=== prog_fetch_ctrl_flat ===
### Placement view, prog_fetch_ctrl_flat

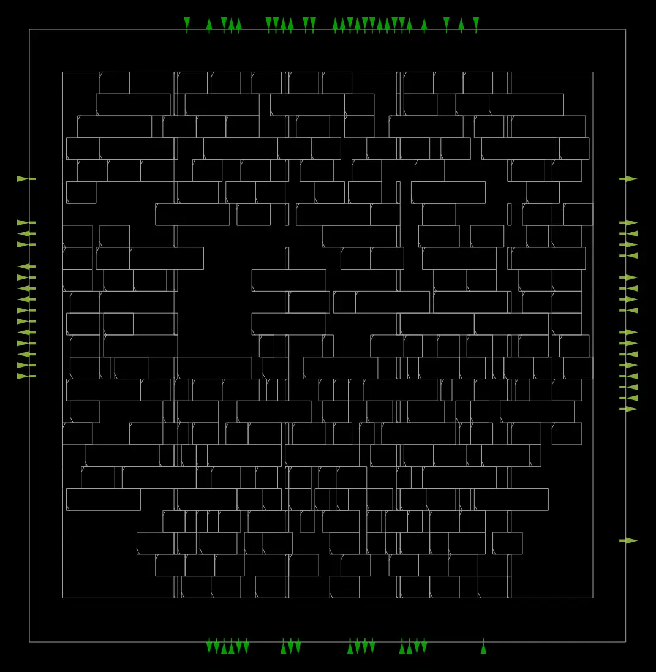
### Wiring heat map, prog_fetch_ctrl_flat

15 x 15 tiles, from dark blue (low) to red (high), scaled to the fullest tile. Values are wire area over tile area, all layers added.
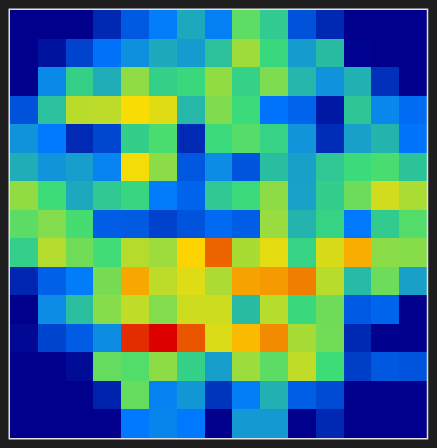
`config.mk`:
```
export PLATFORM = sky130hd
export DESIGN_NAME = prog_fetch_ctrl_flat
export DESIGN_NICKNAME = d
export VERILOG_FILES = /design/src/rtl/prog_pkg.sv /design/src/rtl/prog_fetch_ctrl_if.sv /design/src/rtl/prog_ret_stack.sv /design/src/rtl/prog_fetch_ctrl.sv /design/src/flat_wrapper.sv
export SDC_FILE = /design/constraint.sdc
export NUM_CORES = 1
export LEC_CHECK = 0
export CAP_MARGIN = 30
export CORE_AREA = 4 4 70 72
export DETAILED_ROUTE_END_ITERATION = 10
export DIE_AREA = 0 0 74 76
export PLACE_DENSITY = 0.84
export SLEW_MARGIN = 20
export SYNTH_ARGS = -nofsm -noshare
export SYNTH_HDL_FRONTEND = slang
export SYNTH_SLANG_ARGS = --single-unit
```
`constraint.sdc`:
```
create_clock -name clk -period 3.06 [get_ports clk]
set_input_delay 0.306 -clock clk [delete_from_list [all_inputs] [get_ports clk]]
set_output_delay 0.306 -clock clk [all_outputs]
set_load 0.02 [all_outputs]
```
`src/rtl/prog_pkg.sv`:
```
// prog_pkg -- shared definitions for the program-fetch sequencer.
//   fetch_state_t : IDLE / RUN / DRAIN encoding (also used by the debug state port)
//   P_SIZE_DEF    : default program address width
//   I_SIZE_DEF    : default instruction width
//   RET_DEPTH     : return-stack depth (used only when PROG_FETCH_RET_STACK_EN is defined)
//   NOP           : value held in the IR after reset
package prog_pkg;

  localparam int P_SIZE_DEF = 6;
  localparam int I_SIZE_DEF = 24;
  localparam int RET_DEPTH  = 4;

  localparam logic [I_SIZE_DEF-1:0] NOP = '0;

  typedef enum logic [1:0] {
    IDLE  = 2'd0,
    RUN   = 2'd1,
    DRAIN = 2'd2
  } fetch_state_t;

endpackage

```
`src/rtl/prog_fetch_ctrl_if.sv`:
```
// prog_fetch_ctrl_if -- instruction hand-off between the fetch sequencer and decode.
//   fetch modport  : drives ir / ir_valid / ir_pc, receives ir_ready and redirect controls
//   decode modport : the mirror image
//   PROG_FETCH_RET_STACK_EN adds call / ret redirect controls.
//
// Handshake: an instruction transfers on a rising edge where ir_valid && ir_ready.
// While ir_valid is high and ir_ready is low, ir and ir_pc stay stable. ir_valid
// never depends combinationally on ir_ready. br_take / br_rel / br_target (and
// call / ret) are only looked at on a transfer edge and belong to the instruction
// being transferred.
interface prog_fetch_ctrl_if
  import prog_pkg::*;
#(
  parameter int P_SIZE = P_SIZE_DEF,
  parameter int I_SIZE = I_SIZE_DEF
);

  logic [I_SIZE-1:0] ir;
  logic              ir_valid;
  logic              ir_ready;
  logic [P_SIZE-1:0] ir_pc;
  logic              br_take;
  logic              br_rel;
  logic [P_SIZE-1:0] br_target;
`ifdef PROG_FETCH_RET_STACK_EN
  logic              call;
  logic              ret;
`endif

  modport fetch (
    output ir, ir_valid, ir_pc,
    input  ir_ready, br_take, br_rel, br_target
`ifdef PROG_FETCH_RET_STACK_EN
    , input call, ret
`endif
  );

  modport decode (
    input  ir, ir_valid, ir_pc,
    output ir_ready, br_take, br_rel, br_target
`ifdef PROG_FETCH_RET_STACK_EN
    , output call, ret
`endif
  );

endinterface

```
`src/rtl/prog_ret_stack.sv`:
```
// prog_ret_stack -- small circular LIFO of return addresses.
//   clk, rst   : clock, asynchronous active-high reset (clears the stack)
//   push       : store push_data on top; when full the oldest entry is overwritten
//   pop        : remove the top entry (ignored when empty)
//   push_data  : address to store
//   pop_data   : current top entry, or EMPTY_VAL when the stack is empty
// pop has priority over push if both are asserted. DEPTH must be a power of two.
module prog_ret_stack
  import prog_pkg::*;
#(
  parameter int              W         = P_SIZE_DEF,
  parameter int              DEPTH     = RET_DEPTH,
  parameter logic [W-1:0]    EMPTY_VAL = '0
) (
  input  logic         clk,
  input  logic         rst,
  input  logic         push,
  input  logic         pop,
  input  logic [W-1:0] push_data,
  output logic [W-1:0] pop_data
);

  localparam int PW = $clog2(DEPTH);

  logic [W-1:0]  mem_q [DEPTH];
  logic [W-1:0]  mem_d [DEPTH];
  logic [PW-1:0] sp_q, sp_d;     // next write slot
  logic [PW:0]   cnt_q, cnt_d;   // live entries, saturates at DEPTH
  logic [PW-1:0] top_idx;

  // Writing at sp when full lands on the oldest entry, which gives the
  // overwrite-oldest behaviour without any extra bookkeeping.
  assign top_idx  = sp_q - 1'b1;
  assign pop_data = (cnt_q == '0) ? EMPTY_VAL : mem_q[top_idx];

  always_comb begin
    mem_d = mem_q;
    sp_d  = sp_q;
    cnt_d = cnt_q;
    if (pop) begin
      if (cnt_q != '0) begin
        sp_d  = top_idx;
        cnt_d = cnt_q - 1'b1;
      end
    end else if (push) begin
      mem_d[sp_q] = push_data;
      sp_d        = sp_q + 1'b1;
      if (cnt_q != (PW+1)'(DEPTH)) cnt_d = cnt_q + 1'b1;
    end
  end

  always_ff @(posedge clk or posedge rst) begin
    if (rst) begin
      for (int i = 0; i < DEPTH; i++) mem_q[i] <= '0;
      sp_q  <= '0;
      cnt_q <= '0;
    end else begin
      mem_q <= mem_d;
      sp_q  <= sp_d;
      cnt_q <= cnt_d;
    end
  end

endmodule

```
`src/rtl/prog_fetch_ctrl.sv`:
```
// prog_fetch_ctrl -- instruction-fetch sequencer.
// Owns the PC, addresses a combinational program memory, captures the word into
// the IR and hands it to decode. Supports absolute/relative branch redirect,
// run/halt control and PC wrap-around.
//   clk, reset   : clock, asynchronous active-high reset
//   run, halt    : start/resume fetching (level); stop, drain IR, go idle (halt wins)
//   pc_addr      : program memory address (the PC register)
//   prog_instr   : program memory word at pc_addr
//   busy         : state != IDLE
//   dbg_state    : current fetch_state_t encoding
//   dec          : decode hand-off (prog_fetch_ctrl_if.fetch)
// Optional: PROG_FETCH_RET_STACK_EN adds call/ret via a RET_DEPTH return stack.
module prog_fetch_ctrl
  import prog_pkg::*;
#(
  parameter int                P_SIZE     = P_SIZE_DEF,
  parameter int                I_SIZE     = I_SIZE_DEF,
  parameter logic [P_SIZE-1:0] RESET_ADDR = '0
) (
  input  logic                clk,
  input  logic                reset,
  input  logic                run,
  input  logic                halt,
  output logic [P_SIZE-1:0]   pc_addr,
  input  logic [I_SIZE-1:0]   prog_instr,
  output logic                busy,
  output logic [1:0]          dbg_state,
  prog_fetch_ctrl_if.fetch    dec
);

  localparam logic [1:0] S_IDLE  = IDLE;
  localparam logic [1:0] S_RUN   = RUN;
  localparam logic [1:0] S_DRAIN = DRAIN;

  logic [1:0]        state_q, state_d;
  logic [P_SIZE-1:0] pc_q, pc_d;
  logic [P_SIZE-1:0] ir_pc_q, ir_pc_d;
  logic [I_SIZE-1:0] ir_q, ir_d;
  logic              ir_valid_q, ir_valid_d;

  logic              consume;
  logic              redirect;
  logic              load;
  logic [P_SIZE-1:0] target;

  assign consume = ir_valid_q && dec.ir_ready;

`ifdef PROG_FETCH_RET_STACK_EN
  logic              do_call;
  logic              do_ret;
  logic [P_SIZE-1:0] ret_addr;
  logic [P_SIZE-1:0] link_addr;

  // ret > call > br_take
  assign do_ret    = consume && dec.ret;
  assign do_call   = consume && dec.call && !dec.ret;
  assign redirect  = consume && (dec.ret || dec.call || dec.br_take);
  assign link_addr = ir_pc_q + P_SIZE'(1);

  prog_ret_stack #(
    .W         (P_SIZE),
    .DEPTH     (RET_DEPTH),
    .EMPTY_VAL (RESET_ADDR)
  ) u_ret_stack (
    .clk       (clk),
    .rst       (reset),
    .push      (do_call),
    .pop       (do_ret),
    .push_data (link_addr),
    .pop_data  (ret_addr)
  );

  always_comb begin
    target = dec.br_target;
    if (dec.ret)         target = ret_addr;
    else if (dec.call)   target = dec.br_target;
    else if (dec.br_rel) target = ir_pc_q + dec.br_target;
  end
`else
  assign redirect = consume && dec.br_take;
  // P_SIZE-bit add wraps, giving the modulo-2**P_SIZE relative target.
  assign target   = dec.br_rel ? (ir_pc_q + dec.br_target) : dec.br_target;
`endif

  // A redirect kills the fetch that would otherwise happen alongside it, so the
  // word at the old pc never enters the IR (the one-cycle bubble). halt in RUN
  // also suppresses the load so draining starts from a stable IR.
  assign load = (state_q == S_RUN) && !halt && (!ir_valid_q || dec.ir_ready) && !redirect;

  always_comb begin
    state_d    = state_q;
    pc_d       = pc_q;
    ir_d       = ir_q;
    ir_pc_d    = ir_pc_q;
    ir_valid_d = ir_valid_q;

    if (consume) ir_valid_d = 1'b0;
    if (load) begin
      ir_d       = prog_instr;
      ir_pc_d    = pc_q;
      ir_valid_d = 1'b1;
      pc_d       = pc_q + P_SIZE'(1);
    end
    if (redirect) pc_d = target;

    case (state_q)
      S_IDLE:  if (run && !halt) state_d = S_RUN;
      S_RUN:   if (halt)         state_d = S_DRAIN;
      // No loads in DRAIN, so ir_valid_d low means the IR is empty or emptying now.
      S_DRAIN: if (!ir_valid_d)  state_d = S_IDLE;
      default:                   state_d = S_IDLE;
    endcase
  end

  always_ff @(posedge clk or posedge reset) begin
    if (reset) begin
      state_q    <= S_IDLE;
      pc_q       <= RESET_ADDR;
      ir_q       <= I_SIZE'(NOP);
      ir_pc_q    <= '0;
      ir_valid_q <= 1'b0;
    end else begin
      state_q    <= state_d;
      pc_q       <= pc_d;
      ir_q       <= ir_d;
      ir_pc_q    <= ir_pc_d;
      ir_valid_q <= ir_valid_d;
    end
  end

  assign pc_addr      = pc_q;
  assign busy         = (state_q != S_IDLE);
  assign dbg_state    = state_q;
  assign dec.ir       = ir_q;
  assign dec.ir_valid = ir_valid_q;
  assign dec.ir_pc    = ir_pc_q;

endmodule

```
`src/flat_wrapper.sv`:
```
// flat-port wrapper written by rule: the top's interface ports become plain ports
module prog_fetch_ctrl_flat import prog_pkg::*;
#(
  parameter int                P_SIZE     = P_SIZE_DEF,
  parameter int                I_SIZE     = I_SIZE_DEF,
  parameter logic [P_SIZE-1:0] RESET_ADDR = '0
)
  (clk, reset, run, halt, pc_addr, prog_instr, busy, dbg_state, dec_ir, dec_ir_valid, dec_ir_pc, dec_ir_ready, dec_br_take, dec_br_rel, dec_br_target);
  prog_fetch_ctrl_if #(.P_SIZE(P_SIZE), .I_SIZE(I_SIZE)) dec_i ();
  input  logic clk;
  input  logic reset;
  input  logic run;
  input  logic halt;
  output logic [P_SIZE-1:0] pc_addr;
  input  logic [I_SIZE-1:0] prog_instr;
  output logic busy;
  output logic [1:0] dbg_state;
  output wire logic [$bits(dec_i.ir)-1:0] dec_ir;
  output wire logic [$bits(dec_i.ir_valid)-1:0] dec_ir_valid;
  output wire logic [$bits(dec_i.ir_pc)-1:0] dec_ir_pc;
  input wire logic [$bits(dec_i.ir_ready)-1:0] dec_ir_ready;
  input wire logic [$bits(dec_i.br_take)-1:0] dec_br_take;
  input wire logic [$bits(dec_i.br_rel)-1:0] dec_br_rel;
  input wire logic [$bits(dec_i.br_target)-1:0] dec_br_target;
  assign dec_ir = dec_i.ir;
  assign dec_ir_valid = dec_i.ir_valid;
  assign dec_ir_pc = dec_i.ir_pc;
  assign dec_i.ir_ready = dec_ir_ready;
  assign dec_i.br_take = dec_br_take;
  assign dec_i.br_rel = dec_br_rel;
  assign dec_i.br_target = dec_br_target;
  prog_fetch_ctrl #(.P_SIZE(P_SIZE), .I_SIZE(I_SIZE), .RESET_ADDR(RESET_ADDR)) u_core (.clk(clk), .reset(reset), .run(run), .halt(halt), .pc_addr(pc_addr), .prog_instr(prog_instr), .busy(busy), .dbg_state(dbg_state), .dec(dec_i));
endmodule
```
==> flow_metrics.py <==
# Generated from Yosys and OpenROAD reports
metrics = {
    "yosys": {
        "netlist_logic_family_top": "multiplexers",
        "muxShareOfSynthArea_pct": 18.34,
        "synthesis.area_per_instance_um2": 12.68,
        "post_synth_inst_count": 149,
        "synth_seq_share_pct": 51.66,
        "synth-adder-area-share_pct": 5.033,
        "yosys.area.top_type_share_pct": 51.66,
        "netlist.top_cell.by_area": "dfrtp_1",
        "yosys-top-cells-count": "dfrtp_1 (39), mux2_2 (25), ha_1 (6), inv_1 (6), o21ai_0 (6)",
        "async_reset_ff_share_pct": 100.0,
        "ys.flops": 39,
        "yosysWarnings": 0,
    },
    "critical_path": {
        "crit_end": "u_core.pc_addr[4]",
        "worstPathCellList": "clkdlybuf4s50_1 -> ha_1 -> inv_1 -> fa_1 -> nor2b_1 -> o21a_1 -> o311ai_0 -> mux2_2",
        "startpoint": "dec_br_target[0]",
        "crit_path_class": "input pin to flip-flop",
        "number_of_cells_on_the_critical_path": 8,
        "cp-start-kind": "input pin",
        "combined_buffer_and_inverter_count_along_the_critical_path": 2,
        "worst-r2r-cell-count": 4,
        "critPathMaxFanout": 3,
        "r2r_slack_ns": 1.15,
    },
    "clock_network": {
        "clock-sinks": 39,
        "cts_tree": "done",
        "post_cts_hold_buffer_count": 0,
        "clock_latency_late_sink_ns": 0.28,
    },
    "place": {
        "placement.setup.worst_slack_ns": 0.7889,
        "placed_cell_area_um2": 2700,
        "placement.io_buffers": 76,
        "post-place-cells": 276,
    },
    "pwr": {
        "power.share.sequential_pct": 37.5,
        "max_vdd_drop_v": 0.0003974,
        "clock_power_mw": 0.313,
        "top_power_group": "combinational cells",
        "power_switching_mw": 0.8228,
        "internal-power_mw": 1.445,
    },
    "layout": {
        "multi_input_comb_area_um2": 853.3,
        "final.signal_inverter_count": 6,
        "flop_area_um2": 975.9,
        "comb-cell-share_pct": 30.78,
        "number_of_non_filler_instances_in_the_completed_layout": 282,
        "fin_nets": 275,
        "drive_above_1_share_pct": 16.96,
        "clock_buffer_cells": 6,
        "final_cell_mix": "clkdlybuf4s50_1 (76), dfrtp_1 (39), mux2_2 (25)",
    },
    "floorplan": {
        "initial_utilization_pct": 44.00,
        "die-width_um": 74,
        "die_area_um2": 5624,
    },
    "run_status": {
        "run_status": "finished, final reports clean",
    },
    "sta": {
        "period_minus_slack_ns": 1.978,
        "fmax_mhz": 505.6,
        "grt_setup_unrepaired": "no",
        "slew_violations": 0,
        "final.setup_skew_ns": 0.004645,
    },
    "flow_run": {
        "max-cap-violations": 0,
        "stage_log_warning_count": 26,
    },
    "global_routing": {
        "grt_max_degree": 31,
    },
    "detailed_routing": {
        "drt-vias-per-instance": 5.142,
    },
}
About 'Placement view' of prog_fetch_ctrl_flat:
Row Count: 24
final core utilization: 64.57%
floorplan core area: 4294 um^2

About 'Wiring heat map' of prog_fetch_ctrl_flat:
32% of the tiles are over half the peak. 15% of the tiles are nearly empty. The fullest tile reaches 0.32. The mean over all tiles is 0.12.
total via count after detailed routing: 1450
per-cell routed wire length: 14.92 um
total wire length after detailed routing: 4208 um

sequential cells by signal, indices dropped and copies added, names as in the netlist:
register and count:
u_core.pc_addr 6, u_core.dec.ir_valid 1, u_core.dbg_state 2, u_core.dec.ir_pc 6
u_core.dec.ir 24
routing by layer:
layer / part of all wire [%] / GRT usage, %
met5: 0 / 0
met4: 0.95 / 4.891
met3: 6.3 / 4.617
met2: 51 / 25.89
met1: 42 / 20.34

=== io_uart_tx ===
### config.mk
export PLATFORM = sky130hd
export DESIGN_NAME = io_uart_tx
export DESIGN_NICKNAME = d
export VERILOG_FILES = /design/src/rtl/io_uart_pkg.sv /design/src/rtl/io_uart_tx_sync_fifo8.sv /design/src/rtl/io_uart_tx.sv
export SDC_FILE = /design/constraint.sdc
export NUM_CORES = 1
export LEC_CHECK = 0
export CAP_MARGIN = 20
export CORE_MARGIN = 4
export CORE_UTILIZATION = 60
export CTS_BUF_LIST = sky130_fd_sc_hd__clkbuf_2
export CTS_CLUSTER_SIZE = 10
export DETAILED_ROUTE_END_ITERATION = 8
export DONT_BUFFER_PORTS = 1
export PLACE_DENSITY = 0.78
export RECOVER_POWER = 25
export SETUP_SLACK_MARGIN = 0.5
export SLEW_MARGIN = 5
export SYNTH_ARGS = -nofsm -noshare
export SYNTH_HDL_FRONTEND = slang
export SYNTH_SLANG_ARGS = --single-unit
### constraint.sdc
create_clock -name clock -period 3.74 [get_ports clock]
set_clock_uncertainty 0.1 [all_clocks]
set_input_delay 0.935 -clock clock [delete_from_list [all_inputs] [get_ports clock]]
set_output_delay 0.935 -clock clock [all_outputs]
set_load 0.1 [all_outputs]
### src/rtl/io_uart_pkg.sv
// Shared constants and types for the memory-mapped UART transmitter.
package io_uart_pkg;

   localparam int unsigned DATA_W = 8;
   localparam int unsigned BUS_W  = 32;
   localparam int unsigned DIV_W  = 16;
   localparam int unsigned BIDX_W = 3;

   // Register word indices relative to the block base address
   localparam logic [5:0] REG_TXDATA = 6'd0;
   localparam logic [5:0] REG_STATUS = 6'd1;
   localparam logic [5:0] REG_DIV    = 6'd2;

   // STATUS register bit positions
   localparam int unsigned STAT_EMPTY   = 0;
   localparam int unsigned STAT_FULL    = 1;
   localparam int unsigned STAT_OVF     = 2;
   localparam int unsigned STAT_ACTIVE  = 3;
   localparam int unsigned STAT_CNT_LSB = 4;
   localparam int unsigned STAT_CNT_W   = 3;

   typedef enum logic [1:0] {
      ST_IDLE  = 2'd0,
      ST_START = 2'd1,
      ST_DATA  = 2'd2,
      ST_STOP  = 2'd3
   } tx_state_e;

endpackage

### src/rtl/io_uart_tx_sync_fifo8.sv
// Byte-wide synchronous FIFO; a push into a full FIFO is accepted only when a pop happens in the same cycle.
module sync_fifo8
   import io_uart_pkg::*;
#(
   parameter int unsigned DEPTH = 4,
   parameter int unsigned CNT_W = $clog2(DEPTH + 1)
) (
   input  logic              clock,
   input  logic              clrn,
   input  logic              push_i,
   input  logic              pop_i,
   input  logic [DATA_W-1:0] wdata_i,
   output logic [DATA_W-1:0] rdata_o,
   output logic              full_o,
   output logic              empty_o,
   output logic [CNT_W-1:0]  count_o
);

   localparam int unsigned PTR_W = (DEPTH > 1) ? $clog2(DEPTH) : 1;

   logic [DATA_W-1:0] mem_q [DEPTH];
   logic [PTR_W-1:0]  wr_ptr_q, wr_ptr_d;
   logic [PTR_W-1:0]  rd_ptr_q, rd_ptr_d;
   logic [CNT_W-1:0]  count_q, count_d;
   logic              push_ok;
   logic              pop_ok;

   assign empty_o = (count_q == '0);
   assign full_o  = (count_q == CNT_W'(DEPTH));
   assign count_o = count_q;
   assign rdata_o = mem_q[rd_ptr_q];

   assign pop_ok  = pop_i & ~empty_o;
   assign push_ok = push_i & (~full_o | pop_ok);

   // Pointer and occupancy update; pointers wrap naturally at a power-of-two depth
   always_comb begin
      wr_ptr_d = wr_ptr_q;
      rd_ptr_d = rd_ptr_q;
      count_d  = count_q;
      if (push_ok) wr_ptr_d = wr_ptr_q + PTR_W'(1);
      if (pop_ok)  rd_ptr_d = rd_ptr_q + PTR_W'(1);
      case ({push_ok, pop_ok})
         2'b10:   count_d = count_q + CNT_W'(1);
         2'b01:   count_d = count_q - CNT_W'(1);
         default: count_d = count_q;
      endcase
   end

   // Control state register
   always_ff @(posedge clock or negedge clrn) begin
      if (!clrn) begin
         wr_ptr_q <= '0;
         rd_ptr_q <= '0;
         count_q  <= '0;
      end else begin
         wr_ptr_q <= wr_ptr_d;
         rd_ptr_q <= rd_ptr_d;
         count_q  <= count_d;
      end
   end

   // Storage array, written only on an accepted push
   always_ff @(posedge clock) begin
      if (push_ok) mem_q[wr_ptr_q] <= wdata_i;
   end

endmodule

### src/rtl/io_uart_tx.sv
// Memory-mapped 8N1 UART transmitter: register decode, divisor/overflow registers, TX FSM and baud counter.
module io_uart_tx
   import io_uart_pkg::*;
#(
   parameter int unsigned CLK_DIV    = 16,
   parameter int unsigned FIFO_DEPTH = 4,
   parameter logic [7:0]  BASE_ADDR  = 8'hC0
) (
   input  logic             clock,
   input  logic             clrn,
   input  logic [BUS_W-1:0] addr,
   input  logic [BUS_W-1:0] datas,
   input  logic             we,
   output logic [BUS_W-1:0] dataout,
   output logic             txd,
   output logic             tx_busy
);

   localparam int unsigned CNT_W = $clog2(FIFO_DEPTH + 1);

   tx_state_e         state_q, state_d;
   logic [DIV_W-1:0]  div_q, div_d;
   logic [DIV_W-1:0]  bitlen_q, bitlen_d;
   logic [DIV_W-1:0]  baud_q, baud_d;
   logic [BIDX_W-1:0] bit_idx_q, bit_idx_d;
   logic [DATA_W-1:0] shift_q, shift_d;
   logic              txd_q, txd_d;
   logic              ovf_q, ovf_d;

   logic [5:0]        word_off;
   logic              sel_tx, sel_status, sel_div;
   logic              push, pop, push_drop, bit_end, tx_active;
   logic [DATA_W-1:0] fifo_rdata;
   logic              fifo_full, fifo_empty;
   logic [CNT_W-1:0]  fifo_cnt;
   logic [BUS_W-1:0]  status_rd;
   logic              unused_bits;

   assign unused_bits = ^{addr[BUS_W-1:8], addr[1:0], datas[BUS_W-1:DIV_W]};

   // Address decode on the low byte; the block lives in the upper half of I/O space
   assign word_off   = addr[7:2] - BASE_ADDR[7:2];
   assign sel_tx     = addr[7] && (word_off == REG_TXDATA);
   assign sel_status = addr[7] && (word_off == REG_STATUS);
   assign sel_div    = addr[7] && (word_off == REG_DIV);

   assign push      = we & sel_tx;
   assign push_drop = push & fifo_full & ~pop;
   assign bit_end   = (baud_q == '0);
   assign tx_active = (state_q != ST_IDLE);
   assign tx_busy   = tx_active | ~fifo_empty;
   assign txd       = txd_q;

   sync_fifo8 #(
      .DEPTH (FIFO_DEPTH),
      .CNT_W (CNT_W)
   ) u_fifo (
      .clock   (clock),
      .clrn    (clrn),
      .push_i  (push),
      .pop_i   (pop),
      .wdata_i (datas[DATA_W-1:0]),
      .rdata_o (fifo_rdata),
      .full_o  (fifo_full),
      .empty_o (fifo_empty),
      .count_o (fifo_cnt)
   );

   // Read mux: STATUS and DIV are readable, everything else reads zero
   always_comb begin
      status_rd                                = '0;
      status_rd[STAT_EMPTY]                    = fifo_empty;
      status_rd[STAT_FULL]                     = fifo_full;
      status_rd[STAT_OVF]                      = ovf_q;
      status_rd[STAT_ACTIVE]                   = tx_active;
      status_rd[STAT_CNT_LSB +: STAT_CNT_W]    = STAT_CNT_W'(fifo_cnt);
      dataout = '0;
      if (sel_status)   dataout = status_rd;
      else if (sel_div) dataout = BUS_W'(div_q);
   end

   // Divisor and sticky overflow; a zero divisor is stored as 1
   always_comb begin
      div_d = div_q;
      ovf_d = ovf_q;
      if (we && sel_div) div_d = (datas[DIV_W-1:0] == '0) ? DIV_W'(1) : datas[DIV_W-1:0];
      if (we && sel_status && datas[STAT_OVF]) ovf_d = 1'b0;
      if (push_drop) ovf_d = 1'b1;
   end

   // Frame sequencer: next state, baud counter, shifter and registered serial level
   always_comb begin
      state_d   = state_q;
      baud_d    = baud_q;
      bitlen_d  = bitlen_q;
      bit_idx_d = bit_idx_q;
      shift_d   = shift_q;
      pop       = 1'b0;
      txd_d     = 1'b1;
      case (state_q)
         ST_IDLE: begin
            if (!fifo_empty) begin
               pop      = 1'b1;
               shift_d  = fifo_rdata;
               bitlen_d = div_q;
               baud_d   = div_q - DIV_W'(1);
               state_d  = ST_START;
            end
         end
         ST_START: begin
            if (bit_end) begin
               baud_d    = bitlen_q - DIV_W'(1);
               bit_idx_d = '0;
               state_d   = ST_DATA;
            end else begin
               baud_d = baud_q - DIV_W'(1);
            end
         end
         ST_DATA: begin
            if (bit_end) begin
               baud_d = bitlen_q - DIV_W'(1);
               if (bit_idx_q == BIDX_W'(DATA_W - 1)) begin
                  state_d = ST_STOP;
               end else begin
                  shift_d   = shift_q >> 1;
                  bit_idx_d = bit_idx_q + BIDX_W'(1);
               end
            end else begin
               baud_d = baud_q - DIV_W'(1);
            end
         end
         ST_STOP: begin
            if (bit_end) begin
               if (!fifo_empty) begin
                  pop      = 1'b1;
                  shift_d  = fifo_rdata;
                  bitlen_d = div_q;
                  baud_d   = div_q - DIV_W'(1);
                  state_d  = ST_START;
               end else begin
                  baud_d    = '0;
                  bit_idx_d = '0;
                  state_d   = ST_IDLE;
               end
            end else begin
               baud_d = baud_q - DIV_W'(1);
            end
         end
         default: state_d = ST_IDLE;
      endcase
      case (state_d)
         ST_START: txd_d = 1'b0;
         ST_DATA:  txd_d = shift_d[0];
         default:  txd_d = 1'b1;
      endcase
   end

   // State and datapath registers
   always_ff @(posedge clock or negedge clrn) begin
      if (!clrn) begin
         state_q   <= ST_IDLE;
         div_q     <= DIV_W'(CLK_DIV);
         bitlen_q  <= DIV_W'(CLK_DIV);
         baud_q    <= '0;
         bit_idx_q <= '0;
         shift_q   <= '0;
         txd_q     <= 1'b1;
         ovf_q     <= 1'b0;
      end else begin
         state_q   <= state_d;
         div_q     <= div_d;
         bitlen_q  <= bitlen_d;
         baud_q    <= baud_d;
         bit_idx_q <= bit_idx_d;
         shift_q   <= shift_d;
         txd_q     <= txd_d;
         ovf_q     <= ovf_d;
      end
   end

endmodule

### Wiring heat map, io_uart_tx

22 x 22 tiles, from dark blue (low) to red (high), scaled to the fullest tile. Values are wire area over tile area, all layers added.
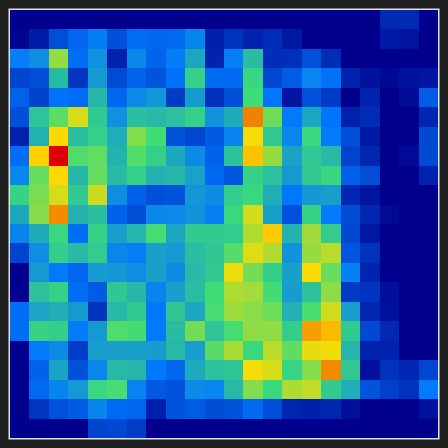
15% of the tiles are over half the peak. The emptiest ninth of the die: upper right. 19% of the tiles are nearly empty. The fullest tile reaches 0.75. The mean over all tiles is 0.20.
total via count after detailed routing: 4629
per-cell routed wire length: 20.24 um
overall track demand over capacity in global routing: 25.73%
total wire length after detailed routing: 14510 um

### Where the registers sit, io_uart_tx

Bar = 20 um.
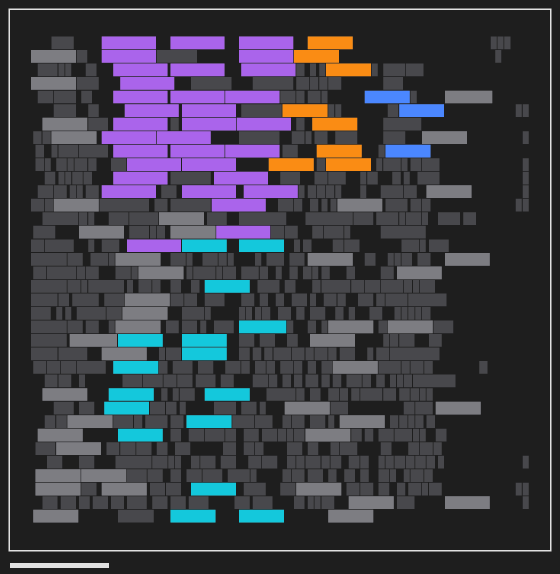
Key: orange = shift_q [flops 8, where top center]; purple = u_fifo.mem_q [flops 32]; cyan = bitlen_q [flops 16]; blue = bit_idx_q [flops 3]
Another 43 sequential cells are not colored.
final core utilization: 67.23%
sequential cell area: 2716 um^2
sequential group power: 1.82 mW
flip-flop and latch share of the layout cell area: 41.15%

==> flow_metrics.py <==
# Generated from Yosys and OpenROAD reports
metrics = {
    "run_status": {
        "run_status": "finished with violations",
        "violations": "capacitance limit, slew limit",
    },
    "sta": {
        "slew_violations": 69,
        "fin_worst_hold_slack_ns": 0.2667,
        "fmax_mhz": 307.9,
    },
    "layout": {
        "biggest_register": "u_fifo.mem_q",
        "comb-cell-share_pct": 48.31,
        "n_multi_input_combinational_cell": 419,
        "lay_top_count": "dfrtp_1",
    },
    "yosys": {
        "muxShareOfSynthArea_pct": 7.394,
        "netlist_logic_family_top": "simple AND/OR/NAND/NOR gates",
        "simple_gate_share_pct": 17.65,
        "yosysWarnings": 0,
        "ys_area_um2": 6075,
        "synth-cells-yosys": 570,
        "post_synth_inst_count": 570,
    },
    "clock_network": {
        "htree_levels": 3,
        "postCtsResizedCells": 12,
        "clock_latency_late_sink_ns": 0.63,
        "root_buffer": "clkbuf_2",
        "clock-sinks": 102,
    },
    "worst_hold_path": {
        "hp-start": "datas[0]",
        "min-delay-path-class": "input pin to flip-flop",
    },
    "place": {
        "place_hpwl_um": 10130,
    },
    "floorplan": {
        "die.size.y_um": 108.6,
        "well_tap_count": 133,
    },
    "pwr": {
        "internal-power_mw": 2.550,
        "power-per-cell-area_nw_per_um2": 735.7,
        "comb_power_mw": 2.48,
        "power.share.combinational_pct": 51.0,
    },
    "flow_run": {
        "max-cap-violations": 1,
    },
    "critical_path": {
        "critPathMaxFanout": 5,
        "worstPathCellList": "nand4bb_4 -> nor2_2 -> and2_4 -> clkinvlp_4 -> o21ai_4 -> buf_6",
        "timing.critical_path.slowest_stage_cell": "buf_6",
        "number_of_cells_on_the_critical_path": 6,
    },
    "detailed_routing": {
        "drt-vias-per-instance": 6.456,
        "dr_wl_met3_um": 1324,
    },
}
### Drive-strength map, io_uart_tx

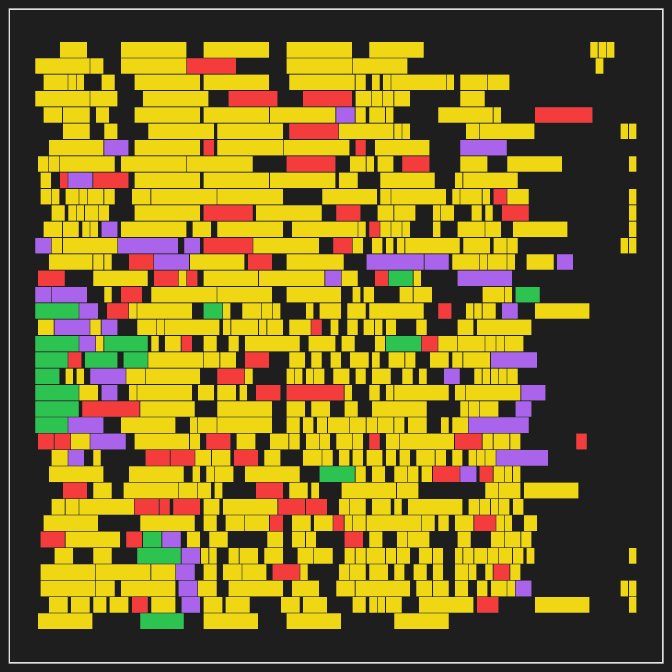
Key: purple = x3 and x4 [cells 39, share 6.7%]; red = x2 [cells 64, share 11%]; yellow = x1 and smaller [cells 463, share 79%]; green = x6 and larger [cells 18, share 3.1%]

synthesized netlist by cell type, types with 4 or more instances:
master,count
a21oi_1,25
a22o_1,13
a22oi_1,13
a31oi_1,6
and2_1,20
buf_2,7
buf_4,16
clkbuf_1,17
dfrtp_1,67
edfxtp_1,32
ha_1,15
inv_1,18
mux2_1,8
mux2_2,12
mux2i_1,4
mux4_2,7
nand2_1,44
nand3_1,14
nand4_1,4
nor2_1,31
nor2b_1,4
nor3_1,10
nor4_1,7
nor4_2,5
o21a_1,4
o21ai_0,36
o21ai_1,4
o22ai_1,5
or3_1,6
or4_1,8
xnor2_1,18
xor2_1,13

=== mem_arbiter ===
===== config.mk =====
export PLATFORM = sky130hd
export DESIGN_NAME = mem_arbiter
export DESIGN_NICKNAME = d
export VERILOG_FILES = /design/src/rtl/mem_arbiter_pkg.sv /design/src/rtl/mem_beat_seq.sv /design/src/rtl/mem_arbiter.sv
export SDC_FILE = /design/constraint.sdc
export NUM_CORES = 1
export LEC_CHECK = 0
export ABC_AREA = 1
export ABC_CLOCK_PERIOD_IN_PS = 2170
export CAP_MARGIN = 20
export CORE_MARGIN = 1
export CORE_UTILIZATION = 46
export CTS_CLUSTER_SIZE = 30
export DETAILED_ROUTE_END_ITERATION = 10
export GPL_TIMING_DRIVEN = 0
export PLACE_DENSITY = 0.89
export SYNTH_ARGS = -nofsm -noshare
export SYNTH_HDL_FRONTEND = slang
export SYNTH_SLANG_ARGS = --single-unit
export TNS_END_PERCENT = 100

===== constraint.sdc =====
create_clock -name clk -period 2.17 [get_ports clk]
set_clock_uncertainty 0.05 [all_clocks]
set_input_delay 0.434 -clock clk [delete_from_list [all_inputs] [get_ports clk]]
set_output_delay 0.434 -clock clk [all_outputs]
set_load 0.005 [all_outputs]

===== src/rtl/mem_arbiter_pkg.sv =====
// Shared encodings for the byte-serial memory arbiter: sizes, FSM states, owners.
package mem_arbiter_pkg;
  localparam logic [1:0] SZ_B = 2'd0;
  localparam logic [1:0] SZ_H = 2'd1;
  localparam logic [1:0] SZ_W = 2'd2;
  localparam logic [1:0] IO_HI_DFLT = 2'b11;

  typedef enum logic [1:0] {S_IDLE, S_BUSY, S_DONE} state_t;
  typedef enum logic {OWN_IF, OWN_LS} owner_t;

  // Size 3 is illegal on the LS side and behaves as a word.
  function automatic logic [2:0] size_len(input logic [1:0] sz);
    case (sz)
      SZ_B:    return 3'd1;
      SZ_H:    return 3'd2;
      default: return 3'd4;
    endcase
  endfunction
endpackage


===== src/rtl/mem_beat_seq.sv =====
// Byte-beat sequencer: walks mem_a across the request, drives store bytes and
// assembles load bytes little-endian into buffer.
module mem_beat_seq
  import mem_arbiter_pkg::*;
#(
  parameter int RAM_A_W = 32
) (
  input  logic               clk,
  input  logic               rst,
  input  logic               en,
  input  logic               start,
  input  logic               step,
  input  logic               st_wr,
  input  logic [1:0]         st_size,
  input  logic [RAM_A_W-1:0] st_addr,
  input  logic [31:0]        st_wdata,
  input  logic [7:0]         mem_din,
  output logic               fin,
  output logic [31:0]        buffer,
  output logic [RAM_A_W-1:0] mem_a,
  output logic [7:0]         mem_dout,
  output logic               mem_wr
);
  logic [2:0]  cnt, len;
  logic        wr;
  logic [31:0] wdata;
  logic [1:0]  bidx;

  // Reads need one extra edge to capture the byte of the final beat.
  assign fin  = wr ? (cnt == len) : (cnt == len + 3'd1);
  assign bidx = cnt[1:0] - 2'd1;

  always_ff @(posedge clk or negedge rst) begin
    if (!rst) begin
      cnt      <= '0;
      len      <= '0;
      wr       <= 1'b0;
      wdata    <= '0;
      buffer   <= '0;
      mem_a    <= '0;
      mem_dout <= '0;
      mem_wr   <= 1'b0;
    end else if (en) begin
      if (start) begin
        cnt      <= 3'd1;
        len      <= size_len(st_size);
        wr       <= st_wr;
        wdata    <= st_wdata;
        buffer   <= '0;
        mem_a    <= st_addr;
        mem_dout <= st_wdata[7:0];
        mem_wr   <= st_wr;
      end else if (step) begin
        if (!wr && cnt != 3'd0 && cnt <= len)
          buffer[{bidx, 3'b000} +: 8] <= mem_din;
        if (cnt < len) begin
          mem_a    <= mem_a + RAM_A_W'(1);
          mem_dout <= wdata[{cnt[1:0], 3'b000} +: 8];
        end else begin
          mem_wr <= 1'b0;
        end
        if (!fin) cnt <= cnt + 3'd1;
      end
    end
  end
endmodule


===== src/rtl/mem_arbiter.sv =====
// Owner of the 8-bit RAM/IO port: arbitrates IF word fetches against LS accesses.
// Optional macro IO_BUFFER_STALL_EN holds IO-window stores while io_buffer_full.
module mem_arbiter
  import mem_arbiter_pkg::*;
#(
  parameter int         ADDR_W  = 32,
  parameter int         RAM_A_W = 32,
  parameter logic [1:0] IO_HI   = IO_HI_DFLT
) (
  input  logic               clk,
  input  logic               rst,
  input  logic               rdy,
  input  logic               clr,
  input  logic               if_req,
  input  logic [ADDR_W-1:0]  if_addr,
  output logic               if_ok,
  output logic [31:0]        if_data,
  input  logic               ls_req,
  input  logic               ls_wr,
  input  logic [1:0]         ls_size,
  input  logic [ADDR_W-1:0]  ls_addr,
  input  logic [31:0]        ls_wdata,
  output logic               ls_ok,
  output logic [31:0]        ls_rdata,
  input  logic [7:0]         mem_din,
  output logic [7:0]         mem_dout,
  output logic [RAM_A_W-1:0] mem_a,
  output logic               mem_wr,
  input  logic               io_buffer_full
);
  state_t      state;
  owner_t      owner;
  logic        if_prio, if_ok_q, ls_ok_q, mem_wr_q;
  logic        io_hit, io_stall, if_go, ls_go, pick_if, accept, fin;
  logic [31:0] buffer;

  assign io_hit = ls_wr && (ls_addr[17:16] == IO_HI) && io_buffer_full;
`ifdef IO_BUFFER_STALL_EN
  assign io_stall = io_hit;
`else
  assign io_stall = 1'b0 && io_hit;
`endif

  assign if_go   = if_req && !clr;
  assign ls_go   = ls_req && !io_stall;
  assign pick_if = if_go && (if_prio || !ls_go);
  assign accept  = if_go || ls_go;

  mem_beat_seq #(.RAM_A_W(RAM_A_W)) u_seq (
    .clk      (clk),
    .rst      (rst),
    .en       (rdy),
    .start    (state == S_IDLE && accept),
    .step     (state == S_BUSY),
    .st_wr    (pick_if ? 1'b0 : ls_wr),
    .st_size  (pick_if ? SZ_W : ls_size),
    .st_addr  (RAM_A_W'(pick_if ? if_addr : ls_addr)),
    .st_wdata (ls_wdata),
    .mem_din  (mem_din),
    .fin      (fin),
    .buffer   (buffer),
    .mem_a    (mem_a),
    .mem_dout (mem_dout),
    .mem_wr   (mem_wr_q)
  );

  // A frozen or flushed cycle must never look like a write or a fetch completion.
  assign mem_wr = mem_wr_q & rdy;
  assign if_ok  = if_ok_q & rdy & ~clr;
  assign ls_ok  = ls_ok_q & rdy;

  always_ff @(posedge clk or negedge rst) begin
    if (!rst) begin
      state    <= S_IDLE;
      owner    <= OWN_IF;
      if_prio  <= 1'b0;
      if_ok_q  <= 1'b0;
      ls_ok_q  <= 1'b0;
      if_data  <= '0;
      ls_rdata <= '0;
    end else if (rdy) begin
      if_ok_q <= 1'b0;
      ls_ok_q <= 1'b0;
      case (state)
        S_IDLE: if (accept) begin
          owner   <= pick_if ? OWN_IF : OWN_LS;
          if_prio <= 1'b0;
          state   <= S_BUSY;
        end
        S_BUSY: begin
          if (owner == OWN_IF && clr) begin
            state <= S_IDLE;
          end else if (fin) begin
            state <= S_DONE;
            if (owner == OWN_IF) begin
              if_ok_q <= 1'b1;
              if_data <= buffer;
            end else begin
              ls_ok_q  <= 1'b1;
              ls_rdata <= buffer;
            end
          end
        end
        default: begin
          state <= S_IDLE;
          // A fetch left waiting behind a load/store goes next.
          if (owner == OWN_LS) if_prio <= if_req;
        end
      endcase
    end
  end
endmodule

### Wiring heat map, mem_arbiter

29 x 29 tiles, from dark blue (low) to red (high), scaled to the fullest tile. Values are wire area over tile area, all layers added.
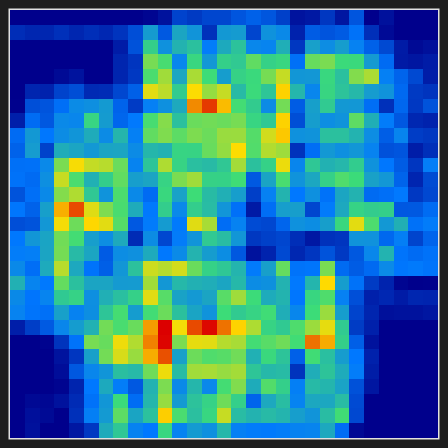
12% of the tiles are nearly empty. The mean over all tiles is 0.24. 20% of the tiles are over half the peak. The densest ninth of the die: bottom center.

### Placement view, mem_arbiter

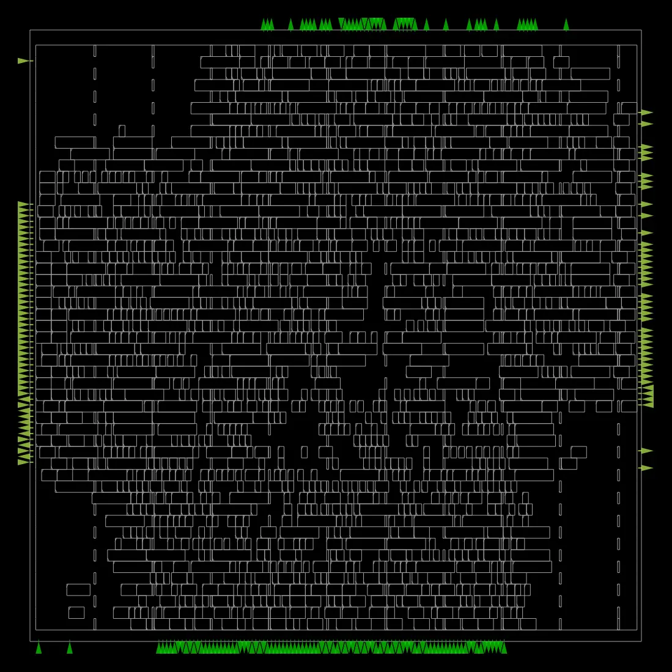
final core utilization: 64.48%
count of sequential standard cells: 182
floorplan core area: 19780 um^2
Row Count: 51
number of tap cells added at floorplan: 265

==> flow_metrics.py <==
# Generated from Yosys and OpenROAD reports
metrics = {
    "clock_network": {
        "postCtsResizedCells": 20,
        "cts.path.max_buffers": 2,
        "clock-sinks": 182,
        "cts_made_buffers": 17,
        "clock_latency_late_sink_ns": 0.43,
    },
    "pwr": {
        "power-per-cell-area_nw_per_um2": 1198,
        "top_power_group": "combinational cells",
        "comb_power_mw": 6.75,
        "power_switching_mw": 6.521,
        "max_vdd_drop_v": 0.0007521,
        "power.share.combinational_pct": 44.2,
    },
    "floorplan": {
        "die.size.y_um": 145.0,
        "die_area_um2": 21030,
        "initial_utilization_pct": 47.57,
        "die-width_um": 145.0,
    },
    "detailed_routing": {
        "detail_route.wl_per_cell_um": 16.93,
        "routed-wl-met2_um": 14400,
        "drt_pre_antenna_iters": 6,
        "top_layer_used": "met4",
        "drt-vias-per-instance": 5.399,
        "routed_wl_um": 30390,
    },
    "yosys": {
        "synth_seq_share_pct": 48.40,
        "synthesis.area_per_instance_um2": 7.404,
        "yosysWarnings": 0,
        "yosys.cell_types.count": 34,
        "synth-main-ff-cell": "dfrtp_1",
    },
    "layout": {
        "fin_nets": 1641,
        "post-route-cell-area_um2": 12750,
        "buffers": 288,
        "n_multi_input_combinational_cell": 942,
        "antennaDiodeCount": 0,
        "flop_area_um2": 4557,
        "final.signal_inverter_count": 86,
        "final_cell_mix": "nand2_1 (470), clkdlybuf4s50_1 (216), dfrtp_1 (180)",
        "multi_input_comb_area_um2": 4275,
        "seq-cell-share_pct": 35.73,
    },
    "critical_path": {
        "crit_end": "u_seq.mem_dout[4]",
        "critPathMaxFanout": 10,
        "timing.critical_path.slowest_stage_cell": "clkbuf_1",
        "combined_buffer_and_inverter_count_along_the_critical_path": 2,
        "required_ns": 2.42,
        "r2r-start": "u_seq.cnt[2]",
        "r2r-end": "u_seq.mem_a[5]",
        "timing.critical_path.to_type": "flip-flop",
        "crit_path_class": "input pin to flip-flop",
    },
    "place": {
        "placement.io_buffers": 219,
        "finalWeightedCongestion": 1.003,
        "post-place-cells": 1756,
        "place_hpwl_um": 22560,
    },
    "global_routing": {
        "grt.met3_usage_pct": 6.478,
        "grt_antenna_before_repair": 0,
        "grtUsageMet1_pct": 38.18,
        "globalRouteOverflowTotal": 0,
        "grt_first_pass_wirelength_um": 48200,
    },
    "flow_run": {
        "max-cap-violations": 0,
        "stage_log_warning_count": 33,
    },
    "sta": {
        "timing.final.crit_share_pct": 99.16,
        "hold_violations": 0,
    },
    "worst_hold_path": {
        "worstHoldEndpoint": "if_ok_q",
        "hp-start": "rdy",
    },
    "run_status": {
        "run_status": "finished, final reports clean",
    },
}
### Drive-strength map, mem_arbiter

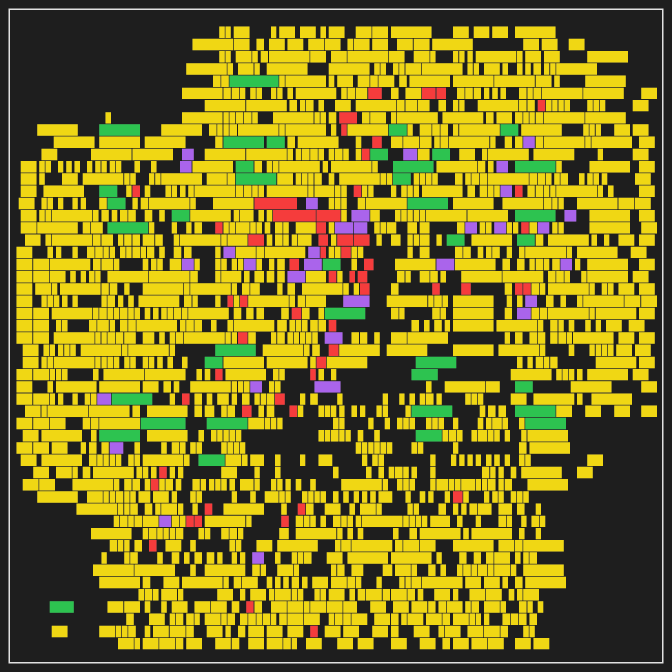
Key: purple = x3 and x4 [cells 32, share 2.1%]; green = x6 and larger [cells 38, share 2.5%]; red = x2 [cells 57, share 3.7%]; yellow = x1 and smaller [cells 1403, share 92%]
setup slack of the critical path after layout: 0.01832 ns
layout overhead on the synthesized area: 35.54%

==> cells in the mapped netlist, drive strengths merged (11+ instances only) <==
master / n
nor2: 129
nand2: 485
o21ai: 134
dfrtp: 182
nand3: 99
nand4: 11
buf: 41
clkbuf: 20
inv: 86
a21oi: 27
==> cell families after synthesis <==
logic type,after synthesis,share of synthesized area [%]
and+or+nand+nor,741,32.47
adders and majority gates,10,1.330
DFF,182,48.40
buffers and inverters,147,6.675
AOI/OAI and AO/OA,179,10.01
xor gates and xnor gates,12,1.117

=== load_store_unit ===
### Placement view, load_store_unit

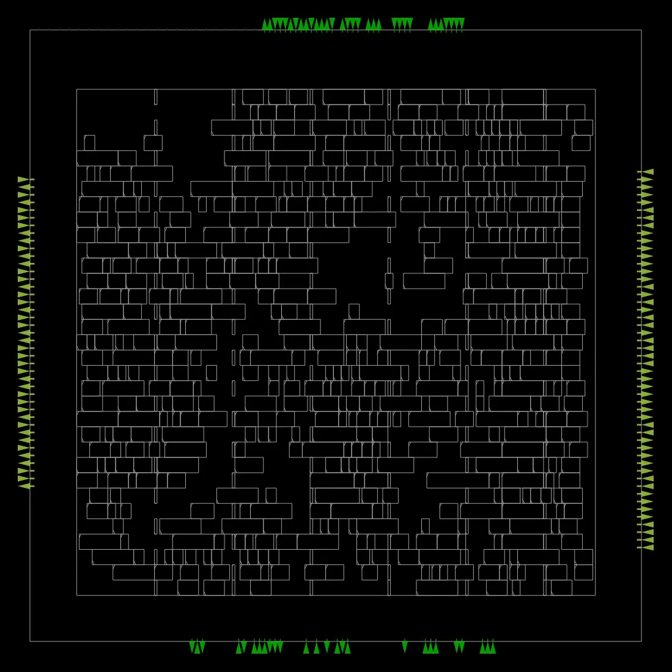
### Wiring heat map, load_store_unit

22 x 22 tiles, from dark blue (low) to red (high), scaled to the fullest tile. Values are wire area over tile area, all layers added.
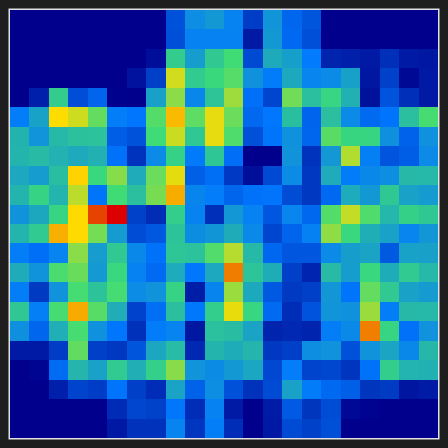
## src/rtl/load_store_unit.sv

```systemverilog
`default_nettype none
// ============================================================================
// Module   : load_store_unit
// Brief    : Data-memory initiator. Accepts one load/store at a time, checks
//            alignment, drives data_memory and returns a one-cycle response.
//            Optional LSU_ACCESS_COUNTERS_EN adds load/store/fault counters.
// Revision : 1.0 - initial release
// ============================================================================
module load_store_unit #(
    parameter int DMEM_DATA_WIDTH = 32,
    parameter int DMEM_ADDR_WIDTH = 4,
    parameter int DMEM_RD_LATENCY = 1
) (
    input  logic                       clk,
    input  logic                       rst,
    input  logic                       req_valid,
    output logic                       req_ready,
    input  logic                       req_store,
    input  logic [1:0]                 req_size,
    input  logic                       req_unsigned,
    input  logic [DMEM_ADDR_WIDTH-1:0] req_addr,
    input  logic [DMEM_DATA_WIDTH-1:0] req_wdata,
    output logic                       resp_valid,
    output logic [DMEM_DATA_WIDTH-1:0] resp_rdata,
    output logic                       resp_fault,
    output logic                       mem_wr_en,
    output logic [1:0]                 mem_rw_mode,
    output logic [DMEM_ADDR_WIDTH-1:0] mem_addr,
    output logic [DMEM_DATA_WIDTH-1:0] mem_w_data,
    input  logic [DMEM_DATA_WIDTH-1:0] mem_r_data
`ifdef LSU_ACCESS_COUNTERS_EN
    ,
    output logic [31:0]                load_count,
    output logic [31:0]                store_count,
    output logic [31:0]                fault_count
`endif
);

    localparam logic [1:0] c_RW_WORD = 2'b00;
    localparam logic [1:0] c_RW_HALF = 2'b01;
    localparam logic [1:0] c_RW_BYTE = 2'b10;
    localparam logic [1:0] c_RW_NONE = 2'b11;

    typedef enum logic [2:0] {
        S_IDLE   = 3'd0,
        S_ACCESS = 3'd1,
        S_WAIT   = 3'd2,
        S_FAULT  = 3'd3,
        S_RESP   = 3'd4
    } state_t;

    state_t                     state_q,       state_d;
    logic                       store_q,       store_d;
    logic [1:0]                 size_q,        size_d;
    logic                       uns_q,         uns_d;
    logic                       resp_valid_q,  resp_valid_d;
    logic [DMEM_DATA_WIDTH-1:0] resp_rdata_q,  resp_rdata_d;
    logic                       resp_fault_q,  resp_fault_d;
    logic                       mem_wr_en_q,   mem_wr_en_d;
    logic [1:0]                 mem_rw_mode_q, mem_rw_mode_d;
    logic [DMEM_ADDR_WIDTH-1:0] mem_addr_q,    mem_addr_d;
    logic [DMEM_DATA_WIDTH-1:0] mem_w_data_q,  mem_w_data_d;

    logic                       w_misaligned;
    logic [1:0]                 w_rw_mode;
    logic [DMEM_DATA_WIDTH-1:0] w_load_ext;

    always_comb begin
        w_misaligned = (req_size == 2'b11)
                    || ((req_size == 2'b01) && req_addr[0])
                    || ((req_size == 2'b10) && (req_addr[1:0] != 2'b00));
        case (req_size)
            2'b00:   w_rw_mode = c_RW_BYTE;
            2'b01:   w_rw_mode = c_RW_HALF;
            2'b10:   w_rw_mode = c_RW_WORD;
            default: w_rw_mode = c_RW_NONE;
        endcase
    end

    // Memory returns the loaded value right-aligned; only extension is needed.
    always_comb begin
        case (size_q)
            2'b00:   w_load_ext = {{(DMEM_DATA_WIDTH-8){~uns_q & mem_r_data[7]}},
                                   mem_r_data[7:0]};
            2'b01:   w_load_ext = {{(DMEM_DATA_WIDTH-16){~uns_q & mem_r_data[15]}},
                                   mem_r_data[15:0]};
            default: w_load_ext = mem_r_data;
        endcase
    end

    always_comb begin
        state_d       = state_q;
        store_d       = store_q;
        size_d        = size_q;
        uns_d         = uns_q;
        resp_valid_d  = 1'b0;
        resp_rdata_d  = '0;
        resp_fault_d  = 1'b0;
        mem_wr_en_d   = 1'b0;
        mem_rw_mode_d = mem_rw_mode_q;
        mem_addr_d    = mem_addr_q;
        mem_w_data_d  = mem_w_data_q;

        case (state_q)
            S_IDLE: begin
                if (req_valid) begin
                    store_d = req_store;
                    size_d  = req_size;
                    uns_d   = req_unsigned;
                    if (w_misaligned) begin
                        state_d = S_FAULT;
                    end else begin
                        // Bus is loaded on the accept edge so the access is visible next cycle.
                        state_d       = S_ACCESS;
                        mem_addr_d    = req_addr;
                        mem_w_data_d  = req_wdata;
                        mem_rw_mode_d = w_rw_mode;
                        mem_wr_en_d   = req_store;
                    end
                end
            end
            S_ACCESS: begin
                if (store_q || (DMEM_RD_LATENCY == 0)) begin
                    state_d       = S_RESP;
                    resp_valid_d  = 1'b1;
                    resp_rdata_d  = store_q ? '0 : w_load_ext;
                    mem_rw_mode_d = c_RW_NONE;
                end else begin
                    state_d = S_WAIT;
                end
            end
            S_WAIT: begin
                state_d       = S_RESP;
                resp_valid_d  = 1'b1;
                resp_rdata_d  = w_load_ext;
                mem_rw_mode_d = c_RW_NONE;
            end
            S_FAULT: begin
                state_d      = S_RESP;
                resp_valid_d = 1'b1;
                resp_fault_d = 1'b1;
            end
            S_RESP: begin
                state_d = S_IDLE;
            end
            default: begin
                state_d       = S_IDLE;
                mem_rw_mode_d = c_RW_NONE;
            end
        endcase
    end

    always_ff @(posedge clk) begin
        if (rst) begin
            state_q       <= S_IDLE;
            store_q       <= 1'b0;
            size_q        <= 2'b00;
            uns_q         <= 1'b0;
            resp_valid_q  <= 1'b0;
            resp_rdata_q  <= '0;
            resp_fault_q  <= 1'b0;
            mem_wr_en_q   <= 1'b0;
            mem_rw_mode_q <= c_RW_NONE;
            mem_addr_q    <= '0;
            mem_w_data_q  <= '0;
        end else begin
            state_q       <= state_d;
            store_q       <= store_d;
            size_q        <= size_d;
            uns_q         <= uns_d;
            resp_valid_q  <= resp_valid_d;
            resp_rdata_q  <= resp_rdata_d;
            resp_fault_q  <= resp_fault_d;
            mem_wr_en_q   <= mem_wr_en_d;
            mem_rw_mode_q <= mem_rw_mode_d;
            mem_addr_q    <= mem_addr_d;
            mem_w_data_q  <= mem_w_data_d;
        end
    end

    assign req_ready   = (state_q == S_IDLE);
    assign resp_valid  = resp_valid_q;
    assign resp_rdata  = resp_rdata_q;
    assign resp_fault  = resp_fault_q;
    assign mem_wr_en   = mem_wr_en_q;
    assign mem_rw_mode = mem_rw_mode_q;
    assign mem_addr    = mem_addr_q;
    assign mem_w_data  = mem_w_data_q;

`ifdef LSU_ACCESS_COUNTERS_EN
    logic [31:0] load_count_q,  load_count_d;
    logic [31:0] store_count_q, store_count_d;
    logic [31:0] fault_count_q, fault_count_d;

    // resp_fault_q is only ever set during RESP, so it classifies the response.
    always_comb begin
        load_count_d  = load_count_q;
        store_count_d = store_count_q;
        fault_count_d = fault_count_q;
        if (state_q == S_RESP) begin
            if (resp_fault_q)
                fault_count_d = fault_count_q + 32'd1;
            else if (store_q)
                store_count_d = store_count_q + 32'd1;
            else
                load_count_d  = load_count_q + 32'd1;
        end
    end

    always_ff @(posedge clk) begin
        if (rst) begin
            load_count_q  <= 32'd0;
            store_count_q <= 32'd0;
            fault_count_q <= 32'd0;
        end else begin
            load_count_q  <= load_count_d;
            store_count_q <= store_count_d;
            fault_count_q <= fault_count_d;
        end
    end

    assign load_count  = load_count_q;
    assign store_count = store_count_q;
    assign fault_count = fault_count_q;
`endif

endmodule
`default_nettype wire
```

## config.mk

```make
export PLATFORM = sky130hd
export DESIGN_NAME = load_store_unit
export DESIGN_NICKNAME = d
export VERILOG_FILES = /design/src/rtl/load_store_unit.sv
export SDC_FILE = /design/constraint.sdc
export NUM_CORES = 1
export LEC_CHECK = 0
export ABC_AREA = 1
export ABC_CLOCK_PERIOD_IN_PS = 1300
export CORE_MARGIN = 8
export CORE_UTILIZATION = 36
export CTS_CLUSTER_SIZE = 28
export DETAILED_ROUTE_END_ITERATION = 8
export GPL_TIMING_DRIVEN = 0
export PLACE_DENSITY = 0.84
export RECOVER_POWER = 25
export SLEW_MARGIN = 15
export SYNTH_ARGS = -nofsm -noshare
export SYNTH_HDL_FRONTEND = slang
export SYNTH_SLANG_ARGS = --single-unit
```

## constraint.sdc

```tcl
create_clock -name clk -period 1.3 [get_ports clk]
set_input_delay 0.195 -clock clk [delete_from_list [all_inputs] [get_ports clk]]
set_output_delay 0.195 -clock clk [all_outputs]
set_load 0.01 [all_outputs]
```

==> flow_metrics.py <==
# Generated from Yosys and OpenROAD reports
metrics = {
    "detailed_routing": {
        "top_layer_used": "met5",
        "routed-wl-met2_um": 4965,
    },
    "pwr": {
        "clock_power_mw": 1.76,
        "top_power_group": "registers",
        "power-per-cell-area_nw_per_um2": 1145,
    },
    "critical_path": {
        "timing.critical_path.slowest_cell_delay_ns": 0.33,
        "r2r-end": "mem_w_data[18]",
    },
    "global_routing": {
        "grt.met3_usage_pct": 6.306,
        "first_global_vias": 3082,
    },
    "yosys": {
        "simple_gate_share_pct": 23.26,
        "topCellsByArea": "dfxtp_1 (52%), o21ai_0 (7.2%), inv_1 (6.2%)",
        "edff_count_synth": 0,
        "synth-cells-yosys": 368,
    },
    "sta": {
        "post-route-worst-setup-slack_ns": -0.002675,
        "setup_violation_total_in_the_final_timing_report": 2,
        "slew_violations": 0,
        "timing.final.crit_share_pct": 100.2,
    },
    "run_status": {
        "run_status": "finished with violations",
        "violations": "setup timing",
    },
    "place": {
        "place_hpwl_um": 7192,
        "placement.setup.worst_slack_ns": -0.7403,
    },
    "floorplan": {
        "io_pins": 149,
    },
    "worst_hold_path": {
        "worstHoldEndpoint": "size_q[0]",
    },
    "layout": {
        "number_of_non_filler_instances_in_the_completed_layout": 659,
        "lay_top_count": "dfxtp_1",
        "post-route-cell-area_um2": 5162,
    },
    "clock_network": {
        "clock-sinks": 80,
    },
}
About 'Placement view' of load_store_unit:
Row Count: 33
floorplan core area: 8258 um^2
final core utilization: 62.52%

About 'Wiring heat map' of load_store_unit:
12% of the tiles are over half the peak. The emptiest ninth of the die: upper left. The fullest tile reaches 0.52. The mean over all tiles is 0.14. 15% of the tiles are nearly empty. The densest ninth of the die: middle left.
overall track demand over capacity in global routing: 15.94%
total via count after detailed routing: 3103
per-cell routed wire length: 15.21 um
total wire length after detailed routing: 10030 um

layout make-up:
type / count / area, um^2
diodes: 1 / 2.502
plain buffers: 19 / 167.7
clock buffers: 9 / 123.9
clock inverters: 6 / 61.31
fillers: 724 / 3095
inverters: 53 / 198.9
multi-input cells: 217 / 1304
flip-flops and latches: 80 / 1605
well taps: 105 / 131.4
repair buffers: 169 / 1568
critical path, delay by kind of cell, from the launching register on:
family | cells | cell delay [ns]
and+or+nand+nor | 5 | 0.60
AOI/OAI and AO/OA | 1 | 0.06
DFF | 1 | 0.33
buffers and inverters | 2 | 0.24

=== csr_file ===
### Placement view, csr_file

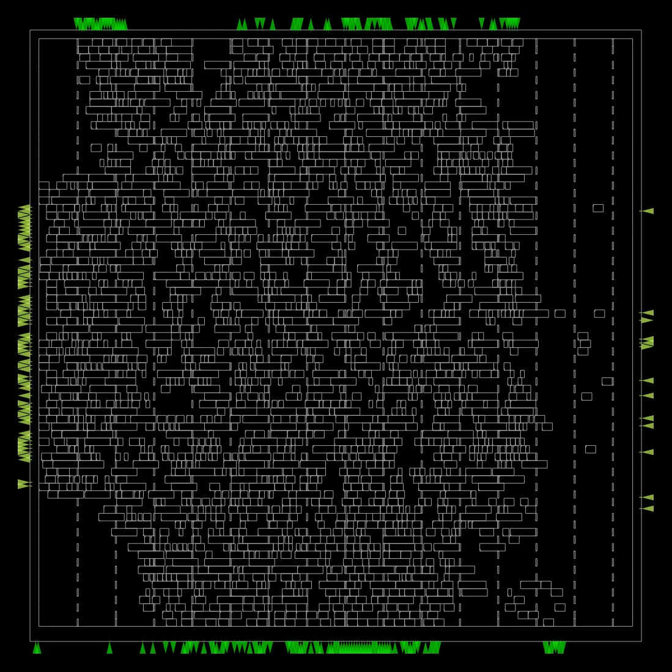
==> src/rtl/csr_file.sv <==
// rtl/csr_file.sv - machine-mode CSR file: trap state, 64-bit cycle/instret counters, external IRQ request
// Combinational read port with write forwarding; trap entry and mret update mstatus/mepc/mcause.
module csr_file #(
   parameter logic [31:0] HARTID    = 32'd0,
   parameter logic [31:0] MISA      = 32'h40000100,
   parameter logic [31:0] MTVEC_RST = 32'h0
) (
   input  logic        clk,
   input  logic        reset,
   input  logic        csr_rd,
   input  logic [11:0] csr_rd_addr,
   output logic [31:0] csr_rd_data,
   input  logic        csr_wr,
   input  logic [11:0] csr_wr_addr,
   input  logic [31:0] csr_wr_data,
   input  logic        instr_retired,
   input  logic        trap_in,
   input  logic [31:0] trap_pc,
   input  logic [31:0] trap_cause,
   input  logic        mret,
   input  logic        irq_ext,
   output logic [31:0] mtvec_out,
   output logic [31:0] mepc_out,
   output logic        irq_pending
);

   localparam logic [11:0] A_MSTATUS  = 12'h300;
   localparam logic [11:0] A_MISA     = 12'h301;
   localparam logic [11:0] A_MIE      = 12'h304;
   localparam logic [11:0] A_MTVEC    = 12'h305;
   localparam logic [11:0] A_MSCRATCH = 12'h340;
   localparam logic [11:0] A_MEPC     = 12'h341;
   localparam logic [11:0] A_MCAUSE   = 12'h342;
   localparam logic [11:0] A_MIP      = 12'h344;
   localparam logic [11:0] A_MCYCLE   = 12'hB00;
   localparam logic [11:0] A_MCYCLEH  = 12'hB80;
   localparam logic [11:0] A_MINSTR   = 12'hB02;
   localparam logic [11:0] A_MINSTRH  = 12'hB82;
   localparam logic [11:0] A_CYCLE    = 12'hC00;
   localparam logic [11:0] A_CYCLEH   = 12'hC80;
   localparam logic [11:0] A_INSTR    = 12'hC02;
   localparam logic [11:0] A_INSTRH   = 12'hC82;
   localparam logic [11:0] A_MHARTID  = 12'hF14;

   logic        mie_q, mie_d;
   logic        mpie_q, mpie_d;
   logic        meie_q, meie_d;
   logic        meip_q;
   logic [31:0] mtvec_q, mtvec_d;
   logic [31:0] mscratch_q, mscratch_d;
   logic [31:0] mepc_q, mepc_d;
   logic [31:0] mcause_q, mcause_d;
   logic [63:0] mcycle_q, mcycle_d;
   logic [63:0] minstret_q, minstret_d;
   logic        irq_pending_q, irq_pending_d;

   logic [31:0] mstatus_rd;
   logic [31:0] rd_val;
   logic [31:0] wr_val;
   logic        wr_ok;
   logic        wr_en;
   logic [63:0] mcycle_inc;
   logic [63:0] minstret_inc;

   assign mstatus_rd = {19'b0, 2'b11, 3'b0, mpie_q, 3'b0, mie_q, 3'b0};

   always_comb begin
      rd_val = 32'h0;
      case (csr_rd_addr)
         A_MSTATUS:            rd_val = mstatus_rd;
         A_MISA:               rd_val = MISA;
         A_MIE:                rd_val = {20'b0, meie_q, 11'b0};
         A_MTVEC:              rd_val = mtvec_q;
         A_MSCRATCH:           rd_val = mscratch_q;
         A_MEPC:               rd_val = mepc_q;
         A_MCAUSE:             rd_val = mcause_q;
         A_MIP:                rd_val = {20'b0, meip_q, 11'b0};
         A_MCYCLE,  A_CYCLE:   rd_val = mcycle_q[31:0];
         A_MCYCLEH, A_CYCLEH:  rd_val = mcycle_q[63:32];
         A_MINSTR,  A_INSTR:   rd_val = minstret_q[31:0];
         A_MINSTRH, A_INSTRH:  rd_val = minstret_q[63:32];
         A_MHARTID:            rd_val = HARTID;
         default:              rd_val = 32'h0;
      endcase
   end

   // Legalized write value, shaped exactly as it would read back once committed.
   always_comb begin
      wr_ok  = 1'b0;
      wr_val = 32'h0;
      case (csr_wr_addr)
         A_MSTATUS: begin
            wr_ok  = 1'b1;
            wr_val = {19'b0, 2'b11, 3'b0, csr_wr_data[7], 3'b0, csr_wr_data[3], 3'b0};
         end
         A_MIE: begin
            wr_ok  = 1'b1;
            wr_val = {20'b0, csr_wr_data[11], 11'b0};
         end
         A_MTVEC, A_MEPC: begin
            wr_ok  = 1'b1;
            wr_val = {csr_wr_data[31:2], 2'b00};
         end
         A_MSCRATCH, A_MCAUSE, A_MCYCLE, A_MCYCLEH, A_MINSTR, A_MINSTRH: begin
            wr_ok  = 1'b1;
            wr_val = csr_wr_data;
         end
         default: begin
            wr_ok  = 1'b0;
            wr_val = 32'h0;
         end
      endcase
   end

   assign wr_en = csr_wr & wr_ok;

   always_comb begin
      csr_rd_data = 32'h0;
      if (csr_rd && !reset) begin
         if (wr_en && (csr_wr_addr == csr_rd_addr))
            csr_rd_data = wr_val;
         else
            csr_rd_data = rd_val;
      end
   end

   assign mcycle_inc   = mcycle_q + 64'd1;
   assign minstret_inc = minstret_q + {63'b0, instr_retired};

   always_comb begin
      mie_d      = mie_q;
      mpie_d     = mpie_q;
      meie_d     = meie_q;
      mtvec_d    = mtvec_q;
      mscratch_d = mscratch_q;
      mepc_d     = mepc_q;
      mcause_d   = mcause_q;

      // Priority: trap entry, then mret, then software write.
      if (trap_in) begin
         mpie_d   = mie_q;
         mie_d    = 1'b0;
         mepc_d   = {trap_pc[31:2], 2'b00};
         mcause_d = trap_cause;
      end else begin
         if (mret) begin
            mie_d  = mpie_q;
            mpie_d = 1'b1;
         end else if (wr_en && csr_wr_addr == A_MSTATUS) begin
            mie_d  = wr_val[3];
            mpie_d = wr_val[7];
         end
         if (wr_en && csr_wr_addr == A_MEPC)   mepc_d   = wr_val;
         if (wr_en && csr_wr_addr == A_MCAUSE) mcause_d = wr_val;
      end

      if (wr_en && csr_wr_addr == A_MIE)      meie_d     = wr_val[11];
      if (wr_en && csr_wr_addr == A_MTVEC)    mtvec_d    = wr_val;
      if (wr_en && csr_wr_addr == A_MSCRATCH) mscratch_d = wr_val;

      // A write to one half freezes the other half for that cycle (no increment, no carry).
      if (wr_en && csr_wr_addr == A_MCYCLE)
         mcycle_d = {mcycle_q[63:32], wr_val};
      else if (wr_en && csr_wr_addr == A_MCYCLEH)
         mcycle_d = {wr_val, mcycle_q[31:0]};
      else
         mcycle_d = mcycle_inc;

      if (wr_en && csr_wr_addr == A_MINSTR)
         minstret_d = {minstret_q[63:32], wr_val};
      else if (wr_en && csr_wr_addr == A_MINSTRH)
         minstret_d = {wr_val, minstret_q[31:0]};
      else
         minstret_d = minstret_inc;

      irq_pending_d = mie_d & meie_d & meip_q;
   end

   always_ff @(posedge clk or posedge reset) begin
      if (reset) begin
         mie_q         <= 1'b0;
         mpie_q        <= 1'b0;
         meie_q        <= 1'b0;
         meip_q        <= 1'b0;
         mtvec_q       <= MTVEC_RST;
         mscratch_q    <= 32'h0;
         mepc_q        <= 32'h0;
         mcause_q      <= 32'h0;
         mcycle_q      <= 64'h0;
         minstret_q    <= 64'h0;
         irq_pending_q <= 1'b0;
      end else begin
         mie_q         <= mie_d;
         mpie_q        <= mpie_d;
         meie_q        <= meie_d;
         meip_q        <= irq_ext;
         mtvec_q       <= mtvec_d;
         mscratch_q    <= mscratch_d;
         mepc_q        <= mepc_d;
         mcause_q      <= mcause_d;
         mcycle_q      <= mcycle_d;
         minstret_q    <= minstret_d;
         irq_pending_q <= irq_pending_d;
      end
   end

   assign mtvec_out   = mtvec_q;
   assign mepc_out    = mepc_q;
   assign irq_pending = irq_pending_q;

endmodule
==> config.mk <==
export PLATFORM = sky130hd
export DESIGN_NAME = csr_file
export DESIGN_NICKNAME = d
export VERILOG_FILES = /design/src/rtl/csr_file.sv
export SDC_FILE = /design/constraint.sdc
export NUM_CORES = 1
export LEC_CHECK = 0
export CORE_MARGIN = 3
export CORE_UTILIZATION = 35
export DETAILED_ROUTE_END_ITERATION = 16
export PLACE_DENSITY = 0.67
export REMOVE_ABC_BUFFERS = 1
export SLEW_MARGIN = 40
export SYNTH_ARGS = -nofsm -noshare
export SYNTH_HDL_FRONTEND = slang
export SYNTH_SLANG_ARGS = --single-unit
==> constraint.sdc <==
create_clock -name clk -period 28.6 [get_ports clk]
set_input_delay 8.58 -clock clk [delete_from_list [all_inputs] [get_ports clk]]
set_output_delay 8.58 -clock clk [all_outputs]
set_load 0.02 [all_outputs]
==> flow_metrics.py <==
# Generated from Yosys and OpenROAD reports
metrics = {
    "yosys": {
        "synth_seq_share_pct": 40.47,
        "netlist_logic_family_top": "AND-OR/OR-AND gates",
        "edff_count_synth": 0,
        "synthMostInstantiatedCell": "nand2_1",
        "yosys-top-cells-count": "nand2_1 (266), dfrtp_1 (261), o21ai_0 (182), nor2_1 (125), a21oi_1 (114)",
        "yosys.area.top_type_share_pct": 40.47,
    },
    "pwr": {
        "power.share.combinational_pct": 14.8,
        "clock_power_share_pct": 41.0,
        "internal-power_mw": 0.7037,
        "power.share.sequential_pct": 44.2,
    },
    "critical_path": {
        "crit_end": "csr_rd_data[31]",
        "timing.critical_path.slowest_cell_delay_ns": 0.72,
        "r2r_slack_ns": 25.19,
        "crit_path_class": "input pin to output pin",
        "startpoint": "csr_wr_addr[6]",
    },
    "floorplan": {
        "initial_utilization_pct": 35.49,
        "design.core.area_um2": 45480,
    },
    "sta": {
        "setup_violation_total_in_the_final_timing_report": 0,
        "fmax_mhz": 46.06,
        "post-route-worst-setup-slack_ns": 6.888,
    },
    "flow_run": {
        "max-cap-violations": 0,
    },
    "detailed_routing": {
        "top_layer_used": "met4",
        "routed_wl_um": 72850,
        "dr_wl_met3_um": 7664,
    },
    "run_status": {
        "run_status": "finished, final reports clean",
    },
    "layout": {
        "finalCoreUtilization_pct": 44.58,
        "drive_above_1_share_pct": 11.36,
        "antennaDiodeCount": 0,
    },
    "clock_network": {
        "cts_post_setup_buffers_inserted": 0,
        "post_cts_hold_buffer_count": 0,
    },
    "global_routing": {
        "grt_usage_pct": 29.37,
    },
    "worst_hold_path": {
        "worst_hold_path.num_cells": 2,
        "worstHoldEndpoint": "mscratch_q[18]",
    },
}
## Picture notes: 'Placement view' of csr_file
count of filler cells inserted in the layout: 4498
number of non-filler instances in the completed layout: 2686

-- layout make-up --
cell class,instances,share of cell area [%]
inverters,30,0.5924
flip-flops and latches,261,32.21
well taps,600,3.703
clock buffers,45,4.425
repair buffers,285,13.48
multi-input cells,1457,44.96
clock inverters,8,0.6233
-- power by group through the flow --
stage               sequential, mW  clock (mW)  combinational (mW)
detailed placement           0.446           0               0.146
CTS                          0.439       0.413               0.147
floorplan                    0.436           0              0.0776
finish                       0.442       0.410               0.148
global placement             0.445           0               0.140
global route                 0.445       0.428               0.161

=== prefetch_queue_flat ===
### Drive-strength map, prefetch_queue_flat

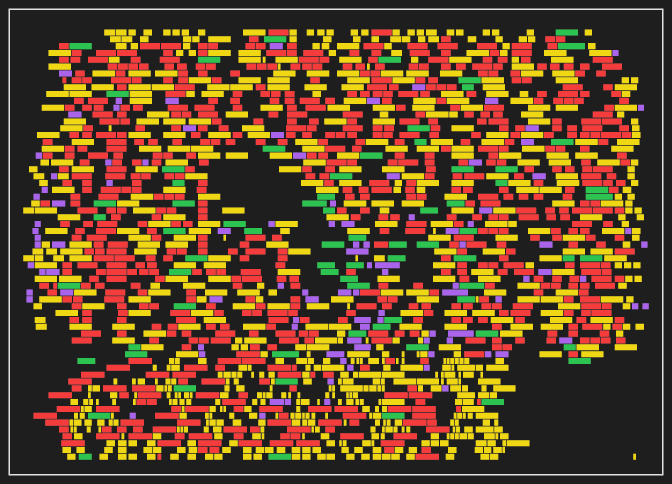
### Placement view, prefetch_queue_flat

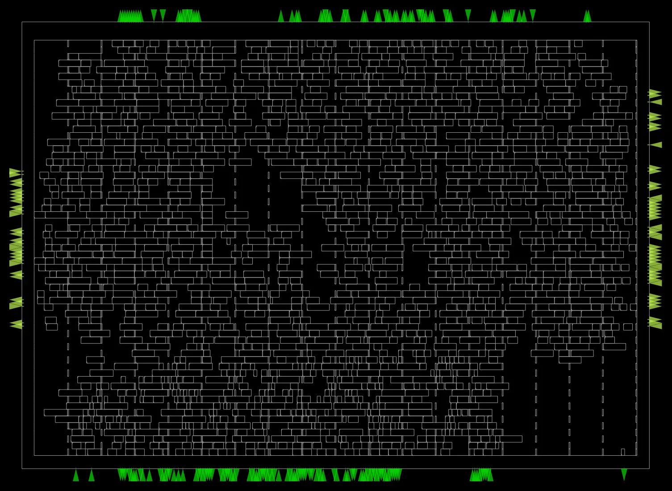
File: src/rtl/prefetch_queue_pkg.sv
`default_nettype none
// +--------------------------------------------------------------------------+
// | Module   : prefetch_queue_pkg                                             |
// | Purpose  : Shared widths, fetch-FSM state encodings and the drop helper   |
// |            used by the code prefetch queue and the decoder that reads     |
// |            its window.                                                    |
// | Contents : c_dword_w, c_codebuf_w, c_win_dwords, fetch_state_e,           |
// |            drop_dwords()                                                  |
// | Revision : 1.0  initial release                                           |
// +--------------------------------------------------------------------------+
package prefetch_queue_pkg;

  localparam int c_dword_w    = 32;
  localparam int c_codebuf_w  = 128;
  localparam int c_win_dwords = c_codebuf_w / c_dword_w;

  // Memory-side fetch FSM. STALE means a read issued before a flush is still
  // outstanding; its data must be thrown away when it returns.
  typedef enum logic [1:0] {
    FETCH_IDLE  = 2'd0,
    FETCH_REQ   = 2'd1,
    FETCH_STALE = 2'd2
  } fetch_state_e;

  // Number of whole dwords the window advances when an instruction of
  // 'len' bytes starting at byte offset 'align' retires. A sum above 16 is a
  // decoder protocol error; the result is clamped so the head never skips
  // past the 4-dword window.
  function automatic logic [2:0] drop_dwords(input logic [1:0] align,
                                             input logic [3:0] len);
    logic [4:0] sum;
    sum = {3'b000, align} + {1'b0, len};
    if (sum > 5'd16) begin
      return 3'd4;
    end
    return sum[4:2];
  endfunction

endpackage
`default_nettype wire

File: src/rtl/prefetch_queue_if.sv
`default_nettype none
// +--------------------------------------------------------------------------+
// | Module   : prefetch_queue_if                                              |
// | Purpose  : Bundles the memory read port and the decoder window port of    |
// |            the code prefetch queue.                                       |
// | Signals  : mem_address/mem_read   -> memory  (request, held to ready)     |
// |            mem_data/mem_ready     <- memory  (1-cycle completion pulse)   |
// |            flush/flush_addr       <- decoder (restart at new IP)          |
// |            codebuf/align/codebuf_ok -> decoder (128-bit window at IP)     |
// |            consume/consume_len    <- decoder (retire instruction)         |
// | Modports : master = prefetch queue, slave = memory + decoder side         |
// | Revision : 1.0  initial release                                           |
// +--------------------------------------------------------------------------+
interface prefetch_queue_if;
  import prefetch_queue_pkg::*;

  logic [31:0]            mem_address;
  logic                   mem_read;
  logic [31:0]            mem_data;
  logic                   mem_ready;
  logic                   flush;
  logic [31:0]            flush_addr;
  logic [c_codebuf_w-1:0] codebuf;
  logic [1:0]             align;
  logic                   codebuf_ok;
  logic                   consume;
  logic [3:0]             consume_len;

  modport master (
    output mem_address, mem_read, codebuf, align, codebuf_ok,
    input  mem_data, mem_ready, flush, flush_addr, consume, consume_len
  );

  modport slave (
    input  mem_address, mem_read, codebuf, align, codebuf_ok,
    output mem_data, mem_ready, flush, flush_addr, consume, consume_len
  );

endinterface
`default_nettype wire

File: src/rtl/prefetch_queue.sv
`default_nettype none
// +--------------------------------------------------------------------------+
// | Module   : prefetch_queue                                                 |
// | Purpose  : Code prefetch stage ahead of the decoder. Fetches dwords from  |
// |            linear memory into a QDEPTH-entry ring and presents a 4-dword  |
// |            window starting at the dword holding the instruction pointer.  |
// | Ports    : clock    - system clock, rising edge                           |
// |            reset_n  - asynchronous active-low reset                       |
// |            bus      - prefetch_queue_if.master (memory + decoder ports)   |
// | Params   : QDEPTH     ring depth in dwords (power of 2, >= 5)             |
// |            RESET_ADDR linear instruction pointer after reset              |
// | Revision : 1.0  initial release                                           |
// +--------------------------------------------------------------------------+
module prefetch_queue
  import prefetch_queue_pkg::*;
#(
  parameter int          QDEPTH     = 8,
  parameter logic [31:0] RESET_ADDR = 32'hFFFF_FFF0
) (
  input  wire              clock,
  input  wire              reset_n,
  prefetch_queue_if.master bus
);

  localparam int                 c_ptr_w       = $clog2(QDEPTH);
  localparam int                 c_cnt_w       = c_ptr_w + 1;
  localparam logic [c_cnt_w-1:0] c_full        = c_cnt_w'(QDEPTH);
  localparam logic [c_cnt_w-1:0] c_win         = c_cnt_w'(c_win_dwords);
  localparam logic [31:0]        c_reset_fetch = {RESET_ADDR[31:2], 2'b00};

  fetch_state_e           r_state;
  fetch_state_e           w_state_next;
  logic [31:0]            r_ring [QDEPTH];
  logic [c_ptr_w-1:0]     r_head;
  logic [c_ptr_w-1:0]     r_tail;
  logic [c_cnt_w-1:0]     r_count;
  logic [31:0]            r_ip;
  logic [31:0]            r_fetch_addr;
  logic [31:0]            r_mem_addr;

  logic                   w_ok;
  logic                   w_fill;
  logic                   w_consume;
  logic                   w_issue;
  logic [2:0]             w_drop;
  logic [4:0]             w_sum;
  logic [c_cnt_w-1:0]     w_count_next;
  logic [c_codebuf_w-1:0] w_codebuf;

  // ------------------------------------------------------------------------
  // Control terms. Flush dominates: it blocks fill, consume and new issue.
  // ------------------------------------------------------------------------
  assign w_ok      = (r_count >= c_win);
  assign w_sum     = {3'b000, r_ip[1:0]} + {1'b0, bus.consume_len};
  assign w_consume = bus.consume && w_ok && !bus.flush;
  assign w_drop    = w_consume ? drop_dwords(r_ip[1:0], bus.consume_len) : 3'd0;
  // Only a read issued in REQ carries live data; a STALE return is dropped.
  assign w_fill    = (r_state == FETCH_REQ) && bus.mem_ready && !bus.flush;
  // Issue is held off in the flush cycle so the request uses the new address.
  assign w_issue   = (r_state == FETCH_IDLE) && (r_count < c_full) && !bus.flush;

  // A read is only issued below full, so fill and drop together cannot wrap.
  assign w_count_next = r_count + c_cnt_w'(w_fill) - c_cnt_w'(w_drop);

  // ------------------------------------------------------------------------
  // Fetch FSM
  // ------------------------------------------------------------------------
  always_ff @(posedge clock or negedge reset_n) begin
    if (!reset_n) begin
      r_state <= FETCH_IDLE;
    end else begin
      r_state <= w_state_next;
    end
  end

  always_comb begin
    w_state_next = r_state;
    case (r_state)
      FETCH_IDLE: begin
        if (w_issue) begin
          w_state_next = FETCH_REQ;
        end
      end
      FETCH_REQ: begin
        // A flush coinciding with ready needs no STALE phase: the data is
        // simply not written.
        if (bus.mem_ready) begin
          w_state_next = FETCH_IDLE;
        end else if (bus.flush) begin
          w_state_next = FETCH_STALE;
        end
      end
      FETCH_STALE: begin
        if (bus.mem_ready) begin
          w_state_next = FETCH_IDLE;
        end
      end
      default: w_state_next = FETCH_IDLE;
    endcase
  end

  // ------------------------------------------------------------------------
  // Pointers, occupancy, instruction pointer and fetch address
  // ------------------------------------------------------------------------
  always_ff @(posedge clock or negedge reset_n) begin
    if (!reset_n) begin
      r_head       <= '0;
      r_tail       <= '0;
      r_count      <= '0;
      r_ip         <= RESET_ADDR;
      r_fetch_addr <= c_reset_fetch;
      r_mem_addr   <= c_reset_fetch;
    end else if (bus.flush) begin
      // r_mem_addr is left alone so an outstanding read keeps its address.
      r_head       <= '0;
      r_tail       <= '0;
      r_count      <= '0;
      r_ip         <= bus.flush_addr;
      r_fetch_addr <= {bus.flush_addr[31:2], 2'b00};
    end else begin
      r_count <= w_count_next;
      if (w_issue) begin
        r_mem_addr <= r_fetch_addr;
      end
      if (w_fill) begin
        r_tail       <= r_tail + c_ptr_w'(1);
        r_fetch_addr <= r_fetch_addr + 32'd4;
      end
      if (w_consume) begin
        r_head <= r_head + c_ptr_w'(w_drop);
        r_ip   <= r_ip + {28'd0, bus.consume_len};
      end
    end
  end

  // Ring storage is cleared on reset so the window reads as zero afterwards.
  always_ff @(posedge clock or negedge reset_n) begin
    if (!reset_n) begin
      for (int i = 0; i < QDEPTH; i++) begin
        r_ring[i] <= '0;
      end
    end else if (w_fill) begin
      r_ring[r_tail] <= bus.mem_data;
    end
  end

  // ------------------------------------------------------------------------
  // Window: 4 dwords from head, wrapping modulo QDEPTH through the natural
  // overflow of the pointer-width index.
  // ------------------------------------------------------------------------
  for (genvar g = 0; g < c_win_dwords; g++) begin : g_window
    assign w_codebuf[g*c_dword_w +: c_dword_w] = r_ring[r_head + c_ptr_w'(g)];
  end

  assign bus.codebuf     = w_codebuf;
  assign bus.align       = r_ip[1:0];
  assign bus.codebuf_ok  = w_ok;
  assign bus.mem_read    = (r_state != FETCH_IDLE);
  assign bus.mem_address = r_mem_addr;

  // An instruction may not extend beyond the 16-byte window.
  a_consume_in_window: assert property (
    @(posedge clock) disable iff (!reset_n) w_consume |-> (w_sum <= 5'd16)
  );

endmodule
`default_nettype wire

File: src/flat_wrapper.sv
// flat-port wrapper written by rule: the top's interface ports become plain ports
module prefetch_queue_flat import prefetch_queue_pkg::*;
#(
  parameter int          QDEPTH     = 8,
  parameter logic [31:0] RESET_ADDR = 32'hFFFF_FFF0
)
  (clock, reset_n, bus_mem_address, bus_mem_read, bus_codebuf, bus_align, bus_codebuf_ok, bus_mem_data, bus_mem_ready, bus_flush, bus_flush_addr, bus_consume, bus_consume_len);
  prefetch_queue_if bus_i ();
  input  wire clock;
  input  wire reset_n;
  output wire logic [$bits(bus_i.mem_address)-1:0] bus_mem_address;
  output wire logic [$bits(bus_i.mem_read)-1:0] bus_mem_read;
  output wire logic [$bits(bus_i.codebuf)-1:0] bus_codebuf;
  output wire logic [$bits(bus_i.align)-1:0] bus_align;
  output wire logic [$bits(bus_i.codebuf_ok)-1:0] bus_codebuf_ok;
  input wire logic [$bits(bus_i.mem_data)-1:0] bus_mem_data;
  input wire logic [$bits(bus_i.mem_ready)-1:0] bus_mem_ready;
  input wire logic [$bits(bus_i.flush)-1:0] bus_flush;
  input wire logic [$bits(bus_i.flush_addr)-1:0] bus_flush_addr;
  input wire logic [$bits(bus_i.consume)-1:0] bus_consume;
  input wire logic [$bits(bus_i.consume_len)-1:0] bus_consume_len;
  assign bus_mem_address = bus_i.mem_address;
  assign bus_mem_read = bus_i.mem_read;
  assign bus_codebuf = bus_i.codebuf;
  assign bus_align = bus_i.align;
  assign bus_codebuf_ok = bus_i.codebuf_ok;
  assign bus_i.mem_data = bus_mem_data;
  assign bus_i.mem_ready = bus_mem_ready;
  assign bus_i.flush = bus_flush;
  assign bus_i.flush_addr = bus_flush_addr;
  assign bus_i.consume = bus_consume;
  assign bus_i.consume_len = bus_consume_len;
  prefetch_queue #(.QDEPTH(QDEPTH), .RESET_ADDR(RESET_ADDR)) u_core (.clock(clock), .reset_n(reset_n), .bus(bus_i));
endmodule
File: config.mk
export PLATFORM = sky130hd
export DESIGN_NAME = prefetch_queue_flat
export DESIGN_NICKNAME = d
export VERILOG_FILES = /design/src/rtl/prefetch_queue_pkg.sv /design/src/rtl/prefetch_queue_if.sv /design/src/rtl/prefetch_queue.sv /design/src/flat_wrapper.sv
export SDC_FILE = /design/constraint.sdc
export NUM_CORES = 1
export LEC_CHECK = 0
export CORE_ASPECT_RATIO = 0.7
export CORE_MARGIN = 5
export CORE_UTILIZATION = 45
export CTS_CLUSTER_SIZE = 25
export DETAILED_ROUTE_END_ITERATION = 6
export HOLD_SLACK_MARGIN = 0.06
export PLACE_DENSITY = 0.67
export REMOVE_ABC_BUFFERS = 1
export SETUP_SLACK_MARGIN = 0.2
export SLEW_MARGIN = 40
export SYNTH_ARGS = -nofsm -noshare
export SYNTH_HDL_FRONTEND = slang
export SYNTH_SLANG_ARGS = --single-unit
File: constraint.sdc
create_clock -name clock -period 3.8 [get_ports clock]
set_input_delay 0.76 -clock clock [delete_from_list [all_inputs] [get_ports clock]]
set_output_delay 0.76 -clock clock [all_outputs]
set_load 0.03 [all_outputs]
==> flow_metrics.py <==
# Generated from Yosys and OpenROAD reports
metrics = {
    "run_status": {
        "run_status": "finished, final reports clean",
    },
    "flow_run": {
        "stage_log_warning_count": 28,
    },
    "pwr": {
        "clock_power_share_pct": 28.8,
        "power-per-cell-area_nw_per_um2": 523.7,
        "net_switching_fraction_of_the_power_pct": 32.65,
        "internal-power_mw": 8.456,
        "max_vdd_drop_v": 0.0003312,
        "power_switching_mw": 4.099,
        "report.power.total_mw": 12.56,
        "clock_power_mw": 3.61,
        "comb_power_mw": 4.34,
    },
    "clock_network": {
        "post_cts_hold_buffer_count": 0,
        "cts_post_setup_buffers_inserted": 5,
        "root_buffer": "clkbuf_16",
        "clock-sinks": 330,
        "clk_pin_slew_ns": 0.06,
        "cts_tree": "done",
        "cts_made_buffers": 36,
    },
    "critical_path": {
        "worstPathCellList": "buf_16 -> mux2_2 -> mux4_2 -> clkdlybuf4s50_1",
        "crit_path_class": "flip-flop to output pin",
        "timing.critical_path.slowest_cell_delay_ns": 0.62,
        "crit_end": "bus_codebuf[29]",
        "critPathMaxFanout": 35,
        "critical_path.top_delay_family": "multiplexers",
        "worst-r2r-cell-count": 12,
        "required_ns": 3.04,
        "startpoint": "u_core.r_head[0]",
        "timing.critical_path.to_type": "output pin",
        "timing.critical_path.slowest_stage_cell": "clkdlybuf4s50_1",
    },
    "yosys": {
        "post_synth_inst_count": 1346,
        "synthMostInstantiatedCell": "mux2_2",
        "simple_gate_share_pct": 3.912,
        "synth_xor_xnor_area_share_pct": 1.434,
        "synth-adder-area-share_pct": 1.140,
        "topCellsByArea": "dfrtp_1 (35%), mux2_2 (29%), mux4_2 (15%)",
        "yosys.area.top_type_share_pct": 35.09,
        "muxShareOfSynthArea_pct": 46.88,
        "async_reset_ff_share_pct": 100.0,
        "yosysWarnings": 0,
    },
    "sta": {
        "final.setup_skew_ns": 0.01289,
        "slew_violations": 0,
        "setup_violation_total_in_the_final_timing_report": 0,
        "final_setup_tns_ns": 0,
        "period_minus_slack_ns": 3.643,
        "fmax_mhz": 274.5,
    },
    "global_routing": {
        "grt_usage_pct": 21.56,
        "grt_first_pass_wirelength_um": 81080,
        "grt_max_degree": 72,
        "grt_antenna_before_repair": 1,
    },
    "floorplan": {
        "initial_utilization_pct": 45.82,
        "die_area_um2": 47760,
    },
    "place": {
        "place_hpwl_um": 33560,
        "placement.io_buffers": 234,
        "placed_cell_area_um2": 22660,
        "placement.setup.worst_slack_ns": 0.04715,
    },
    "layout": {
        "flop_area_um2": 8335,
        "final_cell_mix": "mux2_2 (509), dfrtp_1 (272), mux4_2 (128)",
        "biggest_register": "u_core.r_ring",
        "lay_top_count": "mux2_2",
        "layout-area-overhead-vs-synth_pct": 22.70,
    },
    "detailed_routing": {
        "drt_pre_antenna_iters": 4,
    },
}
## Picture notes: 'Drive-strength map' of prefetch_queue_flat
Key: red = x2 [cells 705, share 44%]; purple = x3 and x4 [cells 100, share 6.3%]; yellow = x1 and smaller [cells 721, share 45%]; green = x6 and larger [cells 71, share 4.4%]

## Picture notes: 'Placement view' of prefetch_queue_flat
flip-flop and latch share of the layout cell area: 34.77%
count of filler cells inserted in the layout: 3454
Row Count: 63
final core utilization: 56.22%
floorplan core area: 42640 um^2

area by class of cell:
type / count / share of cell area (%)
Clock buffer: 55 / 4.519
Sequential cell: 330 / 34.77
Timing Repair Buffer: 287 / 12.15
Clock inverter: 8 / 0.4697
Multi-Input combinational cell: 907 / 44.86
Inverter: 10 / 0.1670
Tap cell: 585 / 3.053
Antenna cell: 1 / 0.01044
metal layers:
| metal | global-route usage, % | share of wire, % |
|---|---|---|
| met5 | 0 | 0 |
| met4 | 5.288 | 2.3 |
| met3 | 3.383 | 4.3 |
| met2 | 34.61 | 46 |
| met1 | 31.14 | 47 |

=== mem_access_stage ===
### Wiring heat map, mem_access_stage

25 x 25 tiles, from dark blue (low) to red (high), scaled to the fullest tile. Values are wire area over tile area, all layers added.
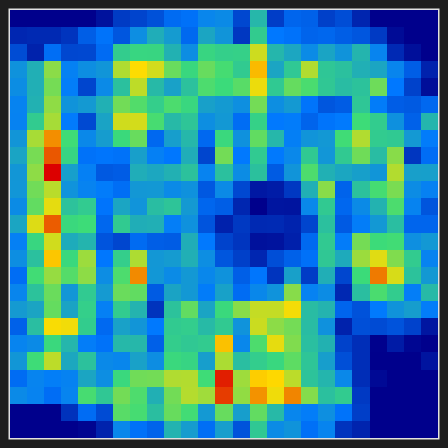
File: src/rtl/mem_stage_pkg.sv
// Shared encodings, state type and lane helpers for the MEM pipeline stage.
package mem_stage_pkg;

    localparam int unsigned DATA_W     = 32;
    localparam int unsigned REG_ADDR_W = 5;
    localparam int unsigned BE_W       = DATA_W / 8;

    localparam logic [1:0] SIZE_BYTE = 2'b00;
    localparam logic [1:0] SIZE_HALF = 2'b01;
    localparam logic [1:0] SIZE_WORD = 2'b10;

    typedef enum logic {
        IDLE = 1'b0,
        WAIT = 1'b1
    } state_e;

    // Access context held while the memory request is outstanding.
    typedef struct packed {
        logic [DATA_W-1:0]     alu_result;
        logic                  mem_to_reg;
        logic                  reg_write;
        logic [REG_ADDR_W-1:0] write_reg;
        logic                  is_load;
        logic [1:0]            size;
        logic                  is_unsigned;
    } mem_ctrl_t;

    function automatic logic [BE_W-1:0] byte_enable(input logic [1:0] size,
                                                    input logic [1:0] addr_lo);
        case (size)
            SIZE_BYTE: byte_enable = 4'b0001 << addr_lo;
            SIZE_HALF: byte_enable = addr_lo[1] ? 4'b1100 : 4'b0011;
            default:   byte_enable = 4'b1111;
        endcase
    endfunction

    // Reserved size 2'b11 behaves as a word.
    function automatic logic is_misaligned(input logic [1:0] size,
                                           input logic [1:0] addr_lo);
        case (size)
            SIZE_BYTE: is_misaligned = 1'b0;
            SIZE_HALF: is_misaligned = addr_lo[0];
            default:   is_misaligned = |addr_lo;
        endcase
    endfunction

    function automatic logic [DATA_W-1:0] store_lanes(input logic [1:0]        size,
                                                      input logic [DATA_W-1:0] data);
        case (size)
            SIZE_BYTE: store_lanes = {4{data[7:0]}};
            SIZE_HALF: store_lanes = {2{data[15:0]}};
            default:   store_lanes = data;
        endcase
    endfunction

endpackage

File: src/rtl/load_align_ext.sv
// Selects the addressed byte/half of a read word and sign- or zero-extends it.
module load_align_ext
    import mem_stage_pkg::*;
(
    input  logic [DATA_W-1:0] rdata_i,
    input  logic [1:0]        addr_lo_i,
    input  logic [1:0]        size_i,
    input  logic              unsigned_i,
    output logic [DATA_W-1:0] data_o
);

    logic [7:0]  byte_sel;
    logic [15:0] half_sel;
    logic        sign_bit;

    always_comb begin
        case (addr_lo_i)
            2'd0:    byte_sel = rdata_i[7:0];
            2'd1:    byte_sel = rdata_i[15:8];
            2'd2:    byte_sel = rdata_i[23:16];
            default: byte_sel = rdata_i[31:24];
        endcase
        half_sel = addr_lo_i[1] ? rdata_i[31:16] : rdata_i[15:0];
        sign_bit = 1'b0;
        case (size_i)
            SIZE_BYTE: begin
                sign_bit = byte_sel[7] & ~unsigned_i;
                data_o   = {{24{sign_bit}}, byte_sel};
            end
            SIZE_HALF: begin
                sign_bit = half_sel[15] & ~unsigned_i;
                data_o   = {{16{sign_bit}}, half_sel};
            end
            default: data_o = rdata_i;
        endcase
    end

endmodule

File: src/rtl/mem_access_stage.sv
// MEM pipeline stage: issues loads/stores over a req/ack port and registers MEM/WB.
module mem_access_stage
    import mem_stage_pkg::*;
(
    input  logic                  clk,
    input  logic                  reset_n,
    input  logic                  ex_valid,
    input  logic [DATA_W-1:0]     ex_alu_result,
    input  logic [DATA_W-1:0]     ex_store_data,
    input  logic                  ex_mem_read,
    input  logic                  ex_mem_write,
    input  logic [1:0]            ex_size,
    input  logic                  ex_unsigned,
    input  logic                  ex_mem_to_reg,
    input  logic                  ex_reg_write,
    input  logic [REG_ADDR_W-1:0] ex_write_reg,
    output logic                  mem_stall,
    output logic                  dm_req,
    output logic                  dm_we,
    output logic [DATA_W-1:0]     dm_addr,
    output logic [DATA_W-1:0]     dm_wdata,
    output logic [BE_W-1:0]       dm_be,
    input  logic                  dm_ack,
    input  logic [DATA_W-1:0]     dm_rdata,
    output logic                  wb_valid,
    output logic [DATA_W-1:0]     wb_read_data,
    output logic [DATA_W-1:0]     wb_alu_result,
    output logic                  wb_mem_to_reg,
    output logic                  wb_reg_write,
    output logic [REG_ADDR_W-1:0] wb_write_reg,
    output logic                  wb_misalign
);

    state_e                state_q, state_d;
    mem_ctrl_t             ctrl_q, ctrl_d;
    logic                  dm_req_q, dm_req_d;
    logic                  dm_we_q, dm_we_d;
    logic [DATA_W-1:0]     dm_addr_q, dm_addr_d;
    logic [DATA_W-1:0]     dm_wdata_q, dm_wdata_d;
    logic [BE_W-1:0]       dm_be_q, dm_be_d;
    logic                  wb_valid_q, wb_valid_d;
    logic [DATA_W-1:0]     wb_read_data_q, wb_read_data_d;
    logic [DATA_W-1:0]     wb_alu_result_q, wb_alu_result_d;
    logic                  wb_mem_to_reg_q, wb_mem_to_reg_d;
    logic                  wb_reg_write_q, wb_reg_write_d;
    logic [REG_ADDR_W-1:0] wb_write_reg_q, wb_write_reg_d;
    logic                  wb_misalign_q, wb_misalign_d;

    logic                  mem_op;
    logic                  misalign;
    logic [DATA_W-1:0]     load_data;

    assign mem_op   = ex_mem_read | ex_mem_write;
    assign misalign = mem_op & is_misaligned(ex_size, ex_alu_result[1:0]);

    load_align_ext u_load_align_ext (
        .rdata_i    (dm_rdata),
        .addr_lo_i  (ctrl_q.alu_result[1:0]),
        .size_i     (ctrl_q.size),
        .unsigned_i (ctrl_q.is_unsigned),
        .data_o     (load_data)
    );

    // State and pipeline registers.
    always_ff @(posedge clk) begin
        if (!reset_n) begin
            state_q         <= IDLE;
            ctrl_q          <= '0;
            dm_req_q        <= 1'b0;
            dm_we_q         <= 1'b0;
            dm_addr_q       <= '0;
            dm_wdata_q      <= '0;
            dm_be_q         <= '0;
            wb_valid_q      <= 1'b0;
            wb_read_data_q  <= '0;
            wb_alu_result_q <= '0;
            wb_mem_to_reg_q <= 1'b0;
            wb_reg_write_q  <= 1'b0;
            wb_write_reg_q  <= '0;
            wb_misalign_q   <= 1'b0;
        end else begin
            state_q         <= state_d;
            ctrl_q          <= ctrl_d;
            dm_req_q        <= dm_req_d;
            dm_we_q         <= dm_we_d;
            dm_addr_q       <= dm_addr_d;
            dm_wdata_q      <= dm_wdata_d;
            dm_be_q         <= dm_be_d;
            wb_valid_q      <= wb_valid_d;
            wb_read_data_q  <= wb_read_data_d;
            wb_alu_result_q <= wb_alu_result_d;
            wb_mem_to_reg_q <= wb_mem_to_reg_d;
            wb_reg_write_q  <= wb_reg_write_d;
            wb_write_reg_q  <= wb_write_reg_d;
            wb_misalign_q   <= wb_misalign_d;
        end
    end

    // Next-state, memory request and MEM/WB capture.
    always_comb begin
        state_d         = state_q;
        ctrl_d          = ctrl_q;
        dm_req_d        = dm_req_q;
        dm_we_d         = dm_we_q;
        dm_addr_d       = dm_addr_q;
        dm_wdata_d      = dm_wdata_q;
        dm_be_d         = dm_be_q;
        wb_valid_d      = wb_valid_q;
        wb_read_data_d  = wb_read_data_q;
        wb_alu_result_d = wb_alu_result_q;
        wb_mem_to_reg_d = wb_mem_to_reg_q;
        wb_reg_write_d  = wb_reg_write_q;
        wb_write_reg_d  = wb_write_reg_q;
        wb_misalign_d   = wb_misalign_q;
        mem_stall       = 1'b0;

        case (state_q)
            IDLE: begin
                if (ex_valid && mem_op && !misalign) begin
                    ctrl_d.alu_result  = ex_alu_result;
                    ctrl_d.mem_to_reg  = ex_mem_to_reg;
                    ctrl_d.reg_write   = ex_reg_write;
                    ctrl_d.write_reg   = ex_write_reg;
                    ctrl_d.is_load     = ex_mem_read;
                    ctrl_d.size        = ex_size;
                    ctrl_d.is_unsigned = ex_unsigned;
                    dm_req_d   = 1'b1;
                    dm_we_d    = ex_mem_write;
                    dm_addr_d  = {ex_alu_result[DATA_W-1:2], 2'b00};
                    dm_wdata_d = store_lanes(ex_size, ex_store_data);
                    dm_be_d    = ex_mem_write ? byte_enable(ex_size, ex_alu_result[1:0])
                                              : 4'b1111;
                    wb_valid_d = 1'b0;
                    mem_stall  = 1'b1;
                    state_d    = WAIT;
                end else if (ex_valid) begin
                    // ALU ops and misaligned accesses retire without touching memory.
                    wb_valid_d      = 1'b1;
                    wb_alu_result_d = ex_alu_result;
                    wb_mem_to_reg_d = ex_mem_to_reg;
                    wb_reg_write_d  = ex_reg_write & ~misalign;
                    wb_write_reg_d  = ex_write_reg;
                    wb_misalign_d   = misalign;
                end else begin
                    wb_valid_d = 1'b0;
                end
            end
            WAIT: begin
                mem_stall = ~dm_ack;
                if (dm_ack) begin
                    dm_req_d        = 1'b0;
                    wb_valid_d      = 1'b1;
                    wb_alu_result_d = ctrl_q.alu_result;
                    wb_mem_to_reg_d = ctrl_q.mem_to_reg;
                    wb_reg_write_d  = ctrl_q.reg_write;
                    wb_write_reg_d  = ctrl_q.write_reg;
                    wb_misalign_d   = 1'b0;
                    if (ctrl_q.is_load) begin
                        wb_read_data_d = load_data;
                    end
                    state_d = IDLE;
                end
            end
        endcase
    end

    assign dm_req        = dm_req_q;
    assign dm_we         = dm_we_q;
    assign dm_addr       = dm_addr_q;
    assign dm_wdata      = dm_wdata_q;
    assign dm_be         = dm_be_q;
    assign wb_valid      = wb_valid_q;
    assign wb_read_data  = wb_read_data_q;
    assign wb_alu_result = wb_alu_result_q;
    assign wb_mem_to_reg = wb_mem_to_reg_q;
    assign wb_reg_write  = wb_reg_write_q;
    assign wb_write_reg  = wb_write_reg_q;
    assign wb_misalign   = wb_misalign_q;

endmodule

File: config.mk
export PLATFORM = sky130hd
export DESIGN_NAME = mem_access_stage
export DESIGN_NICKNAME = d
export VERILOG_FILES = /design/src/rtl/mem_stage_pkg.sv /design/src/rtl/load_align_ext.sv /design/src/rtl/mem_access_stage.sv
export SDC_FILE = /design/constraint.sdc
export NUM_CORES = 1
export LEC_CHECK = 0
export ABC_AREA = 1
export CAP_MARGIN = 20
export CORE_MARGIN = 2
export CORE_UTILIZATION = 50
export DETAILED_ROUTE_END_ITERATION = 8
export HOLD_SLACK_MARGIN = 0.1
export PLACE_DENSITY = 0.85
export SYNTH_ARGS = -nofsm -noshare
export SYNTH_HDL_FRONTEND = slang
export SYNTH_SLANG_ARGS = --single-unit
File: constraint.sdc
create_clock -name clk -period 2.34 [get_ports clk]
set_input_delay 0.234 -clock clk [delete_from_list [all_inputs] [get_ports clk]]
set_output_delay 0.234 -clock clk [all_outputs]
set_load 0.005 [all_outputs]
==> flow_metrics.py <==
# Generated from Yosys and OpenROAD reports
metrics = {
    "global_routing": {
        "first_global_vias": 7108,
        "top_usage_layer": "met2",
    },
    "clock_network": {
        "postCtsResizedCells": 0,
    },
    "detailed_routing": {
        "drt-vias-per-instance": 5.111,
        "routed_wl_um": 22730,
        "dr_wl_met3_um": 2007,
    },
    "layout": {
        "comb-cell-share_pct": 31.94,
        "fin_nets": 1451,
        "biggest_register": "ctrl_q",
    },
    "run_status": {
        "run_status": "finished, final reports clean",
    },
    "sta": {
        "hold_violations": 0,
    },
    "yosys": {
        "netlist.top_cell.by_area": "dfxtp_1",
        "synth_seq_share_pct": 41.22,
    },
    "critical_path": {
        "number_of_cells_on_the_critical_path": 6,
    },
    "floorplan": {
        "io_pins": 256,
    },
    "worst_hold_path": {
        "worst_hold_path.num_cells": 3,
    },
}
Notes on 'Wiring heat map' of mem_access_stage above:
6.9% of the tiles are nearly empty. The emptiest ninth of the die: lower right. 20% of the tiles are over half the peak. The mean over all tiles is 0.24.

## power breakdown
part / total (mW) / internal, mW / switching [mW]
Sequential: 2.91 / 2.81 / 0.0983
Combinational: 1.38 / 0.679 / 0.699
Clock: 2.81 / 1.73 / 1.08
Total: 7.10 / 5.22 / 1.88
## worst max path at each step
stage,end,slack (ns)
finish,mem_stall,0.25
global route,mem_stall,0.13
CTS,mem_stall,0.21
detailed placement,wb_alu_result[29],0.22
global placement,wb_alu_result[29],0.30
floorplan,wb_misalign,0.96
## tightest hold or removal path, cell delays in order
cell and delay (ns):
buf_2 0.09, inv_2 0.12, a21oi_1 0.14

=== nibble_packer ===
===== src/rtl/nibble_packer.sv =====
// Packs a stream of 4-bit samples into 16-bit words (first nibble in the LSBs)
// and queues the completed words in a small FIFO with a sticky overflow flag.
module nibble_packer #(
  parameter int DEPTH = 4
) (
  input  logic                     clk,
  input  logic                     rst,
  input  logic                     in_valid,
  input  logic [3:0]               in_data,
  input  logic                     flush,
  output logic                     out_valid,
  input  logic                     out_ready,
  output logic [15:0]              out_data,
  output logic [$clog2(DEPTH):0]   level,
  output logic                     overflow
);

  localparam int PTR_W = $clog2(DEPTH);
  localparam int LVL_W = PTR_W + 1;

  logic [1:0]       idx_q, idx_d;
  logic [11:0]      partial_q, partial_d;
  logic [PTR_W-1:0] wr_ptr_q, wr_ptr_d;
  logic [PTR_W-1:0] rd_ptr_q, rd_ptr_d;
  logic [LVL_W-1:0] level_q, level_d;
  logic             overflow_q, overflow_d;
  logic [15:0]      mem_q [DEPTH];

  logic        accept;
  logic        push_req;
  logic        push;
  logic        pop;
  logic        full;
  logic [15:0] word;

  always_comb begin
    accept   = in_valid && !flush;
    push_req = accept && (idx_q == 2'd3);
    word     = {in_data, partial_q};
    full     = (level_q == LVL_W'(DEPTH));
    pop      = (level_q != '0) && out_ready;
    // A full FIFO still takes the new word when the head leaves in the same cycle.
    push     = push_req && (!full || pop);
  end

  always_comb begin
    idx_d     = idx_q;
    partial_d = partial_q;
    if (flush) begin
      idx_d     = 2'd0;
      partial_d = 12'd0;
    end else if (in_valid) begin
      idx_d = idx_q + 2'd1;
      case (idx_q)
        2'd0:    partial_d[3:0]  = in_data;
        2'd1:    partial_d[7:4]  = in_data;
        2'd2:    partial_d[11:8] = in_data;
        default: partial_d       = 12'd0;
      endcase
    end
  end

  always_comb begin
    wr_ptr_d   = wr_ptr_q;
    rd_ptr_d   = rd_ptr_q;
    level_d    = level_q + LVL_W'(push) - LVL_W'(pop);
    overflow_d = overflow_q || (push_req && full && !pop);
    if (push) wr_ptr_d = wr_ptr_q + PTR_W'(1);
    if (pop)  rd_ptr_d = rd_ptr_q + PTR_W'(1);
  end

  always_ff @(posedge clk) begin
    if (rst) begin
      idx_q      <= 2'd0;
      partial_q  <= 12'd0;
      wr_ptr_q   <= '0;
      rd_ptr_q   <= '0;
      level_q    <= '0;
      overflow_q <= 1'b0;
    end else begin
      idx_q      <= idx_d;
      partial_q  <= partial_d;
      wr_ptr_q   <= wr_ptr_d;
      rd_ptr_q   <= rd_ptr_d;
      level_q    <= level_d;
      overflow_q <= overflow_d;
    end
  end

  // Storage needs no reset; only the occupancy state decides what is visible.
  always_ff @(posedge clk) begin
    if (!rst && push) mem_q[wr_ptr_q] <= word;
  end

  assign out_valid = (level_q != '0);
  assign out_data  = mem_q[rd_ptr_q];
  assign level     = level_q;
  assign overflow  = overflow_q;

endmodule


===== config.mk =====
export PLATFORM = sky130hd
export DESIGN_NAME = nibble_packer
export DESIGN_NICKNAME = d
export VERILOG_FILES = /design/src/rtl/nibble_packer.sv
export SDC_FILE = /design/constraint.sdc
export NUM_CORES = 1
export LEC_CHECK = 0
export ABC_AREA = 1
export CAP_MARGIN = 40
export CORE_MARGIN = 1
export CORE_UTILIZATION = 40
export DETAILED_ROUTE_END_ITERATION = 12
export GPL_TIMING_DRIVEN = 0
export PLACE_DENSITY = 0.67
export SLEW_MARGIN = 20
export SYNTH_ARGS = -nofsm -noshare
export SYNTH_HDL_FRONTEND = slang
export SYNTH_SLANG_ARGS = --single-unit
export TNS_END_PERCENT = 1

===== constraint.sdc =====
create_clock -name clk -period 3.5 [get_ports clk]
set_clock_uncertainty 0.15 [all_clocks]
set_input_delay 0.35 -clock clk [delete_from_list [all_inputs] [get_ports clk]]
set_output_delay 0.35 -clock clk [all_outputs]
set_load 0.02 [all_outputs]

### Routed clock nets over the placement, nibble_packer

Bar = 20 um.
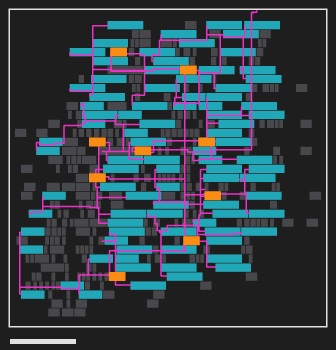
Key: magenta = clock wires [length 933 um]; cyan = flip-flops [count 88]; orange = clock-net drivers [count 9]
There are 10 routed clock nets.

### Wiring heat map, nibble_packer

19 x 19 tiles, from dark blue (low) to red (high), scaled to the fullest tile. Values are wire area over tile area, all layers added.
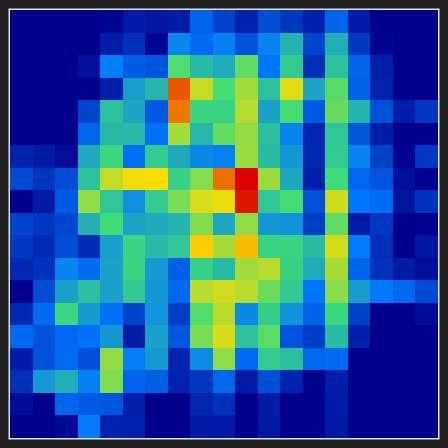
22% of the tiles are nearly empty. The fullest tile reaches 0.48. 15% of the tiles are over half the peak. The emptiest ninth of the die: lower right. The mean over all tiles is 0.12. The densest ninth of the die: center.
per-cell routed wire length: 14.97 um
overall track demand over capacity in global routing: 16.87%

### Where the registers sit, nibble_packer

Bar = 20 um.
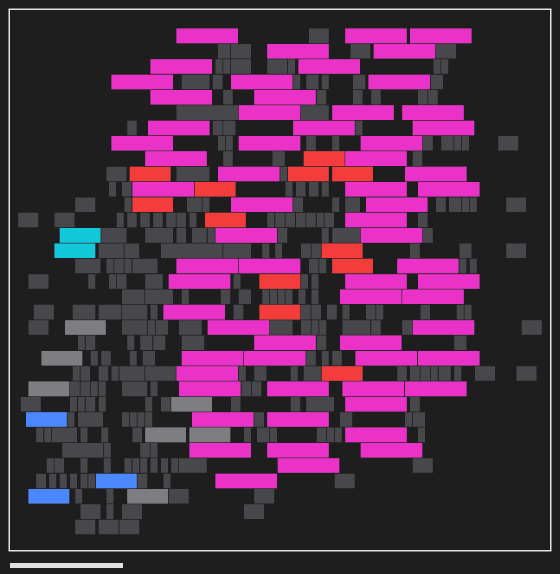
Key: cyan = idx_q [flops 2]; blue = level [flops 3]; magenta = mem_q [flops 64]; red = partial_q [flops 12]
Another 7 sequential cells are not colored.

==> flow_metrics.py <==
# Generated from Yosys and OpenROAD reports
metrics = {
    "layout": {
        "drive_above_1_share_pct": 10.67,
        "multi_input_comb_area_um2": 968.4,
        "layout-area-overhead-vs-synth_pct": 19.88,
        "comb-cell-share_pct": 23.00,
        "fillCellCount": 753,
        "post-route-cell-area_um2": 4210,
        "buffers": 41,
        "clk_share_pct": 5.171,
        "n_multi_input_combinational_cell": 181,
        "layout.area.top_class": "registers",
    },
    "sta": {
        "slew_violations": 0,
        "fin_worst_hold_slack_ns": 0.3077,
        "final_setup_tns_ns": 0,
        "fmax_mhz": 366.9,
        "worst_pin_slew_ns": 0.5378,
        "timing.final.crit_share_pct": 77.87,
        "period_minus_slack_ns": 2.725,
        "grt_setup_unrepaired": "no",
    },
    "pwr": {
        "power.share.sequential_pct": 44.4,
        "top_power_group": "registers",
        "power.sequential.total_mw": 1.18,
    },
    "yosys": {
        "synth_xor_xnor_area_share_pct": 0,
        "edff_count_synth": 64,
        "synth_seq_share_pct": 68.40,
        "topCellsByArea": "edfxtp_1 (55%), dfxtp_1 (14%), nor2_1 (5.5%)",
        "muxShareOfSynthArea_pct": 0,
        "netlist_area_um2": 3512,
        "synth-cells-yosys": 307,
    },
    "critical_path": {
        "crit_end": "out_data[8]",
        "timing.critical_path.to_type": "output pin",
        "critPathMaxFanout": 10,
        "crit_path_class": "flip-flop to output pin",
        "worstPathCellList": "clkinv_2 -> clkbuf_1 -> o21ai_0 -> o22ai_1 -> clkdlybuf4s50_1",
    },
    "place": {
        "placed_cell_area_um2": 3978,
        "finalWeightedCongestion": 0.7475,
        "placement.setup.worst_slack_ns": 0.7611,
        "placement.io_buffers": 29,
    },
    "detailed_routing": {
        "routed_wl_um": 6902,
        "dr_wl_met3_um": 350,
        "violation_count_after_the_first_detailed_route_iteration": 112,
        "drt_drc_violations_left": 0,
        "top_layer_used": "met4",
    },
    "floorplan": {
        "io_pins": 30,
        "die-width_um": 95.71,
        "initial_utilization_pct": 42.11,
        "die.size.y_um": 95.71,
    },
    "clock_network": {
        "cts_post_setup_buffers_inserted": 0,
        "clock_latency_late_sink_ns": 0.36,
        "clk_pin_slew_ns": 0.08,
        "postCtsResizedCells": 0,
        "htree_levels": 3,
    },
    "run_status": {
        "run_status": "finished, final reports clean",
    },
    "global_routing": {
        "grt_first_pass_wirelength_um": 11070,
    },
    "worst_hold_path": {
        "min-delay-path-class": "flip-flop to flip-flop",
        "worst_hold_path.num_cells": 2,
    },
    "flow_run": {
        "max-cap-violations": 0,
    },
}
layout by cell type (no fill, tap or decap), types with 4 or more instances in the layout:
master / count
o21ai_0: 36
buf_2: 5
edfxtp_1: 64
dfxtp_1: 24
nand2_1: 29
nor2_1: 47
nand3_1: 15
o22ai_1: 16
nor2_2: 4
clkdlybuf4s50_1: 29
ha_1: 10
inv_1: 26
a21oi_1: 12
clkbuf_8: 9
sequential cells by signal, indices dropped and copies added, names as in the netlist, named ones only:
name,flops
level,3
idx_q,2
wr_ptr_q,2
overflow,1
mem_q,64
rd_ptr_q,2
partial_q,12

=== pc_unit ===
### A small window of the routed layout, pc_unit

Bar = 10 um. Region (17, 29) to (42, 54) um. Cells in gray, sequential cells in the stronger gray; small squares are vias.
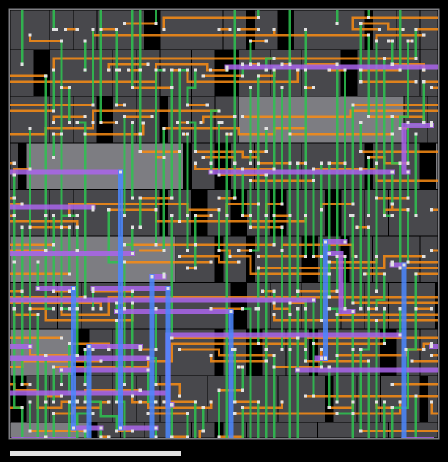
`src/rtl/cpu_pkg.sv`:
```
// Shared CPU definitions: PC width, reset/step defaults and PC FSM states.
// Imported by pc_unit and Adder_PC.
package cpu_pkg;

   localparam int unsigned PC_W = 16;

   localparam logic [PC_W-1:0] RESET_VECTOR_DEF = 16'h0000;
   localparam logic [PC_W-1:0] PC_STEP_DEF      = 16'h0002;

   typedef enum logic [1:0] {
      ST_RUN   = 2'b00,
      ST_HALT  = 2'b01,
      ST_FAULT = 2'b10
   } pc_state_e;

endpackage

```
`src/rtl/pc_unit_adder.sv`:
```
// Sequential-PC adder: sum = a + STEP, wrapping modulo 2^W.
// Used by pc_unit to form PC_next_seq.
module Adder_PC
   import cpu_pkg::*;
#(
   parameter int unsigned   W    = PC_W,
   parameter logic [W-1:0]  STEP = PC_STEP_DEF
) (
   input  logic [W-1:0] a_i,
   output logic [W-1:0] sum_o
);

   assign sum_o = a_i + STEP;

endmodule

```
`src/rtl/pc_unit.sv`:
```
// Program counter with RUN/HALT/FAULT control FSM and registered PC.
// Optional macro PC_ALIGN_CHECK_EN faults on odd redirect targets.
module pc_unit
   import cpu_pkg::*;
#(
   parameter logic [PC_W-1:0] RESET_VECTOR = RESET_VECTOR_DEF,
   parameter logic [PC_W-1:0] PC_STEP      = PC_STEP_DEF
) (
   input  logic            clk,
   input  logic            rst,
   input  logic [PC_W-1:0] JB_Add_out,
   input  logic            jump,
   input  logic            branch_taken,
   input  logic            stall,
   input  logic            halt,
   input  logic            resume,
   output logic [PC_W-1:0] PC_out,
   output logic [PC_W-1:0] PC_next_seq,
   output logic [1:0]      state,
   output logic            halted,
   output logic            fault
);

   logic [PC_W-1:0] pc_q;
   pc_state_e       state_q;
   logic            redirect;

   assign redirect = jump | branch_taken;

   Adder_PC #(
      .W    (PC_W),
      .STEP (PC_STEP)
   ) u_adder (
      .a_i   (pc_q),
      .sum_o (PC_next_seq)
   );

   // PC register and control FSM; halt > stall > redirect > sequential
   always_ff @(posedge clk or posedge rst) begin
      if (rst) begin
         pc_q    <= RESET_VECTOR;
         state_q <= ST_RUN;
      end else begin
         case (state_q)
            ST_RUN: begin
               if (halt) begin
                  state_q <= ST_HALT;
               end else if (stall) begin
                  pc_q <= pc_q;
               end else if (redirect) begin
`ifdef PC_ALIGN_CHECK_EN
                  if (JB_Add_out[0]) begin
                     state_q <= ST_FAULT;
                  end else begin
                     pc_q <= JB_Add_out;
                  end
`else
                  pc_q <= JB_Add_out;
`endif
               end else begin
                  pc_q <= PC_next_seq;
               end
            end
            ST_HALT: begin
               if (resume && !halt) begin
                  state_q <= ST_RUN;
               end
            end
`ifdef PC_ALIGN_CHECK_EN
            ST_FAULT: begin
               state_q <= ST_FAULT;
            end
`endif
            default: begin
               state_q <= ST_RUN;
            end
         endcase
      end
   end

   assign PC_out = pc_q;
   assign state  = state_q;
   assign halted = (state_q == ST_HALT);

`ifdef PC_ALIGN_CHECK_EN
   assign fault = (state_q == ST_FAULT);
`else
   assign fault = 1'b0;
`endif

endmodule

```
`config.mk`:
```
export PLATFORM = sky130hd
export DESIGN_NAME = pc_unit
export DESIGN_NICKNAME = d
export VERILOG_FILES = /design/src/rtl/cpu_pkg.sv /design/src/rtl/pc_unit_adder.sv /design/src/rtl/pc_unit.sv
export SDC_FILE = /design/constraint.sdc
export NUM_CORES = 1
export LEC_CHECK = 0
export ABC_AREA = 1
export CAP_MARGIN = 5
export CORE_MARGIN = 1
export CORE_UTILIZATION = 42
export CTS_CLUSTER_SIZE = 20
export DETAILED_ROUTE_END_ITERATION = 16
export GPL_TIMING_DRIVEN = 0
export PLACE_DENSITY = 0.85
export SLEW_MARGIN = 5
export SYNTH_ARGS = -nofsm -noshare
export SYNTH_HDL_FRONTEND = slang
export SYNTH_HIERARCHICAL = 1
export SYNTH_SLANG_ARGS = --single-unit
```
`constraint.sdc`:
```
create_clock -name clk -period 1.65 [get_ports clk]
set_input_delay 0.33 -clock clk [delete_from_list [all_inputs] [get_ports clk]]
set_output_delay 0.33 -clock clk [all_outputs]
set_load 0.02 [all_outputs]
```
==> flow_metrics.py <==
# Generated from Yosys and OpenROAD reports
metrics = {
    "yosys": {
        "yosys.area.top_type_share_pct": 30.77,
        "synthesis.area_per_instance_um2": 6.284,
        "yosys.cell_types.count": 19,
        "synth_seq_share_pct": 30.77,
        "async_reset_ff_share_pct": 100.0,
    },
    "global_routing": {
        "grtUsageMet1_pct": 28.45,
        "first_global_vias": 1358,
        "grt_first_pass_wirelength_um": 5989,
    },
    "sta": {
        "post-route-worst-setup-slack_ns": -0.2398,
        "setup_violation_total_in_the_final_timing_report": 13,
    },
    "critical_path": {
        "startpoint": "PC_out[6]",
        "required_ns": 1.32,
    },
    "detailed_routing": {
        "drtAntennaViolNets": 0,
        "dr_wl_met3_um": 340,
        "top_layer_used": "met4",
        "drt_pre_antenna_iters": 5,
    },
    "pwr": {
        "total_leakage_power_nw": 1.269,
        "clock_power_share_pct": 11.0,
        "internal-power_mw": 1.168,
        "clock_power_mw": 0.234,
    },
    "layout": {
        "clock_buffer_cells": 4,
        "n_multi_input_combinational_cell": 146,
        "antennaDiodeCount": 0,
    },
    "run_status": {
        "violations": "setup timing",
        "run_status": "finished with violations",
    },
    "clock_network": {
        "cts_made_buffers": 3,
        "cts_tree": "done",
    },
    "place": {
        "place_hpwl_um": 2704,
    },
}
## Picture notes: 'A small window of the routed layout' of pc_unit
Key: blue = M4; green = M2; purple = M3; orange = M1
85 logic cells have their middle in the window. Most frequent: nand2_1 (25), inv_1 (15), buf_4 (10). Sequential cells in the window: 3. Netlist names of flops here include PC_out (3).

==> sequential cells by signal (all words and copies together), names as in the netlist <==
name    flops
PC_out     16
state       1
==> cells by family after synthesis <==
group | count (synthesis) | share of synthesized area (%)
fa+ha+maj | 1 | 0.9048
buf+inv | 58 | 18.46
other cells | 1 | 0.2712
simple gates | 135 | 44.80
compound gates | 1 | 0.3616
xor+xnor | 7 | 4.434
flops | 17 | 30.77
==> critical path: cells and delay by family (launching register included) <==
family / cells / cell delay (ns)
simple gates: 3 / 0.38
xor+xnor: 1 / 0.15
flops: 1 / 0.41
buf+inv: 2 / 0.33


==> gallery <==
Wiring heat map.
shot_01.png
26 x 18 tiles, from dark blue (low) to red (high), scaled to the fullest tile. Values are wire area over tile area, all layers added.
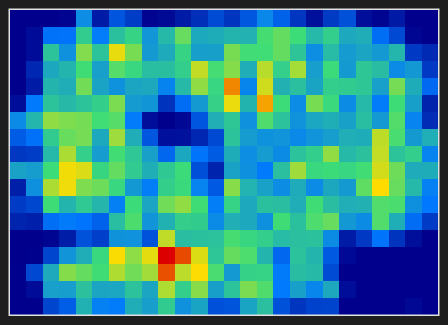
shot_02.png
12 x 12 tiles, from dark blue (low) to red (high), scaled to the fullest tile. Values are wire area over tile area, all layers added.
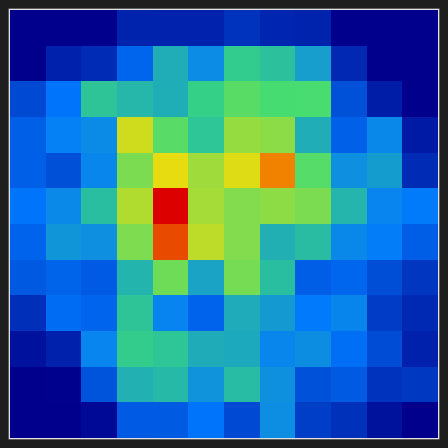
shot_03.png
22 x 22 tiles, from dark blue (low) to red (high), scaled to the fullest tile. Values are wire area over tile area, all layers added.
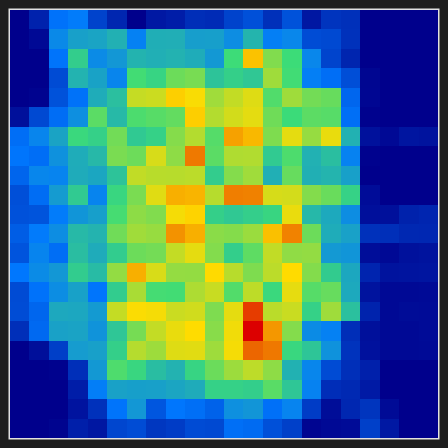
shot_02.png -> pc_unit
shot_03.png -> csr_file
shot_01.png -> prefetch_queue_flat


==> gallery <==
Where the registers sit.
panel A
Bar = 20 um.
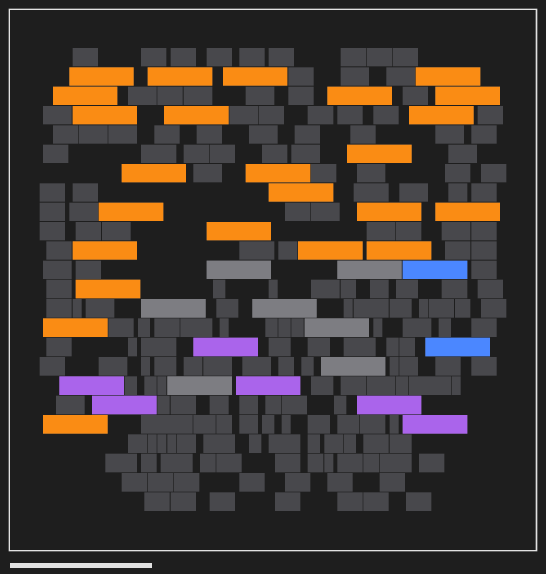
panel B
Bar = 50 um.
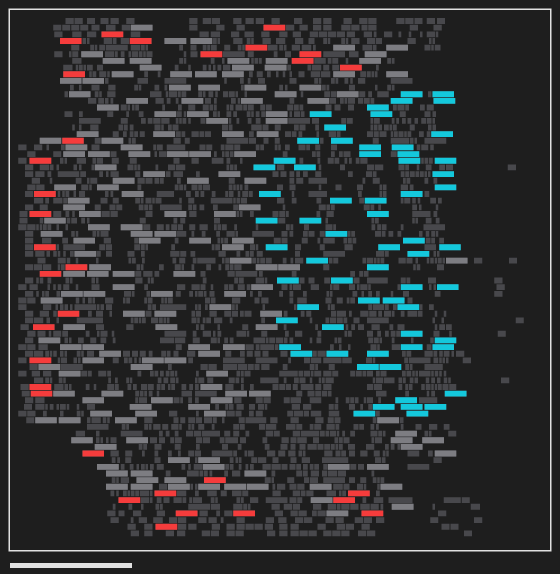
panel C
Bar = 20 um.
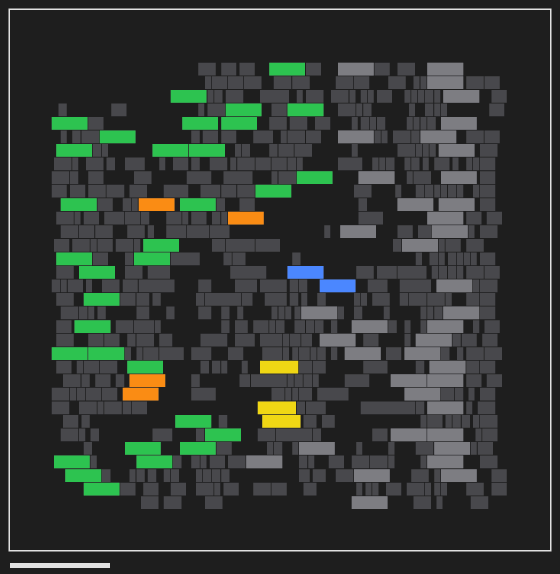
panel D
Bar = 100 um.
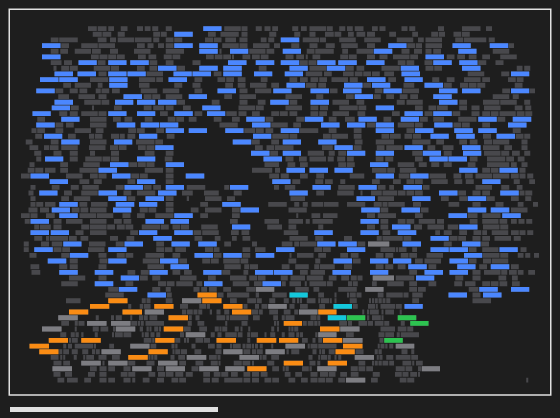
panel E
Bar = 50 um.
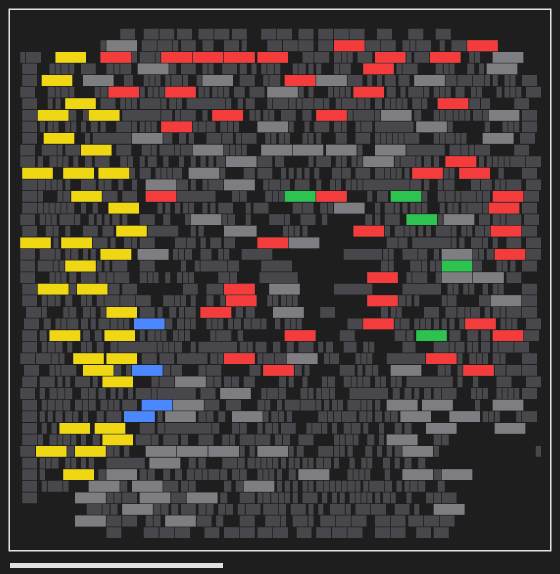
- csr_file = panel B
- mem_access_stage = panel E
- prefetch_queue_flat = panel D
- load_store_unit = panel C
- prog_fetch_ctrl_flat = panel A

Power is estimated from default activity; no workload was simulated.
